# ---- csr_tohost_unit ----
**csr_tohost_unit: met4 routing**

Cells faint in the background.
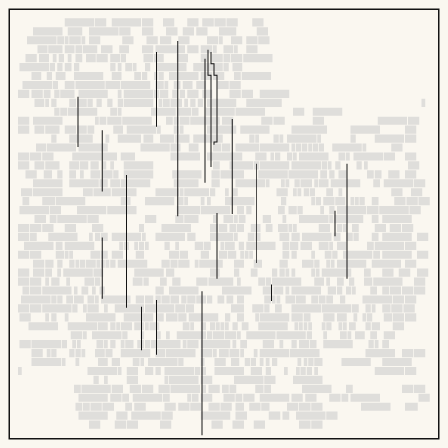

--- src/rtl/csr_tohost_unit.sv ---
// Owner of the tohost CSR: decodes CSR ops, holds tohost, latches a sticky verdict and RUN cycle count.
// Optional watchdog is compiled in with TOHOST_TIMEOUT_EN.
module csr_tohost_unit #(
  parameter logic [11:0] CSR_ADDR = 12'h51e,
  parameter int          CYCLE_W  = 32
`ifdef TOHOST_TIMEOUT_EN
  ,
  parameter int          TIMEOUT  = 10000
`endif
) (
  input  logic               clk,
  input  logic               rst_n,
  input  logic               csr_valid,
  output logic               csr_ready,
  input  logic [11:0]        csr_addr,
  input  logic [1:0]         csr_op,
  input  logic [31:0]        csr_wdata,
  output logic               csr_rvalid,
  output logic [31:0]        csr_rdata,
  output logic [31:0]        tohost,
  output logic               test_done,
  output logic               test_pass,
  output logic               test_timeout,
  output logic [30:0]        fail_id,
  output logic [CYCLE_W-1:0] cycle_count
);

  // state   | meaning
  // RUN     | test executing, cycle_count advancing
  // DONE    | tohost written with bit0=1, verdict frozen
  // TIMEOUT | watchdog expired before completion, verdict frozen
  typedef enum logic [1:0] {
    ST_RUN     = 2'd0,
    ST_DONE    = 2'd1,
    ST_TIMEOUT = 2'd2
  } state_t;

  localparam logic [1:0] OP_NONE = 2'b00;
  localparam logic [1:0] OP_RW   = 2'b01;
  localparam logic [1:0] OP_RS   = 2'b10;
  localparam logic [1:0] OP_RC   = 2'b11;
  localparam logic [CYCLE_W-1:0] CNT_MAX = '1;

  state_t             state, state_nxt;
  logic               accept, hit, wr_en, done_wr, wd_expired;
  logic [31:0]        tohost_new;
  logic               done_nxt, pass_nxt, timeout_nxt;
  logic [30:0]        fail_id_nxt;
  logic [CYCLE_W-1:0] cnt_nxt;
  logic               timeout_q;

  assign csr_ready = 1'b1;
  assign accept    = csr_valid && csr_ready;
  assign hit       = accept && (csr_addr == CSR_ADDR) && (csr_op != OP_NONE);

  // Set/clear with a zero mask is the read-only CSR form and must not write.
  always_comb begin
    tohost_new = csr_wdata;
    wr_en      = hit;
    case (csr_op)
      OP_RW: tohost_new = csr_wdata;
      OP_RS: begin
        tohost_new = tohost | csr_wdata;
        wr_en      = hit && (csr_wdata != '0);
      end
      OP_RC: begin
        tohost_new = tohost & ~csr_wdata;
        wr_en      = hit && (csr_wdata != '0);
      end
      default: wr_en = 1'b0;
    endcase
  end

  assign done_wr = wr_en && tohost_new[0] && (state == ST_RUN);

`ifdef TOHOST_TIMEOUT_EN
  localparam int WD_W = (TIMEOUT > 1) ? $clog2(TIMEOUT) : 1;
  localparam logic [WD_W-1:0] WD_LOAD = WD_W'(TIMEOUT - 1);

  // Down-counter reaches zero exactly when cycle_count == TIMEOUT-1.
  logic [WD_W-1:0] wd_cnt;

  always_ff @(posedge clk or negedge rst_n) begin
    if (!rst_n) begin
      wd_cnt <= WD_LOAD;
    end else if ((state == ST_RUN) && (wd_cnt != '0)) begin
      wd_cnt <= wd_cnt - 1'b1;
    end
  end

  assign wd_expired   = (wd_cnt == '0);
  assign test_timeout = timeout_q;
`else
  assign wd_expired   = 1'b0;
  assign test_timeout = 1'b0;
`endif

  always_comb begin
    state_nxt   = state;
    done_nxt    = test_done;
    pass_nxt    = test_pass;
    timeout_nxt = timeout_q;
    fail_id_nxt = fail_id;
    cnt_nxt     = cycle_count;
    case (state)
      ST_RUN: begin
        if (done_wr) begin
          state_nxt   = ST_DONE;
          done_nxt    = 1'b1;
          pass_nxt    = (tohost_new[31:1] == '0);
          fail_id_nxt = tohost_new[31:1];
        end else if (wd_expired) begin
          state_nxt   = ST_TIMEOUT;
          done_nxt    = 1'b1;
          pass_nxt    = 1'b0;
          timeout_nxt = 1'b1;
        end else if (cycle_count != CNT_MAX) begin
          cnt_nxt = cycle_count + 1'b1;
        end
      end
      default: state_nxt = state;
    endcase
  end

  always_ff @(posedge clk or negedge rst_n) begin
    if (!rst_n) begin
      state       <= ST_RUN;
      tohost      <= '0;
      csr_rdata   <= '0;
      csr_rvalid  <= 1'b0;
      test_done   <= 1'b0;
      test_pass   <= 1'b0;
      timeout_q   <= 1'b0;
      fail_id     <= '0;
      cycle_count <= '0;
    end else begin
      state       <= state_nxt;
      test_done   <= done_nxt;
      test_pass   <= pass_nxt;
      timeout_q   <= timeout_nxt;
      fail_id     <= fail_id_nxt;
      cycle_count <= cnt_nxt;
      csr_rvalid  <= accept;
      csr_rdata   <= hit ? tohost : '0;
      if (wr_en) begin
        tohost <= tohost_new;
      end
    end
  end

`ifndef TOHOST_TIMEOUT_EN
  logic unused_timeout;
  assign unused_timeout = timeout_q;
`endif

endmodule

--- config.mk ---
export PLATFORM = sky130hd
export DESIGN_NAME = csr_tohost_unit
export DESIGN_NICKNAME = d
export VERILOG_FILES = /design/src/rtl/csr_tohost_unit.sv
export SDC_FILE = /design/constraint.sdc
export NUM_CORES = 1
export LEC_CHECK = 0
export CAP_MARGIN = 30
export CORE_MARGIN = 2
export CORE_UTILIZATION = 40
export CTS_BUF_LIST = sky130_fd_sc_hd__clkbuf_16
export CTS_CLUSTER_DIAMETER = 60
export DETAILED_ROUTE_END_ITERATION = 8
export PLACE_DENSITY_LB_ADDON = 0.25
export SYNTH_ARGS = -nofsm -noshare
export SYNTH_HDL_FRONTEND = slang
export SYNTH_SLANG_ARGS = --single-unit
export TNS_END_PERCENT = 50
--- constraint.sdc ---
create_clock -name clk -period 2.7 [get_ports clk]
set_input_delay 0.27 -clock clk [delete_from_list [all_inputs] [get_ports clk]]
set_output_delay 0.27 -clock clk [all_outputs]
set_load 0.005 [all_outputs]
# ---- fifo_wr_ptr_full ----
<file path="src/rtl/fifo_pkg.sv">
// fifo_pkg: shared pointer helpers for both sides of the dual-clock FIFO
package fifo_pkg;

    localparam int FIFO_ADDR_WIDTH = 4;
    localparam int PTR_MAX         = 32;

    // Pointers of any width up to PTR_MAX are passed zero-extended into ptr_t.
    typedef logic [PTR_MAX-1:0] ptr_t;

    function automatic ptr_t bin2gray(input ptr_t b);
        return (b >> 1) ^ b;
    endfunction

    function automatic ptr_t gray2bin(input ptr_t g);
        ptr_t b;
        b[PTR_MAX-1] = g[PTR_MAX-1];
        for (int i = PTR_MAX - 2; i >= 0; i--)
            b[i] = b[i+1] ^ g[i];
        return b;
    endfunction

    // Gray pointer exactly one lap ahead of g: the two MSBs of an
    // (aw+1)-bit pointer are inverted, the rest is unchanged.
    function automatic ptr_t full_cmp_ptr(input ptr_t g, input int aw);
        return g ^ (ptr_t'(3) << (aw - 1));
    endfunction

endpackage

</file>
<file path="src/rtl/gray_to_bin.sv">
// gray_to_bin: combinational Gray-to-binary decode as an XOR prefix from the MSB
module gray_to_bin #(
    parameter int WIDTH = 5
) (
    input  logic [WIDTH-1:0] gray,
    output logic [WIDTH-1:0] bin
);

    for (genvar i = 0; i < WIDTH; i++) begin : g_bit
        assign bin[i] = ^gray[WIDTH-1:i];
    end

endmodule

</file>
<file path="src/rtl/fifo_wr_ptr_full.sv">
// fifo_wr_ptr_full: write-domain pointer, Gray export and full/level/overflow flags of the dual-clock FIFO
module fifo_wr_ptr_full
    import fifo_pkg::*;
#(
    parameter int ADDR_WIDTH     = FIFO_ADDR_WIDTH,
    parameter int ALMOST_FULL_TH = 2
) (
    input  logic                  clk,
    input  logic                  rst,
    input  logic                  wr_en,
    input  logic [ADDR_WIDTH:0]   rd_gray_sync,
    output logic                  mem_we,
    output logic [ADDR_WIDTH-1:0] wr_addr,
    output logic [ADDR_WIDTH:0]   wr_gray,
    output logic                  full,
    output logic                  almost_full,
    output logic [ADDR_WIDTH:0]   wr_level,
    output logic                  overflow
);

    localparam int PW    = ADDR_WIDTH + 1;
    localparam int DEPTH = 1 << ADDR_WIDTH;
    localparam logic [PW-1:0] AF_LEVEL = PW'(DEPTH - ALMOST_FULL_TH);

    logic [PW-1:0] wbin, wbin_n, wgray_n, rbin, level_n, full_gray;
    logic          inc;

    gray_to_bin #(.WIDTH(PW)) u_rbin (
        .gray (rd_gray_sync),
        .bin  (rbin)
    );

    // Qualifying with rst keeps the RAM strobe quiet while reset is held.
    assign inc       = rst & wr_en & ~full;
    assign mem_we    = inc;
    assign wr_addr   = wbin[ADDR_WIDTH-1:0];
    assign wbin_n    = wbin + PW'(inc);
    assign wgray_n   = PW'(bin2gray(ptr_t'(wbin_n)));
    assign full_gray = PW'(full_cmp_ptr(ptr_t'(rd_gray_sync), ADDR_WIDTH));
    assign level_n   = wbin_n - rbin;

    // Pointer, exported Gray pointer and all flags advance together from the next-state values
    always_ff @(posedge clk) begin
        if (!rst) begin
            wbin        <= '0;
            wr_gray     <= '0;
            full        <= 1'b0;
            almost_full <= 1'b0;
            wr_level    <= '0;
            overflow    <= 1'b0;
        end else begin
            wbin        <= wbin_n;
            wr_gray     <= wgray_n;
            full        <= wgray_n == full_gray;
            almost_full <= level_n >= AF_LEVEL;
            wr_level    <= level_n;
            overflow    <= overflow | (wr_en & full);
        end
    end

endmodule
</file>
<file path="config.mk">
export PLATFORM = sky130hd
export DESIGN_NAME = fifo_wr_ptr_full
export DESIGN_NICKNAME = d
export VERILOG_FILES = /design/src/rtl/fifo_pkg.sv /design/src/rtl/gray_to_bin.sv /design/src/rtl/fifo_wr_ptr_full.sv
export SDC_FILE = /design/constraint.sdc
export NUM_CORES = 1
export LEC_CHECK = 0
export CAP_MARGIN = 40
export CORE_UTILIZATION = 45
export DETAILED_ROUTE_END_ITERATION = 8
export PLACE_DENSITY = 0.77
export SLEW_MARGIN = 20
export SYNTH_ARGS = -nofsm -noshare
export SYNTH_HDL_FRONTEND = slang
export SYNTH_SLANG_ARGS = --single-unit
</file>
<file path="constraint.sdc">
create_clock -name clk -period 5.82 [get_ports clk]
set_input_delay 1.164 -clock clk [delete_from_list [all_inputs] [get_ports clk]]
set_output_delay 1.164 -clock clk [all_outputs]
set_load 0.02 [all_outputs]
</file>
**fifo_wr_ptr_full: where the registers sit**

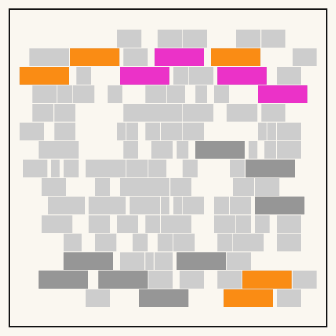
Key: wr_gray = orange [flops 5, where spread over the die]; wbin = magenta [flops 4]
Another 8 sequential cells are not coloured.
Core Util, Final: 66.7%
flop share of the area: 28.6%
register area: 340 um^2

==> run_results.csv, fifo_wr_ptr_full <==
group,metric,value,unit
outcome,status,"finished clean",
die,taps,25,
drt,postRouteAntennaNets,0,
power_and_ir_drop,cellPowerDensity,244,nW/um^2
synth,edf_count,0,
die,die-height,46.4,um
die,die-area,2150,um^2
drt,vias,623,
power_and_ir_drop,pwr.group.clock,62.4,uW
finish,area_share_clock_buf_inv,2.21,%
finish,fin_nets,125,
critical_path,crit_slowest_cell,"clkdlybuf4s50_1",
critical_path,worst-path-stages,4,
sta,rsz0062_at_grt,"false",
clock_tree,clk_pin_slew,0.10,ns
power_and_ir_drop,pwr-share-clk,21.5,%
clock_tree,worstSkewPairLatency,0.29,ns
critical_path,cp-startpoint,"rst",
die,fp-row-count,15,
synth,ys_chip_area,886,um^2
die,die_w,46.4,um
finish,fillers,164,
fifo_wr_ptr_full: synth_stat cells (2+ instances only):
library cell | count | area [um^2]
xnor2_2 | 2 | 32.5
nor2b_1 | 5 | 31.3
xnor2_1 | 9 | 78.8
nand2_1 | 2 | 7.51
nand3_1 | 3 | 15.0
dfxtp_1 | 17 | 340
and2_1 | 10 | 62.6
xor2_1 | 7 | 61.3
inv_1 | 4 | 15.0
or3_1 | 2 | 12.5
a221oi_2 | 2 | 30.0
ha_1 | 6 | 75.1
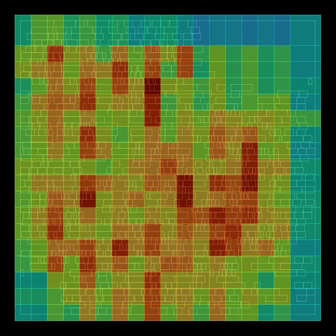
**Above:** csr_tohost_unit (routing congestion map).
Core Util, Final: 59.4%
met2 usage: 37.8%

Notes on 'met4 routing' of csr_tohost_unit above:
The layer carries 470 um of wire. 14 nets have wire on it. The longest straight run is 53.0 um.

==> run_results.csv, csr_tohost_unit <==
group,metric,value,unit
outcome,status,"finished clean",
critical_path,worst-path-stages,9,
finish,comb-cell-share,30.9,%
critical_path,path_cells,"clkdlybuf4s50_1 > nor4_1 > nand4b_1 > nor4_4 > buf_4 > o31ai_4 > buf_12 > nor4_2 > xor2_1",
sta,slew_viol_final,0,
finish,mostFrequentLayoutCells,"177 x clkdlybuf4s50_1, 130 x dfrtp_1, 82 x a21oi_1, 80 x nor2_1, 48 x nand2_1",
placement,place_hpwl,13.8,mm
drt,vias,5930,
finish,syn_to_final_growth,46.4,%
finish,buffer_area_share,24.7,%
clock_tree,post-cts-setup-buffer-count,0,
power_and_ir_drop,power,4480,uW
synth,post_synth.cell_area_avg,9.72,um^2
sta,finalHoldViolations,0,
critical_path,path_class,"primary input to flop",
critical_path,reg2reg_slack,0.29,ns
finish,seq_area_share,34.8,%
synth,simple_gate_share,24.0,%
critical_path,path_buffers,3,
critical_path,reg2regPathDepth,7,
clock_tree,numCtsBuffers,17,
finish,logic_area,2890,um^2
finish,signal_buffers,232,
placement,portBuffers,178,
finish,drive_above_1_share,11.4,%
worst_hold_path,min_path_cells,1,
power_and_ir_drop,top_power_group,"clock",
job,tool_warnings,26,
synth,netlist_top_cells_count,"130 x dfrtp_1, 82 x a21oi_1, 80 x nor2_1, 49 x nand2_1, 33 x and2_1",
synth,ys_chip_area,6380,um^2
worst_hold_path,hp-class,"primary input to flop",
synth,top_cell,"dfrtp_1",
die,fp-row-count,46,
clock_tree,cts_tree,"done",
clock_tree,clock_sinks,130,
power_and_ir_drop,p_leak,0.00421,uW
csr_tohost_unit: how the worst max path moves through the flow:
stage	from	endpoint	slack (ns)
after floorplan	cycle_count[14]	cycle_count[3]	0.55
after global placement	csr_wdata[23]	cycle_count[14]	-0.03
after detailed placement	csr_wdata[23]	cycle_count[14]	-0.09
after CTS	cycle_count[14]	cycle_count[1]	0.28
after global routing	csr_wdata[23]	cycle_count[14]	0.11
final	csr_wdata[23]	cycle_count[14]	0.26

==> gallery <==
PDN straps and rails.
panel A
The bar under the picture is 50 um long. Pins as bars on the die edge. Tap cells in grey.
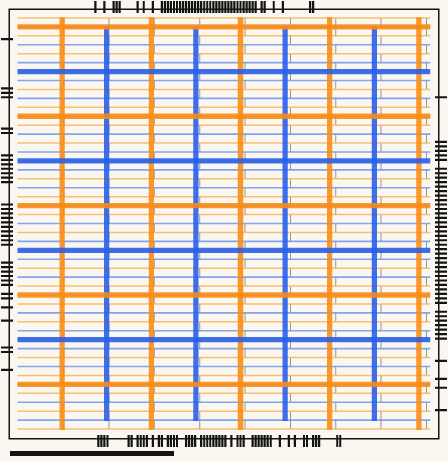
panel B
The bar under the picture is 10 um long. Pins as bars on the die edge. Tap cells in grey.
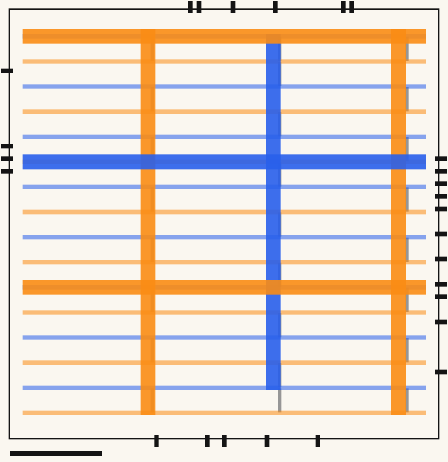
- csr_tohost_unit = panel A
- fifo_wr_ptr_full = panel B


# ---- bus_timer_slave ----
**bus_timer_slave: routing congestion map**

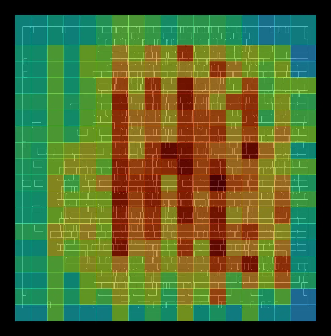

### config.mk
export PLATFORM = sky130hd
export DESIGN_NAME = bus_timer_slave
export DESIGN_NICKNAME = d
export VERILOG_FILES = /design/src/rtl/bus_timer_slave_pkg.sv /design/src/rtl/bus_timer_slave_timer_core.sv /design/src/rtl/bus_timer_slave.sv
export SDC_FILE = /design/constraint.sdc
export NUM_CORES = 1
export LEC_CHECK = 0
export ABC_CLOCK_PERIOD_IN_PS = 5900
export CORE_AREA = 3 3 125 127
export CTS_BUF_LIST = sky130_fd_sc_hd__clkbuf_8
export DETAILED_ROUTE_END_ITERATION = 6
export DIE_AREA = 0 0 128 130
export PLACE_DENSITY = 0.9
export SYNTH_ARGS = -nofsm -noshare
export SYNTH_HDL_FRONTEND = slang
export SYNTH_SLANG_ARGS = --single-unit
### constraint.sdc
create_clock -name clock -period 5.9 [get_ports clock]
set_input_delay 1.18 -clock clock [delete_from_list [all_inputs] [get_ports clock]]
set_output_delay 1.18 -clock clock [all_outputs]
set_load 0.05 [all_outputs]
### src/rtl/bus_timer_slave_pkg.sv
// ---------------------------------------------------------------------------
// bus_timer_slave_pkg
// Shared definitions for the memory-mapped interval timer slave:
//   - request/response bus widths and command encodings
//   - node decoder slot for the timer (address[27:24] == 4'hB)
//   - timer register indices (address[3:2])
//   - ctrl_t layout of the CTRL register
//   - bus-side FSM state enum
// ---------------------------------------------------------------------------
package bus_timer_slave_pkg;

   localparam int DATA_WIDTH = 64;
   localparam int TAG_WIDTH  = 4;
   localparam int CMD_WIDTH  = 3;

   localparam logic [CMD_WIDTH-1:0] CMD_READ  = 3'd1;
   localparam logic [CMD_WIDTH-1:0] CMD_WRITE = 3'd2;

   localparam int         NUM_SLAVE    = 5;
   localparam int         TIMER_SLAVE  = 4;
   localparam logic [3:0] TIMER_DECODE = 4'hB;

   localparam logic [1:0] TIMER_IDX_CTRL    = 2'd0;
   localparam logic [1:0] TIMER_IDX_COUNT   = 2'd1;
   localparam logic [1:0] TIMER_IDX_COMPARE = 2'd2;
   localparam logic [1:0] TIMER_IDX_STATUS  = 2'd3;

   typedef struct packed {
      logic [7:0] div;
      logic       reload;
      logic       ie;
      logic       en;
   } ctrl_t;

   typedef enum logic [1:0] {
      ST_IDLE,
      ST_WAIT_WDATA,
      ST_REQ
   } timer_state_t;

   // Timer slot of the node decoder's one-hot enable vector; the decoder
   // feeds it address[27:24].
   function automatic logic [NUM_SLAVE-1:0] timer_slot_enable(input logic [3:0] addrHi);
      logic [NUM_SLAVE-1:0] sel;
      sel = '0;
      sel[TIMER_SLAVE] = (addrHi == TIMER_DECODE);
      return sel;
   endfunction

   // CTRL as it reads back on the bus: en/ie/reload in [2:0], div in [15:8].
   function automatic logic [31:0] ctrl_to_word(input ctrl_t c);
      return {16'd0, c.div, 5'd0, c.reload, c.ie, c.en};
   endfunction

endpackage

### src/rtl/bus_timer_slave_timer_core.sv
// ---------------------------------------------------------------------------
// bus_timer_slave_timer_core
// Prescaler, COUNT/COMPARE/STATUS registers and the interrupt of the timer.
// Ports:
//   clock, reset     system clock, asynchronous active-low reset
//   i_wr_en          one-cycle register write strobe
//   i_wr_idx         register index of the write
//   i_wr_data        write data
//   i_werr_set       sets STATUS.werr (abandoned bus write)
//   i_rd_idx         register index of the combinational read port
//   o_rd_data        read data for i_rd_idx
//   o_irq            registered STATUS.match & CTRL.ie
// ---------------------------------------------------------------------------
module bus_timer_slave_timer_core
   import bus_timer_slave_pkg::*;
#(
   parameter int PRESCALE_WIDTH = 8
)
(
   input  logic        clock,
   input  logic        reset,
   input  logic        i_wr_en,
   input  logic [1:0]  i_wr_idx,
   input  logic [31:0] i_wr_data,
   input  logic        i_werr_set,
   input  logic [1:0]  i_rd_idx,
   output logic [31:0] o_rd_data,
   output logic        o_irq
);

   ctrl_t                     r_ctrl;
   logic [PRESCALE_WIDTH-1:0] r_prescale;
   logic [31:0]               r_count;
   logic [31:0]               r_compare;
   logic                      r_match;
   logic                      r_werr;
   logic                      r_irq;

   logic w_wrCtrl;
   logic w_wrCount;
   logic w_wrCompare;
   logic w_wrStatus;
   logic w_run;
   logic w_tick;
   logic w_match;

   // Decode the write strobe and work out whether this cycle ticks. A CTRL
   // write that clears en freezes the prescaler in the same cycle, so the
   // run qualifier looks at the incoming en bit as well as the current one.
   always_comb begin
      w_wrCtrl    = i_wr_en && (i_wr_idx == TIMER_IDX_CTRL);
      w_wrCount   = i_wr_en && (i_wr_idx == TIMER_IDX_COUNT);
      w_wrCompare = i_wr_en && (i_wr_idx == TIMER_IDX_COMPARE);
      w_wrStatus  = i_wr_en && (i_wr_idx == TIMER_IDX_STATUS);
      w_run       = r_ctrl.en && !(w_wrCtrl && !i_wr_data[0]);
      w_tick      = w_run && (r_prescale == PRESCALE_WIDTH'(r_ctrl.div));
      w_match     = w_tick && (r_count == r_compare);
   end

   // Register update. A bus write to COUNT wins over the tick, and a new
   // match wins over a simultaneous W1C clear so no match is ever lost.
   always_ff @(posedge clock or negedge reset) begin
      if (!reset) begin
         r_ctrl     <= '0;
         r_prescale <= '0;
         r_count    <= '0;
         r_compare  <= '0;
         r_match    <= 1'b0;
         r_werr     <= 1'b0;
         r_irq      <= 1'b0;
      end else begin
         if (w_wrCtrl) begin
            r_ctrl <= '{div: i_wr_data[15:8], reload: i_wr_data[2],
                        ie: i_wr_data[1], en: i_wr_data[0]};
         end
         if (w_run) begin
            r_prescale <= w_tick ? '0 : r_prescale + PRESCALE_WIDTH'(1);
         end
         if (w_wrCount) begin
            r_count <= i_wr_data;
         end else if (w_tick) begin
            r_count <= (w_match && r_ctrl.reload) ? 32'd0 : r_count + 32'd1;
         end
         if (w_wrCompare) begin
            r_compare <= i_wr_data;
         end
         if (w_match) begin
            r_match <= 1'b1;
         end else if (w_wrStatus && i_wr_data[0]) begin
            r_match <= 1'b0;
         end
         if (i_werr_set) begin
            r_werr <= 1'b1;
         end else if (w_wrStatus && i_wr_data[1]) begin
            r_werr <= 1'b0;
         end
         r_irq <= r_match && r_ctrl.ie;
      end
   end

   // Combinational read port; the bus FSM snapshots it at acceptance.
   always_comb begin
      o_rd_data = 32'd0;
      case (i_rd_idx)
         TIMER_IDX_CTRL:    o_rd_data = ctrl_to_word(r_ctrl);
         TIMER_IDX_COUNT:   o_rd_data = r_count;
         TIMER_IDX_COMPARE: o_rd_data = r_compare;
         TIMER_IDX_STATUS:  o_rd_data = {30'd0, r_werr, r_match};
         default:           o_rd_data = 32'd0;
      endcase
   end

   assign o_irq = r_irq;

endmodule

### src/rtl/bus_timer_slave.sv
// ---------------------------------------------------------------------------
// bus_timer_slave
// Interval timer slave on the split-transaction request/response bus.
// Reads return a snapshot through the response-bus arbiter; writes take
// their data from the snooped response bus when the latched tag reappears.
// Ports:
//   clock, reset                 system clock, asynchronous active-low reset
//   enable                       decoder select (address[27:24] == 4'hB)
//   req_address/command/tag      request bus fields
//   req_valid, req_inhibit       request qualifiers
//   rsp_data_in, rsp_tag_in      snooped response bus (write data)
//   response_data/tag            read data and tag, driven while response_oe
//   response_oe                  response bus drive enable
//   response_breq/bhold/bgnt     response bus arbitration (bhold tied 0)
//   nack                         wired-OR negative acknowledge
//   irq                          timer interrupt
// ---------------------------------------------------------------------------
module bus_timer_slave
   import bus_timer_slave_pkg::*;
#(
   parameter int PRESCALE_WIDTH = 8,
   parameter int WDATA_TIMEOUT  = 255
)
(
   input  logic                  clock,
   input  logic                  reset,
   input  logic                  enable,
   input  logic [31:0]           req_address,
   input  logic [CMD_WIDTH-1:0]  req_command,
   input  logic [TAG_WIDTH-1:0]  req_tag,
   input  logic                  req_valid,
   input  logic                  req_inhibit,
   input  logic [DATA_WIDTH-1:0] rsp_data_in,
   input  logic [TAG_WIDTH-1:0]  rsp_tag_in,
   output logic [DATA_WIDTH-1:0] response_data,
   output logic [TAG_WIDTH-1:0]  response_tag,
   output logic                  response_oe,
   output logic                  response_breq,
   output logic                  response_bhold,
   input  logic                  response_bgnt,
   output logic                  nack,
   output logic                  irq
);

   localparam int               TMO_W    = $clog2(WDATA_TIMEOUT + 1);
   localparam logic [TMO_W-1:0] TMO_LAST = TMO_W'(WDATA_TIMEOUT - 1);

   timer_state_t         r_state;
   timer_state_t         w_nextState;
   logic [TAG_WIDTH-1:0] r_tag;
   logic [1:0]           r_idx;
   logic [31:0]          r_rdata;
   logic [TMO_W-1:0]     r_tmo;

   logic        w_select;
   logic        w_cmdOk;
   logic        w_acceptRd;
   logic        w_acceptWr;
   logic        w_tagHit;
   logic        w_timeout;
   logic        w_wrEn;
   logic        w_werrSet;
   logic [31:0] w_rdData;
   logic        w_unused;

   assign w_select  = req_valid && enable && !req_inhibit;
   assign w_cmdOk   = (req_command == CMD_READ) || (req_command == CMD_WRITE);
   assign w_tagHit  = (rsp_tag_in == r_tag);
   assign w_timeout = (r_tmo == TMO_LAST);

   assign response_bhold = 1'b0;
   assign w_unused = ^{req_address[31:4], req_address[1:0], rsp_data_in[DATA_WIDTH-1:32]};

   // Bus FSM next state and outputs. nack is combinational in the request
   // cycle and is gated by reset so every output reads 0 while in reset.
   always_comb begin
      w_nextState   = r_state;
      response_breq = 1'b0;
      response_oe   = 1'b0;
      response_data = '0;
      response_tag  = '0;
      nack          = 1'b0;
      w_acceptRd    = 1'b0;
      w_acceptWr    = 1'b0;
      w_wrEn        = 1'b0;
      w_werrSet     = 1'b0;
      if (w_select && ((r_state != ST_IDLE) || !w_cmdOk)) begin
         nack = reset;
      end
      case (r_state)
         ST_IDLE: begin
            if (w_select && (req_command == CMD_READ)) begin
               w_acceptRd  = 1'b1;
               w_nextState = ST_REQ;
            end else if (w_select && (req_command == CMD_WRITE)) begin
               w_acceptWr  = 1'b1;
               w_nextState = ST_WAIT_WDATA;
            end
         end
         ST_WAIT_WDATA: begin
            if (w_tagHit) begin
               w_wrEn      = 1'b1;
               w_nextState = ST_IDLE;
            end else if (w_timeout) begin
               w_werrSet   = 1'b1;
               w_nextState = ST_IDLE;
            end
         end
         ST_REQ: begin
            if (response_bgnt) begin
               response_oe   = 1'b1;
               response_data = DATA_WIDTH'(r_rdata);
               response_tag  = r_tag;
               w_nextState   = ST_IDLE;
            end else begin
               response_breq = 1'b1;
            end
         end
         default: w_nextState = ST_IDLE;
      endcase
   end

   // State register plus the per-transaction latches: tag and index at
   // acceptance, the read snapshot, and the write-data wait counter.
   always_ff @(posedge clock or negedge reset) begin
      if (!reset) begin
         r_state <= ST_IDLE;
         r_tag   <= '0;
         r_idx   <= '0;
         r_rdata <= '0;
         r_tmo   <= '0;
      end else begin
         r_state <= w_nextState;
         if (w_acceptRd || w_acceptWr) begin
            r_tag <= req_tag;
            r_idx <= req_address[3:2];
         end
         if (w_acceptRd) begin
            r_rdata <= w_rdData;
         end
         if (w_acceptWr) begin
            r_tmo <= '0;
         end else if (r_state == ST_WAIT_WDATA) begin
            r_tmo <= r_tmo + TMO_W'(1);
         end
      end
   end

   bus_timer_slave_timer_core #(
      .PRESCALE_WIDTH (PRESCALE_WIDTH)
   ) u_core (
      .clock      (clock),
      .reset      (reset),
      .i_wr_en    (w_wrEn),
      .i_wr_idx   (r_idx),
      .i_wr_data  (rsp_data_in[31:0]),
      .i_werr_set (w_werrSet),
      .i_rd_idx   (req_address[3:2]),
      .o_rd_data  (w_rdData),
      .o_irq      (irq)
   );

endmodule

# ---- inst_loader ----
--- src/rtl/inst_loader.sv ---
// rtl/inst_loader.sv - streams program bytes into instruction RAM, then releases the core
module inst_loader #(
    parameter int W = 32,
    parameter int H = 8
) (
    input  logic         clk,
    input  logic         rst,
    input  logic         start,
    input  logic [H:0]   num_words,
    input  logic         byte_valid,
    input  logic [7:0]   byte_data,
    output logic         byte_ready,
    output logic [W-1:0] im_addr,
    output logic [W-1:0] im_inst,
    output logic         is_write,
    output logic         core_run,
    output logic         done,
    output logic [H:0]   words_loaded
);

    typedef enum logic [1:0] {IDLE, RECV, WRITE, RUN} state_t;

    localparam logic [H:0] DEPTH = {1'b1, {H{1'b0}}};

    state_t       state_q, state_d;
    logic [H:0]   eff_q, eff_d;
    logic [H:0]   words_q, words_d;
    logic [1:0]   idx_q, idx_d;
    logic [W-1:0] inst_q, inst_d;
    logic [W-1:0] addr_q, addr_d;
    logic         done_q, done_d;
    logic [H:0]   start_eff;
    logic [H:0]   words_inc;

    assign start_eff = (num_words > DEPTH) ? DEPTH : num_words;
    assign words_inc = words_q + {{H{1'b0}}, 1'b1};

    always_comb begin
        state_d = state_q;
        eff_d   = eff_q;
        words_d = words_q;
        idx_d   = idx_q;
        inst_d  = inst_q;
        addr_d  = addr_q;
        done_d  = 1'b0;
        case (state_q)
            IDLE, RUN: begin
                if (start) begin
                    eff_d   = start_eff;
                    words_d = '0;
                    idx_d   = '0;
                    if (start_eff == '0) begin
                        state_d = RUN;
                        done_d  = 1'b1;
                    end else begin
                        state_d = RECV;
                    end
                end
            end
            RECV: begin
                if (byte_valid) begin
                    inst_d[{idx_q, 3'b000} +: 8] = byte_data;
                    idx_d = idx_q + 2'd1;
                    if (idx_q == 2'd3) begin
                        state_d = WRITE;
                        // Address is captured here so it stays valid after the count moves on.
                        addr_d = '0;
                        addr_d[H+2:0] = {words_q, 2'b00};
                    end
                end
            end
            WRITE: begin
                words_d = words_inc;
                if (words_inc == eff_q) begin
                    state_d = RUN;
                    done_d  = 1'b1;
                end else begin
                    state_d = RECV;
                end
            end
            default: state_d = IDLE;
        endcase
    end

    always_ff @(posedge clk or posedge rst) begin
        if (rst) begin
            state_q <= IDLE;
            eff_q   <= '0;
            words_q <= '0;
            idx_q   <= '0;
            inst_q  <= '0;
            addr_q  <= '0;
            done_q  <= 1'b0;
        end else begin
            state_q <= state_d;
            eff_q   <= eff_d;
            words_q <= words_d;
            idx_q   <= idx_d;
            inst_q  <= inst_d;
            addr_q  <= addr_d;
            done_q  <= done_d;
        end
    end

    assign byte_ready   = (state_q == RECV);
    assign is_write     = (state_q == WRITE);
    assign core_run     = (state_q == RUN);
    assign done         = done_q;
    assign im_addr      = addr_q;
    assign im_inst      = inst_q;
    assign words_loaded = words_q;

endmodule

--- config.mk ---
export PLATFORM = sky130hd
export DESIGN_NAME = inst_loader
export DESIGN_NICKNAME = d
export VERILOG_FILES = /design/src/rtl/inst_loader.sv
export SDC_FILE = /design/constraint.sdc
export NUM_CORES = 1
export LEC_CHECK = 0
export CAP_MARGIN = 15
export CORE_MARGIN = 2
export CORE_UTILIZATION = 30
export DETAILED_ROUTE_END_ITERATION = 16
export PLACE_DENSITY_LB_ADDON = 0.15
export SLEW_MARGIN = 10
export SYNTH_ARGS = -nofsm -noshare
export SYNTH_HDL_FRONTEND = slang
export SYNTH_SLANG_ARGS = --single-unit
--- constraint.sdc ---
create_clock -name clk -period 2.01 [get_ports clk]
set_input_delay 0.201 -clock clk [delete_from_list [all_inputs] [get_ports clk]]
set_output_delay 0.201 -clock clk [all_outputs]
set_load 0.03 [all_outputs]
# ---- stopwatch_cntr ----
## src/rtl/clock_pkg.sv

```systemverilog
// ============================================================================
// Module : clock_pkg
// Brief  : Shared timing constants and digit limits for the stopwatch and
//          time-of-day register.
// Rev    : 1.0  initial release
// ============================================================================
`default_nettype none

package clock_pkg;

  localparam int TICK_DIV_DEFAULT = 500000;
  localparam int NUM_DIGITS       = 6;

  localparam int HUND_ONES_MAX = 9;
  localparam int HUND_TENS_MAX = 9;
  localparam int SEC_ONES_MAX  = 9;
  localparam int SEC_TENS_MAX  = 5;
  localparam int MIN_ONES_MAX  = 9;
  localparam int MIN_TENS_MAX  = 5;

  typedef logic [3:0] bcd_t;

  // Digit index 0 is hundredths units, 5 is minutes tens.
  function automatic int digit_max(input int idx);
    case (idx)
      0:       return HUND_ONES_MAX;
      1:       return HUND_TENS_MAX;
      2:       return SEC_ONES_MAX;
      3:       return SEC_TENS_MAX;
      4:       return MIN_ONES_MAX;
      default: return MIN_TENS_MAX;
    endcase
  endfunction

  function automatic int presc_width(input int div);
    return (div > 1) ? $clog2(div) : 1;
  endfunction

endpackage

`default_nettype wire

```

## src/rtl/bcd_digit.sv

```systemverilog
// ============================================================================
// Module : bcd_digit
// Brief  : One BCD counter digit with wrap at MAX and ripple carry output.
// Rev    : 1.0  initial release
// ============================================================================
`default_nettype none

module bcd_digit
  import clock_pkg::*;
#(
  parameter int MAX = 9
) (
  input  logic clk,
  input  logic rst_n,
  input  logic clr,
  input  logic inc,
  output bcd_t digit,
  output logic carry_out
);

  bcd_t digit_q;
  bcd_t digit_d;
  logic w_at_max;

  // >= rather than == so the digit can never escape above its limit.
  assign w_at_max  = (digit_q >= 4'(MAX));
  assign carry_out = inc && w_at_max;

  always_comb begin
    digit_d = digit_q;
    if (clr) begin
      digit_d = '0;
    end else if (inc) begin
      digit_d = w_at_max ? 4'd0 : digit_q + 4'd1;
    end
  end

  always_ff @(posedge clk or negedge rst_n) begin
    if (!rst_n) begin
      digit_q <= '0;
    end else begin
      digit_q <= digit_d;
    end
  end

  assign digit = digit_q;

endmodule

`default_nettype wire

```

## src/rtl/stopwatch_cntr.sv

```systemverilog
// ============================================================================
// Module : stopwatch_cntr
// Brief  : MM:SS.hh stopwatch: prescaler plus six chained BCD digits.
// Rev    : 1.0  initial release
// ============================================================================
`default_nettype none

module stopwatch_cntr
  import clock_pkg::*;
#(
  parameter int TICK_DIV = TICK_DIV_DEFAULT
) (
  input  logic       clk,
  input  logic       rst_n,
  input  logic       enable_sw,
  input  logic       clr_sw,
  output logic [3:0] hund_ones,
  output logic [3:0] hund_tens,
  output logic [3:0] sec_ones,
  output logic [3:0] sec_tens,
  output logic [3:0] min_ones,
  output logic [3:0] min_tens,
  output logic       rollover
);

  localparam int            PW         = presc_width(TICK_DIV);
  localparam logic [PW-1:0] PRESC_LAST = PW'(TICK_DIV - 1);

  logic [PW-1:0]       presc_q;
  logic [PW-1:0]       presc_d;
  logic                rollover_q;
  logic                rollover_d;
  logic                w_tick;
  logic [NUM_DIGITS:0] w_carry;
  bcd_t                w_digit [NUM_DIGITS];

  assign w_tick = enable_sw && (presc_q == PRESC_LAST);

  always_comb begin
    presc_d = presc_q;
    if (clr_sw) begin
      presc_d = '0;
    end else if (enable_sw) begin
      presc_d = w_tick ? '0 : presc_q + 1'b1;
    end
  end

  // Clear beats a coincident tick, so the carry chain never starts on clear.
  assign w_carry[0] = w_tick && !clr_sw;
  assign rollover_d = w_carry[NUM_DIGITS];

  always_ff @(posedge clk or negedge rst_n) begin
    if (!rst_n) begin
      presc_q    <= '0;
      rollover_q <= 1'b0;
    end else begin
      presc_q    <= presc_d;
      rollover_q <= rollover_d;
    end
  end

  generate
    for (genvar i = 0; i < NUM_DIGITS; i++) begin : g_digit
      bcd_digit #(
        .MAX(digit_max(i))
      ) u_digit (
        .clk      (clk),
        .rst_n    (rst_n),
        .clr      (clr_sw),
        .inc      (w_carry[i]),
        .digit    (w_digit[i]),
        .carry_out(w_carry[i+1])
      );
    end
  endgenerate

  assign hund_ones = w_digit[0];
  assign hund_tens = w_digit[1];
  assign sec_ones  = w_digit[2];
  assign sec_tens  = w_digit[3];
  assign min_ones  = w_digit[4];
  assign min_tens  = w_digit[5];
  assign rollover  = rollover_q;

endmodule

`default_nettype wire

```

## config.mk

```make
export PLATFORM = sky130hd
export DESIGN_NAME = stopwatch_cntr
export DESIGN_NICKNAME = d
export VERILOG_FILES = /design/src/rtl/clock_pkg.sv /design/src/rtl/bcd_digit.sv /design/src/rtl/stopwatch_cntr.sv
export SDC_FILE = /design/constraint.sdc
export NUM_CORES = 1
export LEC_CHECK = 0
export CAP_MARGIN = 20
export CORE_MARGIN = 2
export CORE_UTILIZATION = 45
export CTS_BUF_LIST = sky130_fd_sc_hd__clkbuf_4 sky130_fd_sc_hd__clkbuf_8 sky130_fd_sc_hd__clkbuf_16
export DETAILED_ROUTE_END_ITERATION = 16
export GPL_TIMING_DRIVEN = 0
export PLACE_DENSITY = 0.66
export SLEW_MARGIN = 20
export SYNTH_ARGS = -nofsm -noshare
export SYNTH_HDL_FRONTEND = slang
export SYNTH_SLANG_ARGS = --single-unit
export TNS_END_PERCENT = 1
```

## constraint.sdc

```tcl
create_clock -name clk -period 6.4 [get_ports clk]
set_input_delay 1.92 -clock clk [delete_from_list [all_inputs] [get_ports clk]]
set_output_delay 1.92 -clock clk [all_outputs]
set_load 0.03 [all_outputs]
```

**stopwatch_cntr: layout detail**

Region (48, 8) to (73, 33) um. Cells in grey, sequential cells in the stronger grey; small squares are vias.
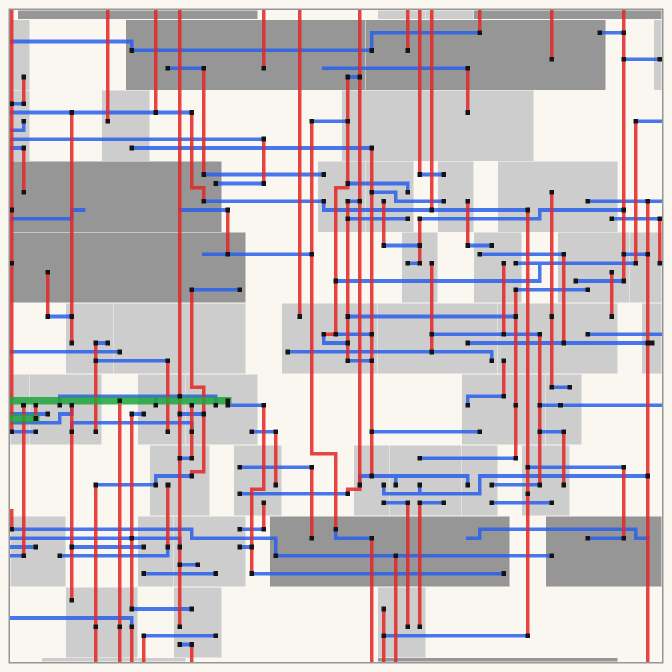
Key: M2 = red; M3 = green; M1 = blue
Most frequent: a21oi_1 (5), dfrtp_1 (5), nor2_1 (4). Sequential cells in the window: 5. 37 logic cells have their middle in the window. Netlist names of flops here include g_digit.u_digit.digit (4), presc_q (1).

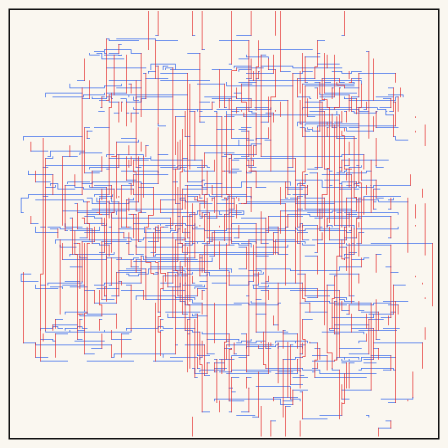
**Above:** stopwatch_cntr (metal layers overlaid).
Two of the layers only.
Key: M2 = red [wire length 2,830 um]; M1 = blue [wire length 2,740 um]
WL per Instance: 14.8 um
via count: 2,241

==> run_results.csv, stopwatch_cntr <==
group,metric,value,unit
worst_hold_path,min_from,"g_digit[4].u_digit.digit[2]",
sta,layout_min_cycle_time,3.87,ns
finish,area_share_clock_buf_inv,2.98,%
critical_path,cp-endpoint,"g_digit[2].u_digit.digit[2]",
worst_hold_path,hp-class,"flop to flop",
synth,synthArstFlopShare,100,%
finish,multiInputCombCellCount,213,
grt,grt_max_degree,25,
job,tool_warnings,38,
critical_path,r2r-start,"g_digit[2].u_digit.digit[0]",
finish,n_all_inverters,20,
sta,finalSetupTns,0,ns
placement,dp.cells,387,
critical_path,cp-startpoint,"enable_sw",
synth,synthFlopType,"dfrtp_1",
placement,dp_slack,2.24,ns
drt,drtIter0Drc,121,
placement,portBuffers,28,
synth,area_leaders,"dfrtp_1 42%, ha_1 9.1%, a21oi_1 4.8%",
synth,yosys.area.top_type,"dfrtp_1",
placement,place_area,3010,um^2
sta,slew_headroom,51.2,%
job,drv_cap,0,
clock_tree,worstSkewPairLatency,0.29,ns
critical_path,reg2reg_slack,3.80,ns
synth,synth-adder-area-share,9.05,%
clock_tree,root_buffer,"clkbuf_8",
drt,wl_met3,237,um
critical_path,reg2regPathDepth,6,
finish,stdcell_count,395,
grt,grt_pass1_vias,2166,
outcome,status,"finished clean",
critical_path,crit_path_max_incr_delay,0.54,ns
finish,seq_area,1100,um^2
critical_path,cp.required,6.61,ns
-- stopwatch_cntr: per-layer routing --
metal | global-route usage (%) | vias up
li1 | - | 1109
met1 | 28.7 | 1069
met2 | 32.8 | 59
met3 | 4.16 | 4
met4 | 4.07 | 0
met5 | 0 | -
-- stopwatch_cntr: flip-flops by register name, summed over array words and instances (netlist names) --
name,count
rollover,1
g_digit.u_digit.digit,24
presc_q,19
-- stopwatch_cntr: where the power goes --
| part | internal [uW] | total, uW | switching [uW] |
|---|---|---|---|
| clock network | 86.2 | 179 | 92.8 |
| logic | 5.43 | 20.7 | 15.3 |
| registers | 279 | 280 | 1.30 |
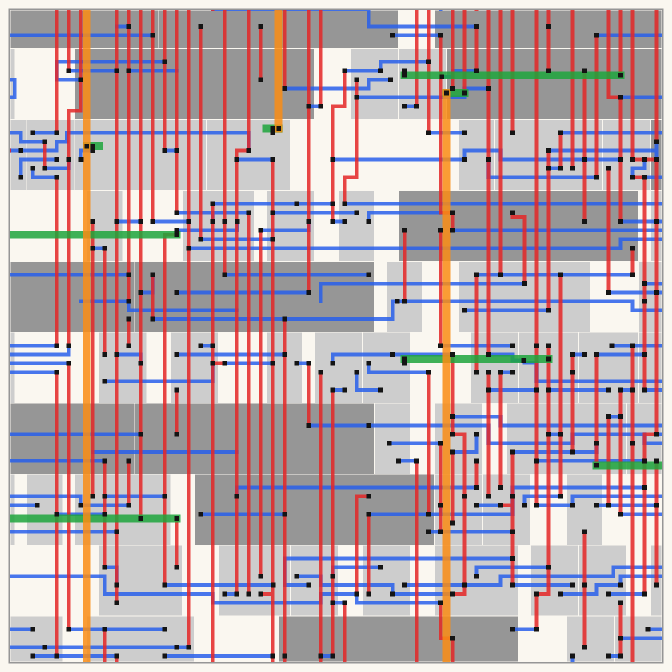
**Above:** bus_timer_slave (layout detail).
Region (84, 20) to (109, 45) um. Cells in grey, sequential cells in the stronger grey; small squares are vias.
Key: M2 = red; M1 = blue; M3 = green; M4 = orange
Most frequent: dfrtp_1 (12), nand3_1 (7), a21oi_1 (6). Sequential cells in the window: 12. Netlist names of flops here include r_rdata (4), r_tmo (3), u_core.r_count (3). 53 logic cells have their middle in the window.

## Picture notes: 'routing congestion map' of bus_timer_slave
met3 usage in global routing: 5.12%
WL per Instance: 18.5 um
Core Util, Final: 61.9%

==> run_results.csv, bus_timer_slave <==
group,metric,value,unit
synth,syn-cell-area,7920,um^2
sta,layout_min_cycle_time,4.30,ns
synth,netlist_top_cells_count,"134 x dfrtp_1, 90 x nor2_1, 72 x a21oi_1, 46 x mux2_2",
sta,setup_slack,1.60,ns
synth,ys_chip_area,7920,um^2
critical_path,crit_slowest_cell,"clkdlybuf4s50_1",
finish,nClkBuffers,21,
sta,fin_hold_ws,0.494,ns
drt,drt_first_pass_iters,6,
finish,logic_area,4020,um^2
drt,viasPerCell,6.09,
die,taps,184,
clock_tree,cts_hold_buf,0,
die,io_pins,186,
finish,dominant_cells,"logic gates",
synth,simple_gate_share,19.8,%
power_and_ir_drop,p_leak,0.00386,uW
power_and_ir_drop,power,2680,uW
finish,design_area,8990,um^2
die,die-height,130,um
synth,ys_ff,134,
critical_path,reg2regPathDepth,7,
outcome,status,"finished clean",
die,design.core.area,14500,um^2
sta,tightest_slew,1.03,ns
worst_hold_path,min_from,"r_tmo[6]",
sta,finalSetupTns,0,ns
critical_path,r2r-start,"r_tag[3]",
clock_tree,clockBufferDepth,2,
finish,mostFrequentLayoutCells,"134 x dfrtp_1, 90 x nor2_1, 89 x clkdlybuf4s50_1, 72 x a21oi_1, 46 x mux2_2",
finish,buffer_area_share,11.0,%
grt,antenna_found_initial,0,
critical_path,path_class,"primary input to output pin",
synth,ys_sh_mux,9.08,%
sta,rsz0062_at_grt,"false",
die,fp_util,54.5,%
bus_timer_slave: worst max-delay path by stage:
| stage | from | cells after the start | to | slack, ns |
|---|---|---|---|---|
| floorplan | response_bgnt | 4 | response_data[25] | 2.08 |
| global placement | response_bgnt | 5 | response_data[31] | 1.61 |
| detailed placement | response_bgnt | 5 | response_data[31] | 1.59 |
| CTS | response_bgnt | 5 | response_data[31] | 1.59 |
| global route | response_bgnt | 5 | response_data[31] | 1.49 |
| finish | response_bgnt | 5 | response_data[26] | 1.60 |
bus_timer_slave: where the power goes:
part	switching [uW]	internal, uW
clock	335	364
combinational	348	291
sequential	222	1120
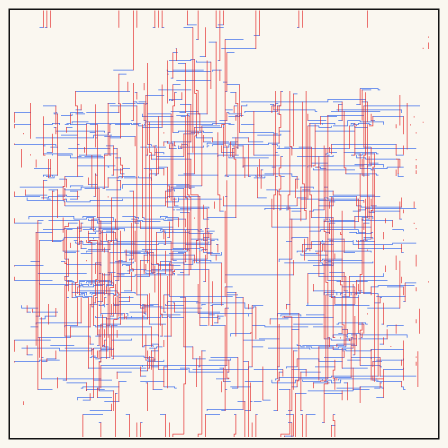
**Above:** inst_loader (metal layers overlaid).
Two of the layers only.
Key: M2 = red [wire length 4,280 um]; M1 = blue [wire length 3,700 um]

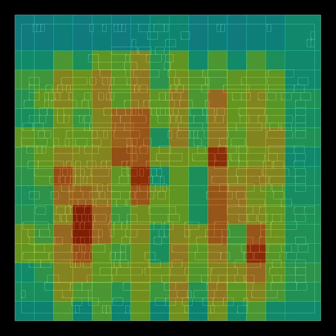
**Above:** inst_loader (routing congestion map).
met3 usage in global routing: 3.38%
busiest layer in global routing: met2
Core Util, Final: 42.1%

==> run_results.csv, inst_loader <==
group,metric,value,unit
finish,fillers,1070,
sta,finalHoldViolations,0,
drt,postRouteAntennaNets,0,
placement,dp_slack,0.0416,ns
die,io_pins,98,
sta,finClkSkew,0.0107,ns
job,drv_cap,0,
critical_path,reg2reg_slack,0.07,ns
synth,ys_ff,64,
synth,ys_seq_share,48.1,%
sta,fin_hold_ws,0.236,ns
placement,dp.cells,539,
sta,layout_min_cycle_time,1.94,ns
critical_path,cp-endpoint,"state_q[1]",
drt,wl_met1,3.70,mm
drt,drtIter0Drc,85,
drt,wl_met3,532,um
drt,wl_met2,4.28,mm
outcome,status,"finished clean",
sta,max_clock_freq,515,MHz
die,die_w,109,um
critical_path,worst-path-stages,7,
die,fp_util,30.7,%
die,fp-row-count,38,
synth,ys_sh_mux,4.02,%
critical_path,worst-path-max-fanout,5,
synth,ys_chip_area,3330,um^2
critical_path,start_kind,"flop",
finish,fin_nets,444,
clock_tree,ctsResizeCount,2,
critical_path,reg2regPathDepth,7,
synth,simple_gate_share,15.1,%
drt,wl_per_cell,15.5,um
inst_loader: metrics by stage:
stage / instance area [um^2] / power, uW
6_report: 4560 / 5310
5_1_grt: 4560 / 5670
4_1_cts: 4540 / 5390
3_5_place_dp: 4360 / 4350
3_3_place_gp: 4360 / 4320
2_1_floorplan: 3500 / 3510
inst_loader: cell type report:
cell class,count,area [um^2],share of cell area [%]
sequential,64,1610,35.2
multi-input combinational,227,1600,35.2
timing repair buffer,103,968,21.2
tap,140,175,3.84
clock buffer,10,138,3.02
clock inverter,6,43.8,0.960
inverter,7,26.3,0.576

# ---- fft_frame_feeder ----
**fft_frame_feeder: metal layers overlaid**

Two of the layers only.
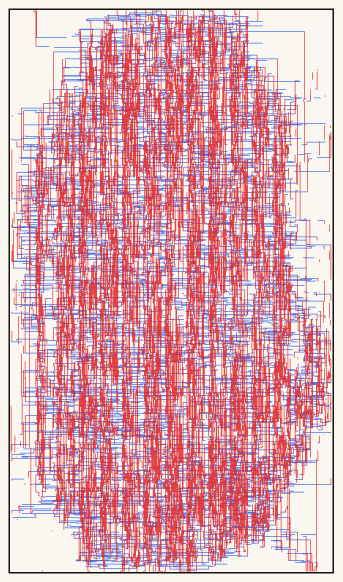

**src/rtl/fft_frame_feeder.sv**
```systemverilog
// Sample feeder for a streaming FFT: buffers two frames and issues
// start / gap / VEC_LEN-beat bursts, then waits for done or times out.
module fft_frame_feeder #(
   parameter int DATA_W       = 32,
   parameter int VEC_LEN      = 8,
   parameter int DONE_TIMEOUT = 1000
) (
   input  logic              i_clk,
   input  logic              i_rst_n,
   input  logic              s_valid,
   output logic              s_ready,
   input  logic [DATA_W-1:0] s_re,
   input  logic [DATA_W-1:0] s_im,
   output logic              o_start,
   output logic              o_valid,
   output logic [DATA_W-1:0] o_re,
   output logic [DATA_W-1:0] o_im,
   input  logic              i_fft_done,
   output logic              o_err,
   output logic [15:0]       o_frame_cnt
);

   localparam int DEPTH = 2 * VEC_LEN;
   localparam int PW    = $clog2(DEPTH);
   localparam int OW    = $clog2(DEPTH + 1);
   localparam int BW    = (VEC_LEN > 1) ? $clog2(VEC_LEN) : 1;
   localparam int TW    = $clog2(DONE_TIMEOUT + 1);

   typedef enum logic [2:0] {
      IDLE,
      START,
      GAP,
      SEND,
      WAIT_DONE
   } state_t;

   state_t            r_state;
   state_t            w_next;

   logic [DATA_W-1:0] r_mem_re [DEPTH];
   logic [DATA_W-1:0] r_mem_im [DEPTH];
   logic [PW-1:0]     r_wptr;
   logic [PW-1:0]     r_rptr;
   logic [OW-1:0]     r_occ;
   logic [BW-1:0]     r_beat;
   logic [TW-1:0]     r_tmo;

   logic              r_start;
   logic              r_valid;
   logic [DATA_W-1:0] r_re;
   logic [DATA_W-1:0] r_im;
   logic              r_err;
   logic [15:0]       r_frame_cnt;

   logic              w_acc;
   logic              w_rd;
   logic              w_last_beat;
   logic              w_done;
   logic              w_tmo;

   function automatic logic [PW-1:0] f_inc(input logic [PW-1:0] p);
      return (p == PW'(DEPTH - 1)) ? '0 : p + 1'b1;
   endfunction

   assign s_ready     = (r_occ < OW'(DEPTH));
   assign w_acc       = s_valid && s_ready;
   assign w_rd        = (r_state == SEND);
   assign w_last_beat = (r_beat == BW'(VEC_LEN - 1));
   assign w_done      = (r_state == WAIT_DONE) && i_fft_done;
   assign w_tmo       = (r_state == WAIT_DONE) && !i_fft_done
                        && (r_tmo == TW'(DONE_TIMEOUT - 1));

   always_comb begin
      w_next = r_state;
      unique case (r_state)
         IDLE:      if (r_occ >= OW'(VEC_LEN)) w_next = START;
         START:     w_next = GAP;
         GAP:       w_next = SEND;
         SEND:      if (w_last_beat) w_next = WAIT_DONE;
         WAIT_DONE: if (w_done || w_tmo) w_next = IDLE;
         default:   w_next = IDLE;
      endcase
   end

   always_ff @(posedge i_clk or negedge i_rst_n) begin
      if (!i_rst_n) r_state <= IDLE;
      else          r_state <= w_next;
   end

   // Storage carries no reset: pointers alone define valid contents.
   always_ff @(posedge i_clk) begin
      if (w_acc) begin
         r_mem_re[r_wptr] <= s_re;
         r_mem_im[r_wptr] <= s_im;
      end
   end

   always_ff @(posedge i_clk or negedge i_rst_n) begin
      if (!i_rst_n) begin
         r_wptr <= '0;
         r_rptr <= '0;
         r_occ  <= '0;
      end else begin
         if (w_acc) r_wptr <= f_inc(r_wptr);
         if (w_rd)  r_rptr <= f_inc(r_rptr);
         unique case ({w_acc, w_rd})
            2'b10:   r_occ <= r_occ + 1'b1;
            2'b01:   r_occ <= r_occ - 1'b1;
            default: r_occ <= r_occ;
         endcase
      end
   end

   always_ff @(posedge i_clk or negedge i_rst_n) begin
      if (!i_rst_n) begin
         r_beat <= '0;
         r_tmo  <= '0;
      end else begin
         if (w_rd) r_beat <= w_last_beat ? '0 : r_beat + 1'b1;
         else      r_beat <= '0;
         if (r_state == WAIT_DONE) r_tmo <= r_tmo + 1'b1;
         else                      r_tmo <= '0;
      end
   end

   // Outputs trail the state by one cycle so data is fully registered.
   always_ff @(posedge i_clk or negedge i_rst_n) begin
      if (!i_rst_n) begin
         r_start     <= 1'b0;
         r_valid     <= 1'b0;
         r_re        <= '0;
         r_im        <= '0;
         r_err       <= 1'b0;
         r_frame_cnt <= '0;
      end else begin
         r_start <= (r_state == START);
         r_valid <= w_rd;
         r_re    <= w_rd ? r_mem_re[r_rptr] : '0;
         r_im    <= w_rd ? r_mem_im[r_rptr] : '0;
         if (w_tmo)  r_err       <= 1'b1;
         if (w_done) r_frame_cnt <= r_frame_cnt + 16'd1;
      end
   end

   assign o_start     = r_start;
   assign o_valid     = r_valid;
   assign o_re        = r_re;
   assign o_im        = r_im;
   assign o_err       = r_err;
   assign o_frame_cnt = r_frame_cnt;

endmodule

```
**config.mk**
```make
export PLATFORM = sky130hd
export DESIGN_NAME = fft_frame_feeder
export DESIGN_NICKNAME = d
export VERILOG_FILES = /design/src/rtl/fft_frame_feeder.sv
export SDC_FILE = /design/constraint.sdc
export NUM_CORES = 1
export LEC_CHECK = 0
export ABC_CLOCK_PERIOD_IN_PS = 9000
export CORE_ASPECT_RATIO = 1.75
export CORE_UTILIZATION = 60
export DETAILED_ROUTE_END_ITERATION = 10
export PLACE_DENSITY = 0.87
export SLEW_MARGIN = 20
export SYNTH_ARGS = -nofsm -noshare
export SYNTH_HDL_FRONTEND = slang
export SYNTH_SLANG_ARGS = --single-unit
export TNS_END_PERCENT = 20
```
**constraint.sdc**
```tcl
create_clock -name i_clk -period 9 [get_ports i_clk]
set_input_delay 2.7 -clock i_clk [delete_from_list [all_inputs] [get_ports i_clk]]
set_output_delay 2.7 -clock i_clk [all_outputs]
set_load 0.05 [all_outputs]
```
# ---- sw_debounce_led ----
`src/rtl/sw_debounce_led.sv`:
```
`default_nettype none
// ============================================================================
//  Module   : sw_debounce_led
//  Purpose  : Multi-channel switch front end. Synchronises and debounces raw
//             switch inputs, emits one-cycle rise/fall pulses and drives one
//             LED per channel in follow, toggle, blink or stretch mode.
//  Revision : 1.0 - initial release
// ============================================================================
module sw_debounce_led #(
    parameter int N_CH            = 2,
    parameter int SYNC_STAGES     = 2,
    parameter int DEBOUNCE_CYCLES = 1000000,
    parameter int BLINK_HALF      = 25000000
) (
    input  logic              clk,
    input  logic              rst,
    input  logic [N_CH-1:0]   sw_i,
    input  logic [2*N_CH-1:0] mode_i,
    output logic [N_CH-1:0]   sw_o,
    output logic [N_CH-1:0]   rise_o,
    output logic [N_CH-1:0]   fall_o,
    output logic [N_CH-1:0]   led_o
);

    localparam int CNT_W = $clog2(DEBOUNCE_CYCLES + 1);
    localparam int BLK_W = $clog2(BLINK_HALF);
    localparam int STR_W = $clog2(BLINK_HALF + 1);

    localparam logic [CNT_W-1:0] C_DEB_LAST = CNT_W'(DEBOUNCE_CYCLES - 1);
    localparam logic [BLK_W-1:0] C_BLK_LAST = BLK_W'(BLINK_HALF - 1);
    localparam logic [STR_W-1:0] C_STR_LOAD = STR_W'(BLINK_HALF);

    localparam logic [1:0] C_MODE_FOLLOW  = 2'b00;
    localparam logic [1:0] C_MODE_TOGGLE  = 2'b01;
    localparam logic [1:0] C_MODE_BLINK   = 2'b10;
    localparam logic [1:0] C_MODE_STRETCH = 2'b11;

    // ------------------------------------------------------------------
    // Shared blink timebase: free-running, not aligned to any press.
    // ------------------------------------------------------------------
    logic [BLK_W-1:0] blk_cnt_q, blk_cnt_d;
    logic             phase_q, phase_d;

    // Wrap the counter at BLINK_HALF-1 and flip the phase on each wrap.
    always_comb begin
        blk_cnt_d = blk_cnt_q + 1'b1;
        phase_d   = phase_q;
        if (blk_cnt_q == C_BLK_LAST) begin
            blk_cnt_d = '0;
            phase_d   = ~phase_q;
        end
    end

    // Blink timebase registers.
    always_ff @(posedge clk or posedge rst) begin
        if (rst) begin
            blk_cnt_q <= '0;
            phase_q   <= 1'b0;
        end else begin
            blk_cnt_q <= blk_cnt_d;
            phase_q   <= phase_d;
        end
    end

    // ------------------------------------------------------------------
    // Per-channel datapath; channels share nothing but the blink phase.
    // ------------------------------------------------------------------
    for (genvar k = 0; k < N_CH; k++) begin : g_ch
        logic [SYNC_STAGES-1:0] sync_q;
        logic                   s_w;
        logic [CNT_W-1:0]       cnt_q, cnt_d;
        logic                   lvl_q, lvl_d;
        logic                   rise_q, rise_d;
        logic                   fall_q, fall_d;
        logic                   tgl_q, tgl_d;
        logic [STR_W-1:0]       str_q, str_d;
        logic                   led_q, led_d;
        logic [1:0]             mode_w;

        assign s_w    = sync_q[SYNC_STAGES-1];
        assign mode_w = mode_i[2*k +: 2];

        // Synchroniser chain; bit 0 samples the raw pin.
        always_ff @(posedge clk or posedge rst) begin
            if (rst) begin
                sync_q <= '0;
            end else begin
                sync_q <= {sync_q[SYNC_STAGES-2:0], sw_i[k]};
            end
        end

        // Debounce decision, LED state updates and LED mode selection.
        always_comb begin
            cnt_d  = cnt_q;
            lvl_d  = lvl_q;
            rise_d = 1'b0;
            fall_d = 1'b0;
            if (s_w == lvl_q) begin
                cnt_d = '0;
            end else if (cnt_q == C_DEB_LAST) begin
                lvl_d  = s_w;
                cnt_d  = '0;
                rise_d = s_w;
                fall_d = ~s_w;
            end else begin
                cnt_d = cnt_q + 1'b1;
            end

            // Toggle and stretch react in the same edge as the rise pulse
            // so the LED (registered from these) follows one cycle later.
            tgl_d = tgl_q ^ rise_d;
            if (rise_d) begin
                str_d = C_STR_LOAD;
            end else if (str_q != '0) begin
                str_d = str_q - 1'b1;
            end else begin
                str_d = '0;
            end

            led_d = 1'b0;
            case (mode_w)
                C_MODE_FOLLOW:  led_d = lvl_q;
                C_MODE_TOGGLE:  led_d = tgl_q;
                C_MODE_BLINK:   led_d = lvl_q & phase_q;
                C_MODE_STRETCH: led_d = (str_q != '0);
                default:        led_d = 1'b0;
            endcase
        end

        // Channel state registers.
        always_ff @(posedge clk or posedge rst) begin
            if (rst) begin
                cnt_q  <= '0;
                lvl_q  <= 1'b0;
                rise_q <= 1'b0;
                fall_q <= 1'b0;
                tgl_q  <= 1'b0;
                str_q  <= '0;
                led_q  <= 1'b0;
            end else begin
                cnt_q  <= cnt_d;
                lvl_q  <= lvl_d;
                rise_q <= rise_d;
                fall_q <= fall_d;
                tgl_q  <= tgl_d;
                str_q  <= str_d;
                led_q  <= led_d;
            end
        end

        assign sw_o[k]   = lvl_q;
        assign rise_o[k] = rise_q;
        assign fall_o[k] = fall_q;
        assign led_o[k]  = led_q;
    end

endmodule
`default_nettype wire

```
`config.mk`:
```
export PLATFORM = sky130hd
export DESIGN_NAME = sw_debounce_led
export DESIGN_NICKNAME = d
export VERILOG_FILES = /design/src/rtl/sw_debounce_led.sv
export SDC_FILE = /design/constraint.sdc
export NUM_CORES = 1
export LEC_CHECK = 0
export CAP_MARGIN = 40
export CORE_MARGIN = 2
export CORE_UTILIZATION = 28
export DETAILED_ROUTE_END_ITERATION = 16
export PLACE_DENSITY = 0.44
export SYNTH_ARGS = -nofsm -noshare
export SYNTH_HDL_FRONTEND = slang
export SYNTH_SLANG_ARGS = --single-unit
```
`constraint.sdc`:
```
create_clock -name clk -period 12.6 [get_ports clk]
set_clock_uncertainty 0.2 [all_clocks]
set_input_delay 1.89 -clock clk [delete_from_list [all_inputs] [get_ports clk]]
set_output_delay 1.89 -clock clk [all_outputs]
set_load 0.02 [all_outputs]
```
# ---- interrupt_controller ----
==> config.mk <==
export PLATFORM = sky130hd
export DESIGN_NAME = interrupt_controller
export DESIGN_NICKNAME = d
export VERILOG_FILES = /design/src/rtl/interrupt_controller.sv
export SDC_FILE = /design/constraint.sdc
export NUM_CORES = 1
export LEC_CHECK = 0
export ABC_AREA = 1
export CORE_ASPECT_RATIO = 1.75
export CORE_MARGIN = 2
export CORE_UTILIZATION = 55
export DETAILED_ROUTE_END_ITERATION = 7
export GPL_TIMING_DRIVEN = 0
export PLACE_DENSITY_LB_ADDON = 0.08
export SLEW_MARGIN = 10
export SYNTH_ARGS = -nofsm -noshare
export SYNTH_HDL_FRONTEND = slang
export SYNTH_SLANG_ARGS = --single-unit
export TNS_END_PERCENT = 10
==> constraint.sdc <==
create_clock -name clk -period 7 [get_ports clk]
set_input_delay 2.1 -clock clk [delete_from_list [all_inputs] [get_ports clk]]
set_output_delay 2.1 -clock clk [all_outputs]
set_load 0.01 [all_outputs]
==> src/rtl/interrupt_controller.sv <==
// Return-address stack sequencer and prioritised interrupt controller.
// Decides each cycle between decoder call/ret/reti and external interrupt
// requests, drives the stack strobes and PC-source select, and keeps its own
// copy of stack depth and ISR call nesting so illegal sequences are blocked
// (the offending instruction is squashed and the block locks into FAULT).
//
//   state  | meaning
//   -------+------------------------------------------------------------
//   RUN    | normal program flow, interrupts may be accepted
//   ISR    | inside an interrupt handler, no further interrupts accepted
//   FAULT  | sequencing error seen, everything squashed until reset
module interrupt_controller #(
  parameter int          NUM_IRQ    = 4,
  parameter logic [9:0]  VEC_BASE   = 10'h3C0,
  parameter logic [9:0]  VEC_STRIDE = 10'd4,
  parameter int          DEPTH      = 16
) (
  input  logic               clk,
  input  logic               reset,
  input  logic [NUM_IRQ-1:0] irq,
  input  logic               mask_we,
  input  logic [NUM_IRQ-1:0] mask_in,
  input  logic               call,
  input  logic               ret,
  input  logic               reti,
  output logic               push,
  output logic               pop,
  output logic               interrupt,
  output logic [1:0]         pc_sel,
  output logic [9:0]         vec_addr,
  output logic               squash,
  output logic [NUM_IRQ-1:0] irq_ack,
  output logic               in_isr,
  output logic               fault
);

  localparam int DW = $clog2(DEPTH + 1);
  localparam int IW = (NUM_IRQ > 1) ? $clog2(NUM_IRQ) : 1;

  localparam logic [1:0] PC_NEXT  = 2'b00;
  localparam logic [1:0] PC_VEC   = 2'b01;
  localparam logic [1:0] PC_STACK = 2'b10;

  typedef enum logic [1:0] {
    ST_RUN   = 2'b00,
    ST_ISR   = 2'b01,
    ST_FAULT = 2'b10
  } state_t;

  state_t             state;
  logic [DW-1:0]      depth;
  logic [DW-1:0]      isr_depth;
  logic [NUM_IRQ-1:0] irq_q;
  logic [NUM_IRQ-1:0] pending;
  logic [NUM_IRQ-1:0] mask;

  logic [NUM_IRQ-1:0] eligible;
  logic [NUM_IRQ-1:0] rise;
  logic [IW-1:0]      win_idx;
  logic [1:0]         op_count;
  logic               multi_op;
  logic               stack_full;
  logic               stack_empty;

  logic               do_accept;
  logic               do_fault;
  logic               do_leave;
  logic               depth_inc;
  logic               depth_dec;
  logic               isr_inc;
  logic               isr_dec;

  assign eligible    = pending & mask;
  assign rise        = irq & ~irq_q;
  assign op_count    = {1'b0, call} + {1'b0, ret} + {1'b0, reti};
  assign multi_op    = (op_count > 2'd1);
  assign stack_full  = (depth == DW'(DEPTH));
  assign stack_empty = (depth == '0);

  // Lowest-numbered eligible line wins; scanning downward leaves the lowest.
  always_comb begin
    win_idx = '0;
    for (int i = NUM_IRQ - 1; i >= 0; i--) begin
      if (eligible[i]) win_idx = IW'(i);
    end
  end

  // Strobe decode; everything is held at zero while reset is asserted.
  always_comb begin
    push      = 1'b0;
    pop       = 1'b0;
    interrupt = 1'b0;
    pc_sel    = PC_NEXT;
    vec_addr  = '0;
    squash    = 1'b0;
    irq_ack   = '0;
    do_accept = 1'b0;
    do_fault  = 1'b0;
    do_leave  = 1'b0;
    depth_inc = 1'b0;
    depth_dec = 1'b0;
    isr_inc   = 1'b0;
    isr_dec   = 1'b0;
    if (reset) begin
      unique case (state)
        ST_RUN: begin
          if ((|eligible) && !stack_full) begin
            // The interrupted instruction is squashed; its own PC is saved.
            push             = 1'b1;
            squash           = 1'b1;
            pc_sel           = PC_VEC;
            vec_addr         = VEC_BASE + 10'(win_idx) * VEC_STRIDE;
            irq_ack[win_idx] = 1'b1;
            do_accept        = 1'b1;
          end else if (multi_op) begin
            squash   = 1'b1;
            do_fault = 1'b1;
          end else if (call) begin
            if (!stack_full) begin
              push      = 1'b1;
              depth_inc = 1'b1;
            end else begin
              squash   = 1'b1;
              do_fault = 1'b1;
            end
          end else if (ret) begin
            if (!stack_empty) begin
              pop       = 1'b1;
              pc_sel    = PC_STACK;
              depth_dec = 1'b1;
            end else begin
              squash   = 1'b1;
              do_fault = 1'b1;
            end
          end else if (reti) begin
            squash   = 1'b1;
            do_fault = 1'b1;
          end
        end
        ST_ISR: begin
          if (multi_op) begin
            squash   = 1'b1;
            do_fault = 1'b1;
          end else if (call) begin
            if (!stack_full) begin
              push      = 1'b1;
              depth_inc = 1'b1;
              isr_inc   = 1'b1;
            end else begin
              squash   = 1'b1;
              do_fault = 1'b1;
            end
          end else if (ret) begin
            // isr_depth > 0 implies the stack holds at least the ISR frame too.
            if (isr_depth != '0) begin
              pop       = 1'b1;
              pc_sel    = PC_STACK;
              depth_dec = 1'b1;
              isr_dec   = 1'b1;
            end else begin
              squash   = 1'b1;
              do_fault = 1'b1;
            end
          end else if (reti) begin
            if (isr_depth == '0) begin
              pop       = 1'b1;
              interrupt = 1'b1;
              pc_sel    = PC_STACK;
              do_leave  = 1'b1;
            end else begin
              squash   = 1'b1;
              do_fault = 1'b1;
            end
          end
        end
        default: begin
          squash = 1'b1;
        end
      endcase
    end
  end

  // Sequencer state, stack depth tracking and registered status outputs.
  always_ff @(posedge clk or negedge reset) begin
    if (!reset) begin
      state     <= ST_RUN;
      depth     <= '0;
      isr_depth <= '0;
      in_isr    <= 1'b0;
      fault     <= 1'b0;
    end else begin
      if (do_fault) begin
        state  <= ST_FAULT;
        in_isr <= 1'b0;
        fault  <= 1'b1;
      end else if (do_accept) begin
        state     <= ST_ISR;
        in_isr    <= 1'b1;
        depth     <= depth + DW'(1);
        isr_depth <= '0;
      end else if (do_leave) begin
        state  <= ST_RUN;
        in_isr <= 1'b0;
        depth  <= depth - DW'(1);
      end else begin
        if (depth_inc) depth <= depth + DW'(1);
        if (depth_dec) depth <= depth - DW'(1);
        if (isr_inc)   isr_depth <= isr_depth + DW'(1);
        if (isr_dec)   isr_depth <= isr_depth - DW'(1);
      end
    end
  end

  // Edge capture, pending latch (a new edge beats a same-cycle ack) and mask.
  always_ff @(posedge clk or negedge reset) begin
    if (!reset) begin
      irq_q   <= '0;
      pending <= '0;
      mask    <= '0;
    end else begin
      irq_q   <= irq;
      pending <= (pending & ~irq_ack) | rise;
      if (mask_we) mask <= mask_in;
    end
  end

endmodule

# ---- motor_pwm_driver_flat ----
==> config.mk <==
export PLATFORM = sky130hd
export DESIGN_NAME = motor_pwm_driver_flat
export DESIGN_NICKNAME = d
export VERILOG_FILES = /design/src/rtl/motor_pwm_driver_pkg.sv /design/src/rtl/motor_pwm_driver_if.sv /design/src/rtl/motor_pwm_driver_channel.sv /design/src/rtl/motor_pwm_driver.sv /design/src/flat_wrapper.sv
export SDC_FILE = /design/constraint.sdc
export NUM_CORES = 1
export LEC_CHECK = 0
export CAP_MARGIN = 10
export CELL_PAD_IN_SITES_DETAIL_PLACEMENT = 0
export CELL_PAD_IN_SITES_GLOBAL_PLACEMENT = 1
export CORE_ASPECT_RATIO = 1.5
export CORE_UTILIZATION = 30
export CTS_CLUSTER_DIAMETER = 120
export CTS_CLUSTER_SIZE = 40
export DETAILED_ROUTE_END_ITERATION = 7
export HOLD_SLACK_MARGIN = 0.15
export PLACE_DENSITY = 0.65
export SLEW_MARGIN = 20
export SYNTH_ARGS = -nofsm -noshare
export SYNTH_HDL_FRONTEND = slang
export SYNTH_HIERARCHICAL = 1
export SYNTH_SLANG_ARGS = --single-unit
export TNS_END_PERCENT = 5
==> constraint.sdc <==
create_clock -name clk -period 1.7 [get_ports clk]
set_input_delay 0.34 -clock clk [delete_from_list [all_inputs] [get_ports clk]]
set_output_delay 0.34 -clock clk [all_outputs]
set_load 0.02 [all_outputs]
==> src/rtl/motor_pwm_driver_pkg.sv <==
// Purpose: shared defaults and ramp arithmetic for the motor PWM driver.
// Contents: default parameter values, sat_ramp() saturating add/subtract.
package motor_drv_pkg;

    localparam int unsigned PWM_BITS_DEF  = 8;
    localparam int unsigned RAMP_DIV_DEF  = 16;
    localparam int unsigned RAMP_STEP_DEF = 8;
    localparam int unsigned DUTY_MAX_DEF  = 255;

    // Working width for ramp arithmetic; much wider than any duty, so neither direction wraps
    localparam int unsigned SAT_W = 32;

    // One ramp step: up saturates at max_v, down saturates at 0
    function automatic logic [SAT_W-1:0] sat_ramp(
        input logic [SAT_W-1:0] duty,
        input logic             up,
        input logic [SAT_W-1:0] step,
        input logic [SAT_W-1:0] max_v
    );
        logic [SAT_W-1:0] sum;
        sum = duty + step;
        if (up) begin
            return (sum > max_v) ? max_v : sum;
        end
        return (duty >= step) ? (duty - step) : '0;
    endfunction

endpackage

==> src/rtl/motor_pwm_driver_if.sv <==
// Purpose: command/drive bundle between the navigation FSM and the motor PWM driver.
// master: navigation side (drives motor commands, observes drive/status).
// slave : driver side (reads commands, drives pwm, duty and brake).
interface motor_pwm_driver_if #(
    parameter int unsigned PWM_BITS = 8
);
    logic                motorLeft;
    logic                motorRight;
    logic                pwmLeft;
    logic                pwmRight;
    logic [PWM_BITS-1:0] dutyLeft;
    logic [PWM_BITS-1:0] dutyRight;
    logic                brake;

    modport master (
        output motorLeft, motorRight,
        input  pwmLeft, pwmRight, dutyLeft, dutyRight, brake
    );

    modport slave (
        input  motorLeft, motorRight,
        output pwmLeft, pwmRight, dutyLeft, dutyRight, brake
    );
endinterface

==> src/rtl/motor_pwm_driver_channel.sv <==
// Purpose: one wheel channel - duty ramp register, period shadow, PWM compare flop.
// Ports: clk, reset (sync, active-high), cmd_i run/stop, tick_i ramp strobe,
//        cnt_i shared PWM counter, period_end_i (cnt at max), pwm_o drive, duty_o ramp duty.
module pwm_channel
    import motor_drv_pkg::*;
#(
    parameter int unsigned PWM_BITS  = PWM_BITS_DEF,
    parameter int unsigned RAMP_STEP = RAMP_STEP_DEF,
    parameter int unsigned DUTY_MAX  = DUTY_MAX_DEF
) (
    input  logic                clk,
    input  logic                reset,
    input  logic                cmd_i,
    input  logic                tick_i,
    input  logic [PWM_BITS-1:0] cnt_i,
    input  logic                period_end_i,
    output logic                pwm_o,
    output logic [PWM_BITS-1:0] duty_o
);

    logic [PWM_BITS-1:0] duty_q,   duty_d;
    logic [PWM_BITS-1:0] shadow_q, shadow_d;
    logic                pwm_q,    pwm_d;

    // Next-state: ramp on tick, latch shadow only at period end, compare against shadow
    always_comb begin
        duty_d   = duty_q;
        shadow_d = shadow_q;
        pwm_d    = (cnt_i < shadow_q);
        if (tick_i) begin
            duty_d = PWM_BITS'(sat_ramp(SAT_W'(duty_q), cmd_i,
                                        SAT_W'(RAMP_STEP), SAT_W'(DUTY_MAX)));
        end
        // Old duty is captured even when a tick lands on the same edge
        if (period_end_i) begin
            shadow_d = duty_q;
        end
    end

    always_ff @(posedge clk) begin
        if (reset) begin
            duty_q   <= '0;
            shadow_q <= '0;
            pwm_q    <= 1'b0;
        end else begin
            duty_q   <= duty_d;
            shadow_q <= shadow_d;
            pwm_q    <= pwm_d;
        end
    end

    assign pwm_o  = pwm_q;
    assign duty_o = duty_q;

endmodule

==> src/rtl/motor_pwm_driver.sv <==
// Purpose: soft-start/soft-stop PWM driver for the left/right wheel H-bridge enables.
// Ports: clk, reset (sync, active-high), bus (slave): motorLeft/motorRight in,
//        pwmLeft/pwmRight, dutyLeft/dutyRight, brake out (all registered).
module motor_pwm_driver
    import motor_drv_pkg::*;
#(
    parameter int unsigned PWM_BITS  = PWM_BITS_DEF,
    parameter int unsigned RAMP_DIV  = RAMP_DIV_DEF,
    parameter int unsigned RAMP_STEP = RAMP_STEP_DEF,
    parameter int unsigned DUTY_MAX  = DUTY_MAX_DEF
) (
    input  logic               clk,
    input  logic               reset,
    motor_pwm_driver_if.slave  bus
);

    // RAMP_DIV of 1 would give a zero-width counter; keep at least one bit
    localparam int unsigned RCNT_W = (RAMP_DIV > 1) ? $clog2(RAMP_DIV) : 1;

    logic [PWM_BITS-1:0] cnt_q,  cnt_d;
    logic [RCNT_W-1:0]   rcnt_q, rcnt_d;
    logic                brake_q, brake_d;
    logic                tick_c;
    logic                period_end_c;
    logic [PWM_BITS-1:0] duty_left, duty_right;
    logic                pwm_left,  pwm_right;

    assign tick_c       = (rcnt_q == RCNT_W'(RAMP_DIV - 1));
    assign period_end_c = (cnt_q == {PWM_BITS{1'b1}});

    // Free-running PWM counter, ramp divider and brake status
    always_comb begin
        cnt_d   = cnt_q + PWM_BITS'(1);
        rcnt_d  = tick_c ? '0 : (rcnt_q + RCNT_W'(1));
        brake_d = !bus.motorLeft && !bus.motorRight
                  && (duty_left == '0) && (duty_right == '0);
    end

    always_ff @(posedge clk) begin
        if (reset) begin
            cnt_q   <= '0;
            rcnt_q  <= '0;
            brake_q <= 1'b0;
        end else begin
            cnt_q   <= cnt_d;
            rcnt_q  <= rcnt_d;
            brake_q <= brake_d;
        end
    end

    pwm_channel #(
        .PWM_BITS  (PWM_BITS),
        .RAMP_STEP (RAMP_STEP),
        .DUTY_MAX  (DUTY_MAX)
    ) u_left (
        .clk          (clk),
        .reset        (reset),
        .cmd_i        (bus.motorLeft),
        .tick_i       (tick_c),
        .cnt_i        (cnt_q),
        .period_end_i (period_end_c),
        .pwm_o        (pwm_left),
        .duty_o       (duty_left)
    );

    pwm_channel #(
        .PWM_BITS  (PWM_BITS),
        .RAMP_STEP (RAMP_STEP),
        .DUTY_MAX  (DUTY_MAX)
    ) u_right (
        .clk          (clk),
        .reset        (reset),
        .cmd_i        (bus.motorRight),
        .tick_i       (tick_c),
        .cnt_i        (cnt_q),
        .period_end_i (period_end_c),
        .pwm_o        (pwm_right),
        .duty_o       (duty_right)
    );

    assign bus.pwmLeft   = pwm_left;
    assign bus.pwmRight  = pwm_right;
    assign bus.dutyLeft  = duty_left;
    assign bus.dutyRight = duty_right;
    assign bus.brake     = brake_q;

endmodule

==> src/flat_wrapper.sv <==
// flat-port wrapper written by rule: the top's interface ports become plain ports
module motor_pwm_driver_flat import motor_drv_pkg::*;
#(
    parameter int unsigned PWM_BITS  = PWM_BITS_DEF,
    parameter int unsigned RAMP_DIV  = RAMP_DIV_DEF,
    parameter int unsigned RAMP_STEP = RAMP_STEP_DEF,
    parameter int unsigned DUTY_MAX  = DUTY_MAX_DEF
)
  (clk, reset, bus_motorLeft, bus_motorRight, bus_pwmLeft, bus_pwmRight, bus_dutyLeft, bus_dutyRight, bus_brake);
  motor_pwm_driver_if #(.PWM_BITS(PWM_BITS)) bus_i ();
  input  logic clk;
  input  logic reset;
  input wire logic [$bits(bus_i.motorLeft)-1:0] bus_motorLeft;
  input wire logic [$bits(bus_i.motorRight)-1:0] bus_motorRight;
  output wire logic [$bits(bus_i.pwmLeft)-1:0] bus_pwmLeft;
  output wire logic [$bits(bus_i.pwmRight)-1:0] bus_pwmRight;
  output wire logic [$bits(bus_i.dutyLeft)-1:0] bus_dutyLeft;
  output wire logic [$bits(bus_i.dutyRight)-1:0] bus_dutyRight;
  output wire logic [$bits(bus_i.brake)-1:0] bus_brake;
  assign bus_i.motorLeft = bus_motorLeft;
  assign bus_i.motorRight = bus_motorRight;
  assign bus_pwmLeft = bus_i.pwmLeft;
  assign bus_pwmRight = bus_i.pwmRight;
  assign bus_dutyLeft = bus_i.dutyLeft;
  assign bus_dutyRight = bus_i.dutyRight;
  assign bus_brake = bus_i.brake;
  motor_pwm_driver #(.PWM_BITS(PWM_BITS), .RAMP_DIV(RAMP_DIV), .RAMP_STEP(RAMP_STEP), .DUTY_MAX(DUTY_MAX)) u_core (.clk(clk), .reset(reset), .bus(bus_i));
endmodule
**fft_frame_feeder: PDN straps and rails**

The bar under the picture is 50 um long. Pins as bars on the die edge. Tap cells in grey.
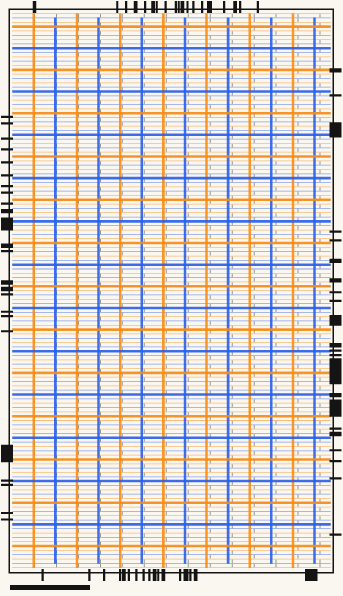
Key: VSS = orange; VDD = blue
910 tap cells. The core has 128 rows. 129 met1 rails follow the rows. 14 straps on met4.
maximum vdd drop: 239 uV
Die Wd: 203 um
area of the core: 69,700 um^2
die y size: 353 um

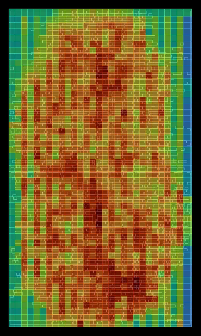
**Above:** fft_frame_feeder (routing congestion map).
WL per Instance: 34.1 um
GRT Total Usage: 28.4%
busiest layer in global routing: met2
met3 usage in global routing: 3.78%

Notes on 'metal layers overlaid' of fft_frame_feeder above:
Key: M2 = red [wire length 57.5 mm]; M1 = blue [wire length 34.7 mm]
via count: 20,900
Detailed Route WL: 104 mm

==> run_results.csv, fft_frame_feeder <==
group,metric,value,unit
outcome,status,"finished clean",
grt,grt_max_degree,121,
finish,largest_registers,"r_mem_im: 512 flops, r_mem_re: 512 flops",
synth,area_leaders,"edfxtp_1 73%, mux4_2 14%, dfrtp_1 6.6%",
clock_tree,htree_levels,3,
synth,ys_cells,1863,
finish,comb-cell-share,17.1,%
sta,max_clock_freq,175,MHz
grt,grt_util_met2,50.8,%
synth,yosys.area.top_type_share,72.7,%
sta,finClkSkew,0.0213,ns
synth,syn-num-nets,1944,
synth,netlist_top_cells_count,"1,024 x edfxtp_1, 256 x mux4_2, 128 x a22oi_1, 112 x dfrtp_1, 90 x nand2_1",
die,taps,910,
grt,grt_overflow,0,
placement,portBuffers,151,
critical_path,reg2reg_to,"r_mem_im[11][7]",
sta,slew_headroom,23.5,%
critical_path,path_cells,"clkdlybuf4s50_1 > nor2b_1 > inv_1 > nor3b_1 > and2_4 > buf_4",
critical_path,cp.required,9.29,ns
critical_path,reg2regPathDepth,5,
critical_path,worst-path-max-fanout,46,
synth,ys_ff,1136,
sta,finalHoldViolations,0,
finish,buffer_area_share,3.96,%
clock_tree,cts_hold_buf,0,
finish,seq_area_share,69.9,%
finish,drive_above_1_share,21.8,%
synth,yosys.area.top_type,"edfxtp_1",
synth,post_synth.cell_area_avg,22.7,um^2
job,tool_warnings,32,
worst_hold_path,hp-class,"flop to flop",
sta,rsz0062_at_grt,"false",
clock_tree,root_buffer,"clkbuf_16",
synth,synthArstFlopShare,9.86,%
critical_path,crit_arrival,6.00,ns
finish,design_area,48000,um^2
-- fft_frame_feeder: routing by layer --
layer,part of all wire (%),up-vias
li1,-,8136
met3,7.0,278
met2,55,1472
met1,33,11000
met4,4.1,2
met5,0.012,-
-- fft_frame_feeder: logic make-up after synthesis --
group           after synthesis  synth area share, %
buf+inv                      98                 1.31
mux                         257                 13.7
flops                      1136                 79.4
compound gates              146                 2.53
fa+ha+maj                    13                0.385
xor+xnor                     30                0.622
simple gates                183                 2.13
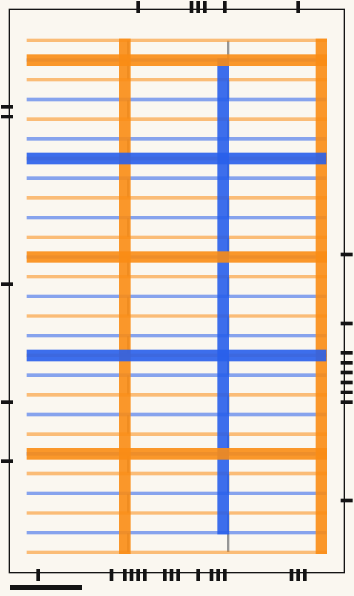
**Above:** interrupt_controller (PDN straps and rails).
The bar under the picture is 10 um long. Pins as bars on the die edge. Tap cells in grey.
Key: VSS = orange; VDD = blue
36 signal pins sit on the boundary. 5 straps on met5. 3 straps on met4. 27 met1 rails follow the rows. The core has 26 rows.
maximum vdd drop: 151 uV
die y size: 77.6 um
Die Wd: 46.1 um
area of the core: 2930 um^2

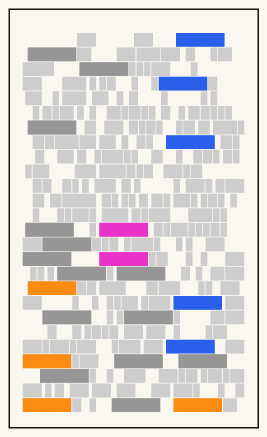
**Above:** interrupt_controller (where the registers sit).
Key: state = magenta [flops 2]; irq_q = orange [flops 4, where bottom left]; isr_depth = blue [flops 5]
Another 14 sequential cells are not coloured.

==> run_results.csv, interrupt_controller <==
group,metric,value,unit
outcome,status,"finished clean",
finish,nClkBuffers,3,
finish,seq_area_share,29.7,%
clock_tree,worstSkewPairLatency,0.28,ns
power_and_ir_drop,p_leak,0.00113,uW
critical_path,cpLargestDelayFamily,"buffers and inverters",
placement,place_area,2060,um^2
sta,rsz0062_at_grt,"false",
finish,diodes,0,
clock_tree,cts_tree,"done",
synth,synth-adder-area-share,4.41,%
drt,drc,0,
job,tool_warnings,28,
synth,simple_gate_share,32.4,%
sta,finalSetupTns,0,ns
synth,ys_cells,223,
drt,drtIter0Drc,49,
job,drv_cap,0,
critical_path,reg2regPathDepth,10,
finish,design_area,2110,um^2
worst_hold_path,min_path_cells,1,
grt,antenna_found_initial,0,
critical_path,crit_path_max_incr_delay,0.52,ns
finish,lay_top_count,"nand2_1",
finish,n_all_inverters,36,
drt,wl_per_cell,12.5,um
synth,area_leaders,"dfrtp_1 37%, nand2_1 12%, inv_1 7.0%",
clock_tree,clockBufferDepth,2,
-- interrupt_controller: stage by stage --
step	setup WS, ns	std cells
finish	0.399	289
global route	0.245	289
CTS	0.385	289
detailed placement	0.430	285
global placement	-0.278	285
floorplan	1.63	226
-- interrupt_controller: where the power goes --
| group | internal [uW] | switching [uW] |
|---|---|---|
| combinational | 13.3 | 15.7 |
| sequential | 148 | 1.57 |
| clock | 41.8 | 51.3 |
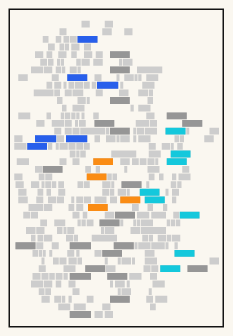
**Above:** motor_pwm_driver_flat (where the registers sit).
Key: u_core/u_right/duty_o = blue [flops 6]; u_core/rcnt_q = orange [flops 4, where middle]; u_core/cnt_q = cyan [flops 8]
Another 21 sequential cells are not coloured.

==> run_results.csv, motor_pwm_driver_flat <==
group,metric,value,unit
outcome,status,"finished clean",
sta,finClkSkew,0.00500,ns
synth,ys_chip_area,2440,um^2
critical_path,reg2reg_slack,0.08,ns
synth,logic_family,"simple AND/OR/NAND/NOR gates",
clock_tree,clk_pin_slew,0.06,ns
critical_path,crit_slowest_cell,"dfxtp_1",
finish,final_util,40.2,%
die,design.core.area,7760,um^2
finish,logic_area,1460,um^2
die,fp_util,31.4,%
clock_tree,clockBufferDepth,2,
grt,grt_usage,15.6,%
placement,place_congestion,0.810,
worst_hold_path,min_path_cells,2,
finish,nClkBuffers,8,
drt,wl_met3,145,um
grt,grt_overflow,0,
power_and_ir_drop,p_leak,0.00129,uW
power_and_ir_drop,swShare,21.3,%
critical_path,start_kind,"flop",
finish,n_all_inverters,21,
finish,largest_reg_flops,8,
grt,grt_max_degree,19,
job,tool_warnings,31,
die,die_w,75.6,um
power_and_ir_drop,cellPowerDensity,662,nW/um^2
critical_path,worst-path-max-fanout,5,
synth,ys_cells,289,
drt,wl_per_cell,14.1,um
critical_path,reg2reg_to,"u_core/u_left/pwm_o",
placement,place_area,2950,um^2
clock_tree,worstSkewPairLatency,0.28,ns
drt,wl_met2,3.09,mm
sta,layout_min_cycle_time,1.62,ns
finish,signal_buffers,59,
sta,slew_headroom,71.6,%
placement,portBuffers,22,
-- motor_pwm_driver_flat: metrics by stage --
stage,power (uW),hold WS [ns],instances
floorplan,1040,0.412,289
global placement,1100,0.475,423
detailed placement,1100,0.475,423
CTS,2090,0.487,431
global route,2150,0.513,431
finish,2060,0.486,431
-- motor_pwm_driver_flat: power groups by stage --
stage | Sequential, uW | Clock [uW] | Combinational, uW
2_1_floorplan | 971 | 0 | 68.3
3_3_place_gp | 969 | 0 | 132
3_5_place_dp | 969 | 0 | 132
4_1_cts | 949 | 1010 | 133
5_1_grt | 952 | 1050 | 150
6_report | 949 | 983 | 134
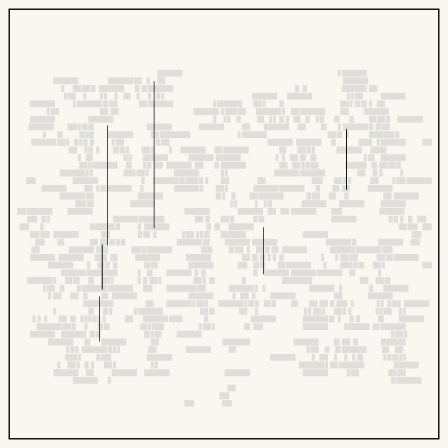
**Above:** sw_debounce_led (met4 routing).
Cells faint in the background.
The layer holds 1.3% of the routed length. The wires run mostly vertical. The layer carries 163 um of wire. 3 nets have wire on it.

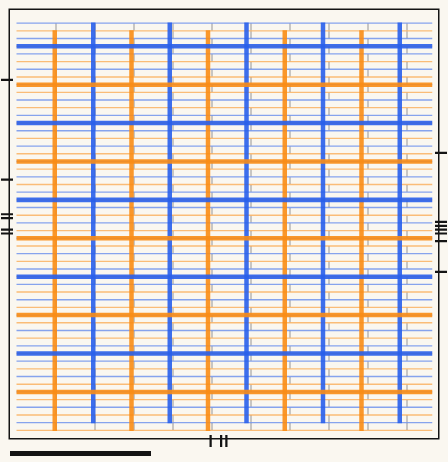
**Above:** sw_debounce_led (PDN straps and rails).
The bar under the picture is 50 um long. Pins as bars on the die edge. Tap cells in grey.
Key: VDD = blue; VSS = orange
The core has 53 rows. 54 met1 rails follow the rows. 275 tap cells. 10 straps on met4. 16 signal pins sit on the boundary.

==> run_results.csv, sw_debounce_led <==
group,metric,value,unit
critical_path,crit_slowest_cell,"clkdlybuf4s50_1",
grt,antenna_found_initial,0,
die,taps,275,
grt,grt_util_met2,18.2,%
critical_path,reg2reg_to,"g_ch[0].str_q[17]",
finish,largest_reg_flops,50,
job,tool_warnings,26,
outcome,status,"finished clean",
sta,fin_hold_ws,0.148,ns
drt,drt_first_pass_iters,4,
synth,synth-adder-area-share,1.03,%
clock_tree,root_buffer,"clkbuf_16",
clock_tree,clockBufferDepth,2,
critical_path,reg2regPathDepth,5,
finish,seq_area_share,45.2,%
power_and_ir_drop,comb_power,17.6,uW
finish,fin_nets,630,
synth,ys_seq_share,53.4,%
finish,dominant_cells,"flip-flops and latches",
placement,dp_slack,8.98,ns
sw_debounce_led: placed cells by master (no fill, tap or decap), drive strengths merged, types with 4 or more instances in the layout:
master	netlist	final
nand3	33	33
nor2	98	98
or4	8	8
clkbuf	7	19
or3	6	6
clkinv	0	4
nor3b	4	4
nor3	25	25
xor2	45	45
inv	11	11
ha	5	5
clkinvlp	0	4
clkdlybuf4s50	0	15
o21ai	19	19
nor4	21	21
nand2	52	52
dfrtp	130	130
nand3b	8	8
bufinv	0	5
mux2i	6	6
o31ai	4	4
nand4	14	14
and3	10	10
xnor2	47	47

==> notes/layouts.md <==
Pictures saved along the way, in no particular order.

Metal layers overlaid.
Two of the layers only.
picture 1
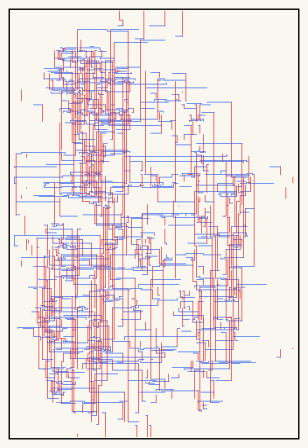
picture 2
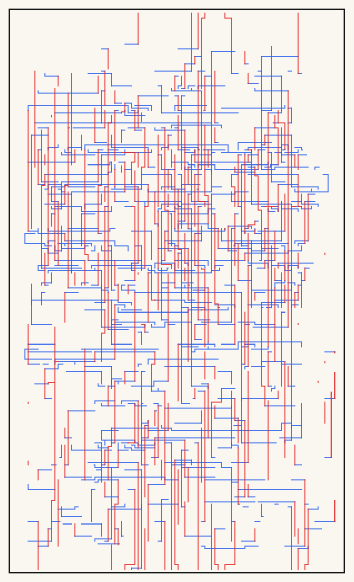
picture 3
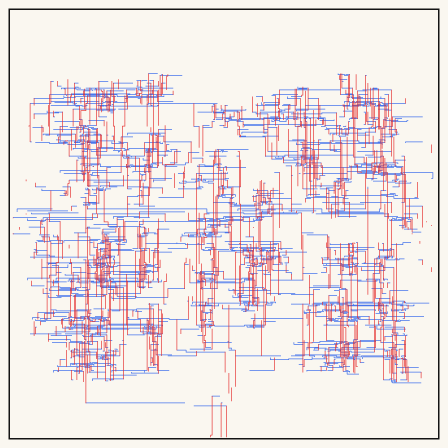
The one with the most wire is picture 3.
| from | picture |
|---|---|
| sw_debounce_led | picture 3 |
| motor_pwm_driver_flat | picture 1 |
| interrupt_controller | picture 2 |


# ---- axis_input_join ----
**axis_input_join: metal layers overlaid**

Two of the layers only.
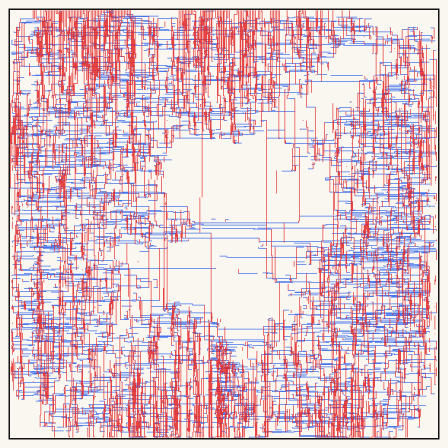

$ cat src/rtl/axis_input_join_pkg.sv
// Shared defaults and tuser layout for the AXI-Stream input join.
// m_axis_tuser is packed as {weights_user_gated, pixel0_user}.
package axis_input_join_pkg;

    localparam int DEF_PIXEL_STREAMS   = 2;
    localparam int DEF_UNITS           = 8;
    localparam int DEF_WORD_WIDTH      = 8;
    localparam int DEF_CORES           = 4;
    localparam int DEF_KERNEL_W_MAX    = 3;
    localparam int DEF_TUSER_WIDTH_PIX = 4;
    localparam int DEF_TUSER_WIDTH_W   = 8;
    localparam int DEF_COUNT_WIDTH     = 16;

    localparam logic [DEF_TUSER_WIDTH_W-1:0] DEF_GATE_MASK = 8'b0011_1000;

    // Pixel-0 user sits at the bottom of m_axis_tuser; weight user follows it.
    localparam int TUSER_PIX_LSB = 0;

    localparam int SKID_DEPTH = 2;

endpackage

$ cat src/rtl/axis_skid_fifo2.sv
// Two-entry skid FIFO with a registered s_ready that depends only on occupancy.
// Payload is an opaque vector; the caller packs {last, user, data}.
module axis_skid_fifo2
    import axis_input_join_pkg::*;
#(
    parameter int WIDTH = 8
) (
    input  logic             aclk,
    input  logic             aresetn,
    input  logic             s_valid,
    output logic             s_ready,
    input  logic [WIDTH-1:0] s_payload,
    output logic             m_valid,
    output logic [WIDTH-1:0] m_payload,
    input  logic             pop
);

    logic [WIDTH-1:0] mem [SKID_DEPTH];
    logic             wr_ptr;
    logic             rd_ptr;
    logic [1:0]       count;
    logic [1:0]       count_next;
    logic             push;
    logic             do_pop;

    assign push   = s_valid && s_ready;
    assign do_pop = pop && m_valid;

    always_comb begin
        count_next = count + {1'b0, push} - {1'b0, do_pop};
    end

    // s_ready is computed from the next occupancy so it never sees m_axis_tready combinationally.
    always_ff @(posedge aclk or negedge aresetn) begin
        if (!aresetn) begin
            count   <= 2'd0;
            wr_ptr  <= 1'b0;
            rd_ptr  <= 1'b0;
            s_ready <= 1'b0;
        end else begin
            count   <= count_next;
            s_ready <= (count_next < 2'(SKID_DEPTH));
            if (push) begin
                wr_ptr <= ~wr_ptr;
            end
            if (do_pop) begin
                rd_ptr <= ~rd_ptr;
            end
        end
    end

    always_ff @(posedge aclk) begin
        if (push) begin
            mem[wr_ptr] <= s_payload;
        end
    end

    assign m_valid   = (count != 2'd0);
    assign m_payload = mem[rd_ptr];

endmodule

$ cat src/rtl/axis_input_join.sv
// Joins PIXEL_STREAMS pixel streams and one weight stream into a single registered
// output beat; every input is decoupled by its own two-entry skid FIFO.
module axis_input_join
    import axis_input_join_pkg::*;
#(
    parameter int PIXEL_STREAMS   = DEF_PIXEL_STREAMS,
    parameter int UNITS           = DEF_UNITS,
    parameter int WORD_WIDTH      = DEF_WORD_WIDTH,
    parameter int CORES           = DEF_CORES,
    parameter int KERNEL_W_MAX    = DEF_KERNEL_W_MAX,
    parameter int TUSER_WIDTH_PIX = DEF_TUSER_WIDTH_PIX,
    parameter int TUSER_WIDTH_W   = DEF_TUSER_WIDTH_W,
    parameter logic [TUSER_WIDTH_W-1:0] GATE_MASK = DEF_GATE_MASK,
    parameter int COUNT_WIDTH     = DEF_COUNT_WIDTH
) (
    input  logic                                          aclk,
    input  logic                                          aresetn,
    input  logic [PIXEL_STREAMS-1:0]                      s_axis_pixels_tvalid,
    output logic [PIXEL_STREAMS-1:0]                      s_axis_pixels_tready,
    input  logic [PIXEL_STREAMS-1:0]                      s_axis_pixels_tlast,
    input  logic [PIXEL_STREAMS*UNITS*WORD_WIDTH-1:0]     s_axis_pixels_tdata,
    input  logic [PIXEL_STREAMS*TUSER_WIDTH_PIX-1:0]      s_axis_pixels_tuser,
    input  logic                                          s_axis_weights_tvalid,
    output logic                                          s_axis_weights_tready,
    input  logic                                          s_axis_weights_tlast,
    input  logic [CORES*KERNEL_W_MAX*WORD_WIDTH-1:0]      s_axis_weights_tdata,
    input  logic [TUSER_WIDTH_W-1:0]                      s_axis_weights_tuser,
    output logic                                          m_axis_tvalid,
    input  logic                                          m_axis_tready,
    output logic                                          m_axis_tlast,
    output logic [PIXEL_STREAMS*UNITS*WORD_WIDTH-1:0]     m_axis_pixels_tdata,
    output logic [CORES*KERNEL_W_MAX*WORD_WIDTH-1:0]      m_axis_weights_tdata,
    output logic [TUSER_WIDTH_W+TUSER_WIDTH_PIX-1:0]      m_axis_tuser,
    output logic                                          err_tlast_mismatch,
    output logic [COUNT_WIDTH-1:0]                        beat_count
);

    localparam int PIX_W       = UNITS * WORD_WIDTH;
    localparam int WGT_W       = CORES * KERNEL_W_MAX * WORD_WIDTH;
    localparam int PIX_FW      = PIX_W + TUSER_WIDTH_PIX + 1;
    localparam int WGT_FW      = WGT_W + TUSER_WIDTH_W + 1;
    localparam int TUSER_W_LSB = TUSER_PIX_LSB + TUSER_WIDTH_PIX;

    logic [PIXEL_STREAMS-1:0]       pix_valid;
    logic [PIXEL_STREAMS-1:0]       pix_last;
    logic [PIXEL_STREAMS*PIX_W-1:0] pix_data;
    logic [TUSER_WIDTH_PIX-1:0]     pix0_user;

    logic [WGT_FW-1:0]              wgt_head;
    logic                           wgt_valid;
    logic                           join_fire;
    logic                           out_handshake;

    logic                           out_valid;
    logic                           out_last;
    logic [PIXEL_STREAMS*PIX_W-1:0] out_pix;
    logic [WGT_W-1:0]               out_wgt;
    logic [TUSER_WIDTH_W-1:0]       out_wuser;
    logic [TUSER_WIDTH_PIX-1:0]     out_puser;

    for (genvar k = 0; k < PIXEL_STREAMS; k++) begin : g_pix
        logic [PIX_FW-1:0] head;

        axis_skid_fifo2 #(.WIDTH(PIX_FW)) u_fifo (
            .aclk      (aclk),
            .aresetn   (aresetn),
            .s_valid   (s_axis_pixels_tvalid[k]),
            .s_ready   (s_axis_pixels_tready[k]),
            .s_payload ({s_axis_pixels_tlast[k],
                         s_axis_pixels_tuser[k*TUSER_WIDTH_PIX +: TUSER_WIDTH_PIX],
                         s_axis_pixels_tdata[k*PIX_W +: PIX_W]}),
            .m_valid   (pix_valid[k]),
            .m_payload (head),
            .pop       (join_fire)
        );

        assign pix_data[k*PIX_W +: PIX_W] = head[PIX_W-1:0];
        assign pix_last[k]                = head[PIX_FW-1];
        if (k == 0) begin : g_user0
            assign pix0_user = head[PIX_W +: TUSER_WIDTH_PIX];
        end
    end

    axis_skid_fifo2 #(.WIDTH(WGT_FW)) u_wgt_fifo (
        .aclk      (aclk),
        .aresetn   (aresetn),
        .s_valid   (s_axis_weights_tvalid),
        .s_ready   (s_axis_weights_tready),
        .s_payload ({s_axis_weights_tlast, s_axis_weights_tuser, s_axis_weights_tdata}),
        .m_valid   (wgt_valid),
        .m_payload (wgt_head),
        .pop       (join_fire)
    );

    // All heads leave together; a lone head is never popped.
    assign out_handshake = out_valid && m_axis_tready;
    assign join_fire     = (&pix_valid) && wgt_valid && (!out_valid || m_axis_tready);

    always_ff @(posedge aclk or negedge aresetn) begin
        if (!aresetn) begin
            out_valid          <= 1'b0;
            out_last           <= 1'b0;
            out_pix            <= '0;
            out_wgt            <= '0;
            out_wuser          <= '0;
            out_puser          <= '0;
            err_tlast_mismatch <= 1'b0;
            beat_count         <= '0;
        end else begin
            if (join_fire) begin
                out_valid <= 1'b1;
                out_last  <= wgt_head[WGT_FW-1];
                out_pix   <= pix_data;
                out_wgt   <= wgt_head[WGT_W-1:0];
                out_wuser <= wgt_head[WGT_W +: TUSER_WIDTH_W];
                out_puser <= pix0_user;
                if (pix_last != {PIXEL_STREAMS{wgt_head[WGT_FW-1]}}) begin
                    err_tlast_mismatch <= 1'b1;
                end
            end else if (out_handshake) begin
                out_valid <= 1'b0;
            end
            if (out_handshake) begin
                beat_count <= out_last ? '0 : beat_count + COUNT_WIDTH'(1);
            end
        end
    end

    assign m_axis_tvalid        = out_valid;
    assign m_axis_tlast         = out_last;
    assign m_axis_pixels_tdata  = out_pix;
    assign m_axis_weights_tdata = out_wgt;
    assign m_axis_tuser[TUSER_PIX_LSB +: TUSER_WIDTH_PIX] = out_puser;
    assign m_axis_tuser[TUSER_W_LSB +: TUSER_WIDTH_W] =
        out_wuser & (~GATE_MASK | {TUSER_WIDTH_W{out_valid}});

endmodule

$ cat config.mk
export PLATFORM = sky130hd
export DESIGN_NAME = axis_input_join
export DESIGN_NICKNAME = d
export VERILOG_FILES = /design/src/rtl/axis_input_join_pkg.sv /design/src/rtl/axis_skid_fifo2.sv /design/src/rtl/axis_input_join.sv
export SDC_FILE = /design/constraint.sdc
export NUM_CORES = 1
export LEC_CHECK = 0
export CORE_UTILIZATION = 43
export CTS_CLUSTER_DIAMETER = 80
export DETAILED_ROUTE_END_ITERATION = 10
export PLACE_DENSITY = 0.67
export SYNTH_ARGS = -nofsm -noshare
export SYNTH_HDL_FRONTEND = slang
export SYNTH_HIERARCHICAL = 1
export SYNTH_SLANG_ARGS = --single-unit
$ cat constraint.sdc
create_clock -name aclk -period 5.6 [get_ports aclk]
set_clock_uncertainty 0.15 [all_clocks]
set_input_delay 1.4 -clock aclk [delete_from_list [all_inputs] [get_ports aclk]]
set_output_delay 1.4 -clock aclk [all_outputs]
set_load 0.005 [all_outputs]
# ---- spi_master_mode ----
**config.mk**
```make
export PLATFORM = sky130hd
export DESIGN_NAME = spi_master_mode
export DESIGN_NICKNAME = d
export VERILOG_FILES = /design/src/rtl/spi_master_mode.sv
export SDC_FILE = /design/constraint.sdc
export NUM_CORES = 1
export LEC_CHECK = 0
export ABC_AREA = 1
export ABC_CLOCK_PERIOD_IN_PS = 1900
export CORE_MARGIN = 2
export CORE_UTILIZATION = 41
export CTS_CLUSTER_DIAMETER = 80
export DETAILED_ROUTE_END_ITERATION = 6
export SYNTH_ARGS = -nofsm -noshare
export SYNTH_HDL_FRONTEND = slang
export SYNTH_SLANG_ARGS = --single-unit
```
**constraint.sdc**
```tcl
create_clock -name clk -period 1.9 [get_ports clk]
set_input_delay 0.19 -clock clk [delete_from_list [all_inputs] [get_ports clk]]
set_output_delay 0.19 -clock clk [all_outputs]
set_load 0.02 [all_outputs]
```
**src/rtl/spi_master_mode.sv**
```systemverilog
// SPI master with per-transfer mode (CPOL/CPHA), slave select and SCK divider.
// Frame: H-cycle lead-in with CS asserted, DATA_W SCK periods, H-cycle tail, then rx_valid.

module spi_master_mode #(
    parameter  int DATA_W = 8,
    parameter  int NUM_CS = 4,
    parameter  int DIV_W  = 8,
    localparam int CS_W   = (NUM_CS > 1) ? $clog2(NUM_CS) : 1
) (
    input  logic              clk,
    input  logic              reset,
    input  logic              start_valid,
    output logic              start_ready,
    input  logic [DATA_W-1:0] tx_data,
    input  logic [CS_W-1:0]   cs_sel,
    input  logic              cpol,
    input  logic              cpha,
    input  logic [DIV_W-1:0]  clk_div,
    output logic [DATA_W-1:0] rx_data,
    output logic              rx_valid,
    output logic              busy,
    output logic              sck,
    output logic [NUM_CS-1:0] cs_n,
    output logic              mosi,
    input  logic              miso
);

    localparam int                EDGE_W    = $clog2(2 * DATA_W);
    localparam logic [EDGE_W-1:0] LAST_EDGE = EDGE_W'(2 * DATA_W - 1);

    typedef enum logic [1:0] {
        IDLE,
        LEAD,
        XFER,
        TRAIL
    } state_e;

    state_e              state_q;
    logic [DIV_W-1:0]    div_q;
    logic [DIV_W-1:0]    half_cnt_q;
    logic [EDGE_W-1:0]   edge_cnt_q;
    logic                cpha_q;
    logic                sck_q;
    logic                mosi_q;
    logic                rx_valid_q;
    logic [NUM_CS-1:0]   cs_n_q;
    logic [DATA_W-1:0]   tx_sh_q;
    logic [DATA_W-1:0]   rx_sh_q;
    logic [DATA_W-1:0]   rx_data_q;

    logic                half_done_d;
    logic                leading_d;
    logic                last_edge_d;
    logic [NUM_CS-1:0]   cs_dec_d;

    assign half_done_d = (half_cnt_q == div_q);
    // Toggles are counted from zero, so an even count means the next toggle is a leading edge.
    assign leading_d   = ~edge_cnt_q[0];
    assign last_edge_d = (edge_cnt_q == LAST_EDGE);

    // An out-of-range select matches no index and leaves every line deasserted.
    always_comb begin
        // NOTE: default first so every path assigns the vector and no latch is inferred.
        cs_dec_d = '1;
        for (int i = 0; i < NUM_CS; i++) begin
            if (cs_sel == CS_W'(i)) begin
                cs_dec_d[i] = 1'b0;
            end
        end
    end

    // NOTE: state registers use non-blocking assignments so every branch sees pre-edge values.
    always_ff @(posedge clk) begin
        if (reset) begin
            state_q    <= IDLE;
            div_q      <= '0;
            half_cnt_q <= '0;
            edge_cnt_q <= '0;
            cpha_q     <= 1'b0;
            sck_q      <= 1'b0;
            mosi_q     <= 1'b0;
            rx_valid_q <= 1'b0;
            cs_n_q     <= '1;
            tx_sh_q    <= '0;
            rx_sh_q    <= '0;
            rx_data_q  <= '0;
        end else begin
            rx_valid_q <= 1'b0;
            case (state_q)
                IDLE: begin
                    sck_q  <= cpol;
                    mosi_q <= 1'b0;
                    if (start_valid) begin
                        state_q    <= LEAD;
                        div_q      <= clk_div;
                        cpha_q     <= cpha;
                        cs_n_q     <= cs_dec_d;
                        half_cnt_q <= '0;
                        edge_cnt_q <= '0;
                        rx_sh_q    <= '0;
                        // Mode 0 presents the MSB during lead-in; mode 1 waits for the first leading edge.
                        if (cpha) begin
                            tx_sh_q <= tx_data;
                        end else begin
                            mosi_q  <= tx_data[DATA_W-1];
                            tx_sh_q <= {tx_data[DATA_W-2:0], 1'b0};
                        end
                    end
                end

                LEAD: begin
                    if (half_done_d) begin
                        half_cnt_q <= '0;
                        state_q    <= XFER;
                    end else begin
                        half_cnt_q <= half_cnt_q + 1'b1;
                    end
                end

                XFER: begin
                    if (half_done_d) begin
                        half_cnt_q <= '0;
                        sck_q      <= ~sck_q;
                        edge_cnt_q <= edge_cnt_q + 1'b1;
                        if (leading_d ^ cpha_q) begin
                            rx_sh_q <= {rx_sh_q[DATA_W-2:0], miso};
                        end else if (!last_edge_d) begin
                            mosi_q  <= tx_sh_q[DATA_W-1];
                            tx_sh_q <= {tx_sh_q[DATA_W-2:0], 1'b0};
                        end
                        if (last_edge_d) begin
                            state_q <= TRAIL;
                        end
                    end else begin
                        half_cnt_q <= half_cnt_q + 1'b1;
                    end
                end

                TRAIL: begin
                    if (half_done_d) begin
                        half_cnt_q <= '0;
                        state_q    <= IDLE;
                        cs_n_q     <= '1;
                        mosi_q     <= 1'b0;
                        rx_valid_q <= 1'b1;
                        rx_data_q  <= rx_sh_q;
                    end else begin
                        half_cnt_q <= half_cnt_q + 1'b1;
                    end
                end

                default: state_q <= IDLE;
            endcase
        end
    end

    // Gating with reset keeps the handshake closed during the reset cycle itself.
    assign start_ready = (state_q == IDLE) && !reset;
    assign busy        = (state_q != IDLE);
    assign sck         = sck_q;
    assign mosi        = mosi_q;
    assign cs_n        = cs_n_q;
    assign rx_data     = rx_data_q;
    assign rx_valid    = rx_valid_q;

endmodule

```
# ---- sm_fixed_addsub_pipe ----
==> config.mk <==
export PLATFORM = sky130hd
export DESIGN_NAME = sm_fixed_addsub_pipe
export DESIGN_NICKNAME = d
export VERILOG_FILES = /design/src/rtl/sm_fixed_addsub_pipe.sv
export SDC_FILE = /design/constraint.sdc
export NUM_CORES = 1
export LEC_CHECK = 0
export CAP_MARGIN = 30
export CORE_ASPECT_RATIO = 0.5
export CORE_MARGIN = 5
export CORE_UTILIZATION = 57
export DETAILED_ROUTE_END_ITERATION = 8
export GPL_ROUTABILITY_DRIVEN = 0
export PLACE_DENSITY_LB_ADDON = 0.2
export SETUP_SLACK_MARGIN = 0.5
export SLEW_MARGIN = 20
export SYNTH_ARGS = -nofsm -noshare
export SYNTH_HDL_FRONTEND = slang
export SYNTH_SLANG_ARGS = --single-unit
==> constraint.sdc <==
create_clock -name clk -period 4.8 [get_ports clk]
set_input_delay 1.44 -clock clk [delete_from_list [all_inputs] [get_ports clk]]
set_output_delay 1.44 -clock clk [all_outputs]
set_load 0.01 [all_outputs]
==> src/rtl/sm_fixed_addsub_pipe.sv <==
// Two-stage pipelined sign-magnitude fixed-point adder/subtractor with valid/ready handshake.
// Define SM_ADDSUB_SATURATE_EN to clamp overflowed magnitudes to all ones instead of wrapping.
module sm_fixed_addsub_pipe #(
    parameter int  INT_BITS  = 21,
    parameter int  FRAC_BITS = 10,
    localparam int W         = 1 + INT_BITS + FRAC_BITS
) (
    input  logic         clk,
    input  logic         rst,
    input  logic         in_valid,
    output logic         in_ready,
    input  logic [W-1:0] a,
    input  logic [W-1:0] b,
    input  logic         op,
    output logic         out_valid,
    input  logic         out_ready,
    output logic [W-1:0] Z,
    output logic         ovf,
    output logic         ovf_sticky,
    input  logic         clr_ovf
);
    localparam int M = W - 1;

    logic         s1_valid_reg;
    logic [M-1:0] s1_big_reg;
    logic [M-1:0] s1_small_reg;
    logic         s1_add_reg;
    logic         s1_sign_reg;

    logic         out_valid_reg;
    logic [W-1:0] z_reg;
    logic         ovf_reg;
    logic         ovf_sticky_reg;

    logic         out_adv;
    logic         sign_a;
    logic         sign_b_eff;
    logic [M-1:0] mag_a;
    logic [M-1:0] mag_b;
    logic         same_sign;
    logic         a_is_big;
    logic [M-1:0] big_next;
    logic [M-1:0] small_next;
    logic         sign_next;

    logic [M:0]   sum_full;
    logic [M-1:0] diff;
    logic         ovf_next;
    logic [M-1:0] mag_next;
    logic [W-1:0] z_next;

    // Stage 2 can take a new word when it is empty or its word leaves this cycle.
    assign out_adv  = !out_valid_reg || out_ready;
    assign in_ready = !s1_valid_reg || out_adv;

    assign sign_a     = a[W-1];
    assign sign_b_eff = b[W-1] ^ op;
    assign mag_a      = a[M-1:0];
    assign mag_b      = b[M-1:0];
    assign same_sign  = (sign_a == sign_b_eff);
    assign a_is_big   = same_sign || (mag_a >= mag_b);

    always_comb begin
        big_next   = mag_b;
        small_next = mag_a;
        sign_next  = sign_b_eff;
        if (a_is_big) begin
            big_next   = mag_a;
            small_next = mag_b;
            sign_next  = sign_a;
        end
    end

    assign sum_full = {1'b0, s1_big_reg} + {1'b0, s1_small_reg};
    assign diff     = s1_big_reg - s1_small_reg;
    assign ovf_next = s1_add_reg & sum_full[M];

    always_comb begin
        mag_next = s1_add_reg ? sum_full[M-1:0] : diff;
`ifdef SM_ADDSUB_SATURATE_EN
        if (ovf_next) begin
            mag_next = '1;
        end
`endif
        // A zero magnitude is always reported as +0, whatever the operand signs were.
        z_next = {s1_sign_reg && (mag_next != '0), mag_next};
    end

    always_ff @(posedge clk) begin
        if (rst) begin
            s1_valid_reg   <= 1'b0;
            s1_big_reg     <= '0;
            s1_small_reg   <= '0;
            s1_add_reg     <= 1'b0;
            s1_sign_reg    <= 1'b0;
            out_valid_reg  <= 1'b0;
            z_reg          <= '0;
            ovf_reg        <= 1'b0;
            ovf_sticky_reg <= 1'b0;
        end else begin
            if (in_ready) begin
                s1_valid_reg <= in_valid;
                if (in_valid) begin
                    s1_big_reg   <= big_next;
                    s1_small_reg <= small_next;
                    s1_add_reg   <= same_sign;
                    s1_sign_reg  <= sign_next;
                end
            end
            if (out_adv) begin
                out_valid_reg <= s1_valid_reg;
                if (s1_valid_reg) begin
                    z_reg   <= z_next;
                    ovf_reg <= ovf_next;
                end
            end
            // Setting takes priority over a simultaneous clear.
            if (out_valid_reg && out_ready && ovf_reg) begin
                ovf_sticky_reg <= 1'b1;
            end else if (clr_ovf) begin
                ovf_sticky_reg <= 1'b0;
            end
        end
    end

    assign out_valid  = out_valid_reg;
    assign Z          = z_reg;
    assign ovf        = ovf_reg;
    assign ovf_sticky = ovf_sticky_reg;

endmodule

**spi_master_mode: metal layers overlaid**

Two of the layers only.
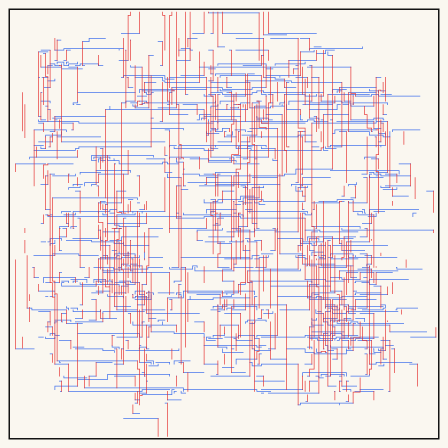
Key: M1 = blue [wire length 3,060 um]; M2 = red [wire length 2,930 um]

==> run_results.csv, spi_master_mode <==
group,metric,value,unit
drt,highest_layer,"met4",
drt,vias,2599,
job,tool_warnings,30,
synth,simple_gate_share,29.5,%
critical_path,path_class,"flop to output pin",
grt,grt_pass1_wl,10.8,mm
outcome,status,"finished clean",
finish,dominant_cells,"logic gates",
drt,wl_per_cell,12.1,um
synth,ys_sh_mux,0,%
synth,yosys.area.top_type,"dfxtp_1",
sta,finalHoldViolations,0,
worst_hold_path,hold_end,"rx_data[4]",
finish,area_share_clock_buf_inv,3.34,%
synth,post_synth.cell_area_avg,6.85,um^2
grt,antenna_found_initial,0,
spi_master_mode: cells by family after synthesis:
| logic type | after synthesis |
|---|---|
| xor+xnor | 6 |
| buf+inv | 72 |
| fa+ha+maj | 7 |
| compound gates | 79 |
| flops | 54 |
| simple gates | 182 |
spi_master_mode: worst max-delay path, stage by stage (launching register included):
cell and delay, ns:
dfxtp_1 0.40, inv_1 0.10, ha_1 0.24, inv_1 0.15, nor2_1 0.05, dlygate4sd2_1 0.31
spi_master_mode: where the power goes:
part           total, uW  internal [uW]  switching (uW)
Sequential          1590           1420             170
Combinational       2290            845            1450
Clock                783            422             361
Total               4660           2680            1980
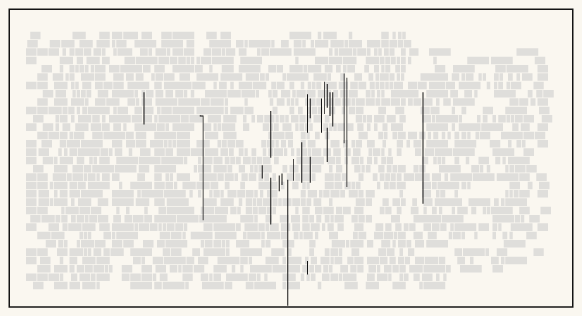
**Above:** sm_fixed_addsub_pipe (met4 routing).
Cells faint in the background.
The layer carries 330 um of wire. The longest straight run is 40.8 um.
via count: 8,862
Detailed Route WL: 26.3 mm

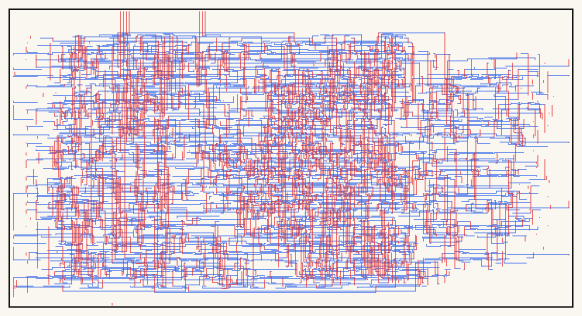
**Above:** sm_fixed_addsub_pipe (metal layers overlaid).
Two of the layers only.
Key: M2 = red [wire length 9,270 um]; M1 = blue [wire length 13,400 um]

==> run_results.csv, sm_fixed_addsub_pipe <==
group,metric,value,unit
outcome,status,"finished clean",
critical_path,crit_arrival,4.48,ns
die,taps,198,
synth,synth-adder-area-share,13.9,%
finish,stdcell_count,1394,
clock_tree,worstSkewPairLatency,0.36,ns
finish,syn_to_final_growth,18.4,%
critical_path,cp-startpoint,"a[7]",
finish,nClkBuffers,10,
critical_path,reg2reg_to,"Z[31]",
sta,setup_slack,0.586,ns
clock_tree,cts_hold_buf,0,
grt,grt_pass1_wl,41.1,mm
sta,period_used_share,87.8,%
synth,logic_family,"AND-OR/OR-AND gates",
synth,synth_cell_types,69,
finish,seq_area,2000,um^2
worst_hold_path,hp-class,"flop to flop",
critical_path,r2r-start,"s1_big_reg[0]",
synth,area_leaders,"dfxtp_1 23%, ha_1 13%, mux2i_1 7.6%",
finish,drive_above_1_share,5.18,%
finish,design_area,10100,um^2
grt,grt_max_degree,79,
synth,edf_count,0,
finish,multiInputCombCellCount,860,
finish,largest_reg_flops,32,
finish,logic_area,6010,um^2
die,die-height,96.7,um
critical_path,cp-end-kind,"flop",
synth,yosys.area.top_type_share,23.4,%
placement,dp_slack,-0.154,ns
power_and_ir_drop,comb_power,1350,uW
sta,layout_min_cycle_time,4.21,ns
power_and_ir_drop,pwr.group.clock,729,uW
die,io_pins,106,
placement,place_area,9730,um^2
synth,synthFlopType,"dfxtp_1",
grt,grt_pass1_vias,7951,
[sm_fixed_addsub_pipe: cells in the final DEF, fill, tap and decap left out, types with 23 or more instances in the layout]
master	n
a21oi_1	79
a211oi_1	76
dfxtp_1	100
mux2i_1	63
inv_1	93
o21ai_0	30
nand2_1	61
ha_1	92
clkdlybuf4s50_1	101
nor2_1	150
nor3_1	23
[sm_fixed_addsub_pipe: worst max-delay path, delay by kind of cell]
kind	cells	cell delay [ns]
adders and majority gates	1	0.24
and+or+nand+nor	1	0.34
AOI/OAI and AO/OA	9	1.65
muxes	1	0.12
buffers and inverters	2	0.69
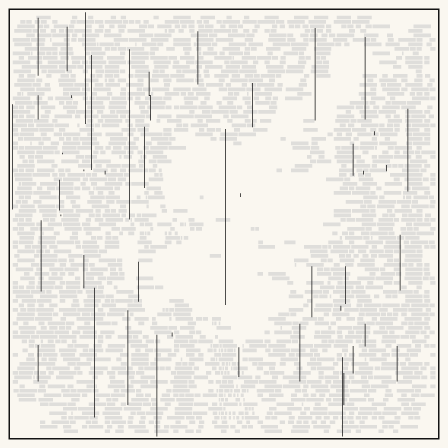
**Above:** axis_input_join (met4 routing).
Cells faint in the background.
The layer carries 1,380 um of wire. The layer holds 2.2% of the routed length. The longest straight run is 106 um.
Detailed Route WL: 62.0 mm
via count: 14,300

Notes on 'metal layers overlaid' of axis_input_join above:
Key: M2 = red [wire length 30.3 mm]; M1 = blue [wire length 24.3 mm]

==> run_results.csv, axis_input_join <==
group,metric,value,unit
placement,dp.cells,2723,
finish,stdcell_count,2872,
finish,multiInputCombCellCount,592,
clock_tree,clockBufferDepth,3,
drt,wl_met3,5.80,mm
critical_path,crit_slowest_cell,"dfrtp_1",
clock_tree,cts_hold_buf,0,
sta,max_clock_freq,278,MHz
synth,netlist_instances,1406,
critical_path,path_buffers,1,
die,design.core.area,64800,um^2
sta,rsz0062_at_grt,"false",
drt,drc,0,
finish,fin_nets,2202,
placement,place_area,34300,um^2
critical_path,crit_path_max_incr_delay,0.65,ns
drt,postRouteAntennaNets,0,
drt,wl_per_cell,21.6,um
finish,mostFrequentLayoutCells,"501 x clkdlybuf4s50_1, 478 x edfxtp_1, 304 x mux2_2, 267 x dfrtp_1, 174 x mux2_4",
placement,dp_slack,1.50,ns
sta,setup_slack,2.00,ns
critical_path,reg2regPathDepth,7,
finish,drive_above_1_share,32.0,%
die,fp_util,43.8,%
finish,final_util,57.0,%
critical_path,path_cells,"and2_1 > clkdlybuf4s50_1",
grt,grt_max_degree,114,
drt,viasPerCell,4.98,
sta,finalSetupViolations,0,
clock_tree,post-cts-setup-buffer-count,0,
critical_path,path_class,"flop to output pin",
synth,post_synth.cell_area_avg,20.2,um^2
synth,syn-cell-area,28400,um^2
finish,diodes,4,
critical_path,r2r-start,"g_pix[0].u_fifo/count[1]",
outcome,status,"finished clean",
synth,syn-num-nets,1659,
critical_path,cpLargestDelayFamily,"flip-flops",
## axis_input_join: metal layers
layer	vias to the layer above	global-route usage, %
li1	6416	-
met1	7333	22.0
met3	115	8.06
met2	407	29.9
met4	20	5.10
met5	-	0
## axis_input_join: flip-flops by register name, indices dropped and copies added (netlist names), 4 cells and up
name,cells
beat_count,16
out_puser,4
m_axis_weights_tdata,96
m_axis_pixels_tdata,128
u_wgt_fifo/mem,210
g_pix.u_fifo/mem,268
g_pix.u_fifo/count,4
out_wuser,8
## axis_input_join: report_power, final
part	switching, uW	internal [uW]
logic	2760	4420
registers	940	7720
clock network	2130	3090
total	5830	15200

==> screenshots <==
Routing congestion map.
image #1
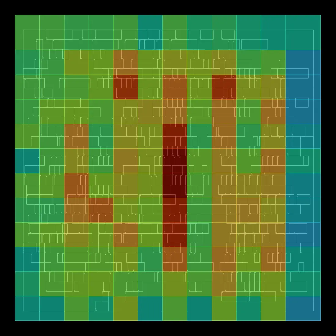
image #2
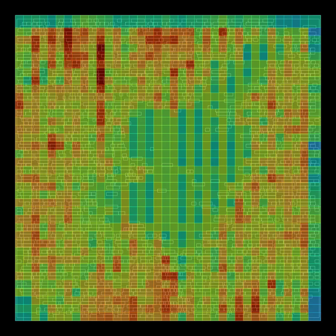
image #3
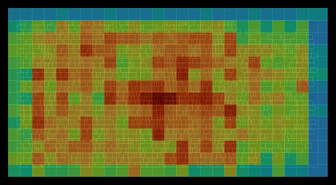
axis_input_join: image #2
spi_master_mode: image #1
sm_fixed_addsub_pipe: image #3



==> notes/layouts.md <==
Pictures saved along the way, in no particular order.

Metal layers overlaid.
Two of the layers only.
shot_01.png
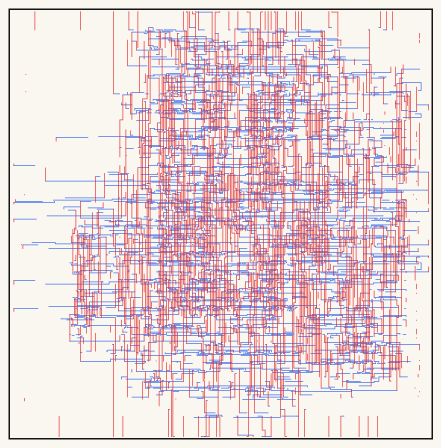
shot_02.png
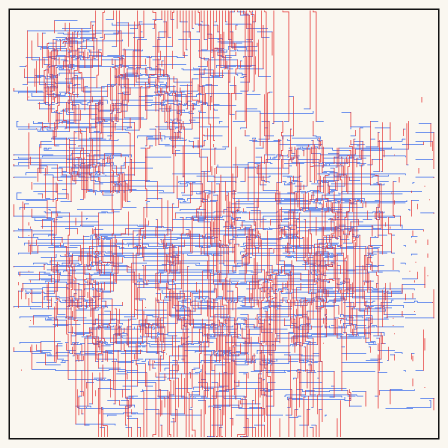
shot_03.png
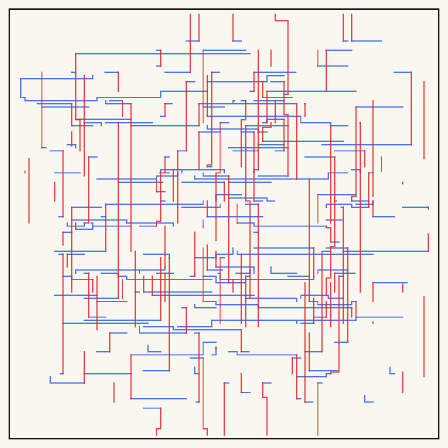
The one with the least wire is shot_03.png.
fifo_wr_ptr_full: shot_03.png
bus_timer_slave: shot_01.png
csr_tohost_unit: shot_02.png


==> gallery <==
PDN straps and rails.
(a)
The bar under the picture is 20 um long. Pins as bars on the die edge. Tap cells in grey.
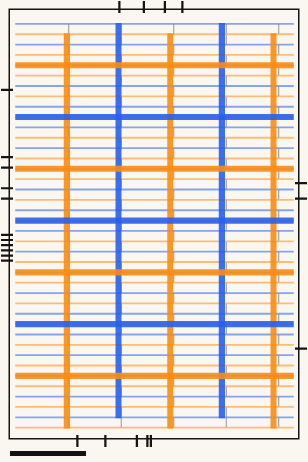
(b)
The bar under the picture is 50 um long. Pins as bars on the die edge. Tap cells in grey.
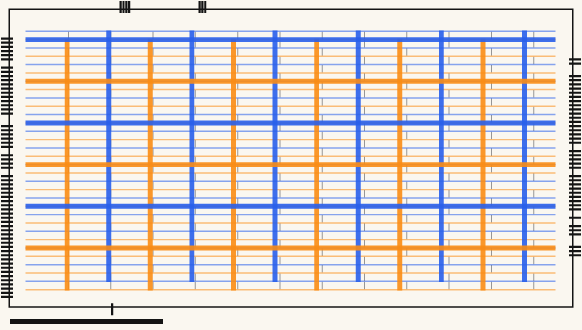
(c)
The bar under the picture is 20 um long. Pins as bars on the die edge. Tap cells in grey.
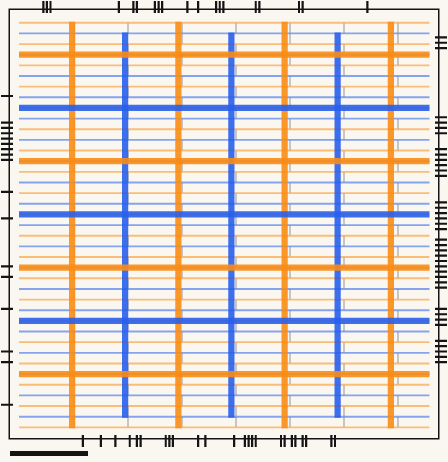
(d)
The bar under the picture is 50 um long. Pins as bars on the die edge. Tap cells in grey.
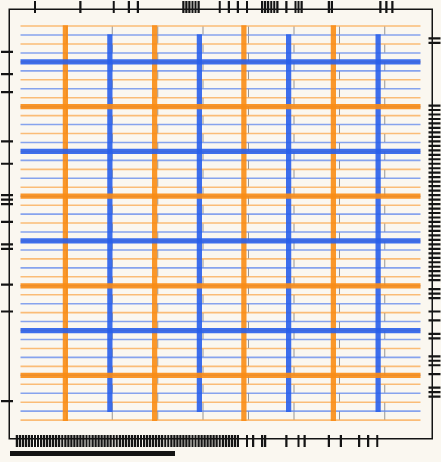
(e)
The bar under the picture is 100 um long. Pins as bars on the die edge. Tap cells in grey.
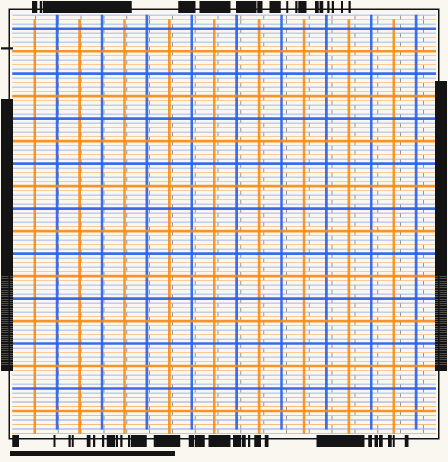
(f)
The bar under the picture is 20 um long. Pins as bars on the die edge. Tap cells in grey.
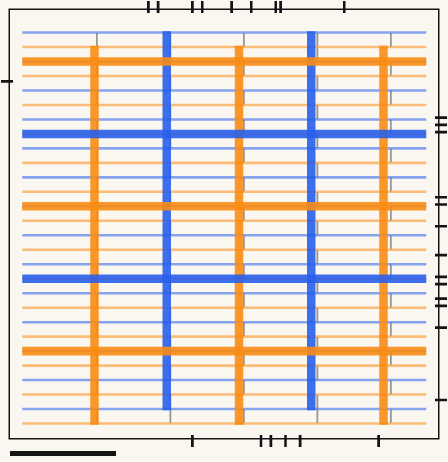
- motor_pwm_driver_flat = (a)
- bus_timer_slave = (d)
- stopwatch_cntr = (f)
- inst_loader = (c)
- sm_fixed_addsub_pipe = (b)
- axis_input_join = (e)
- largest die: (e)

Power is estimated from default activity; no workload was simulated.
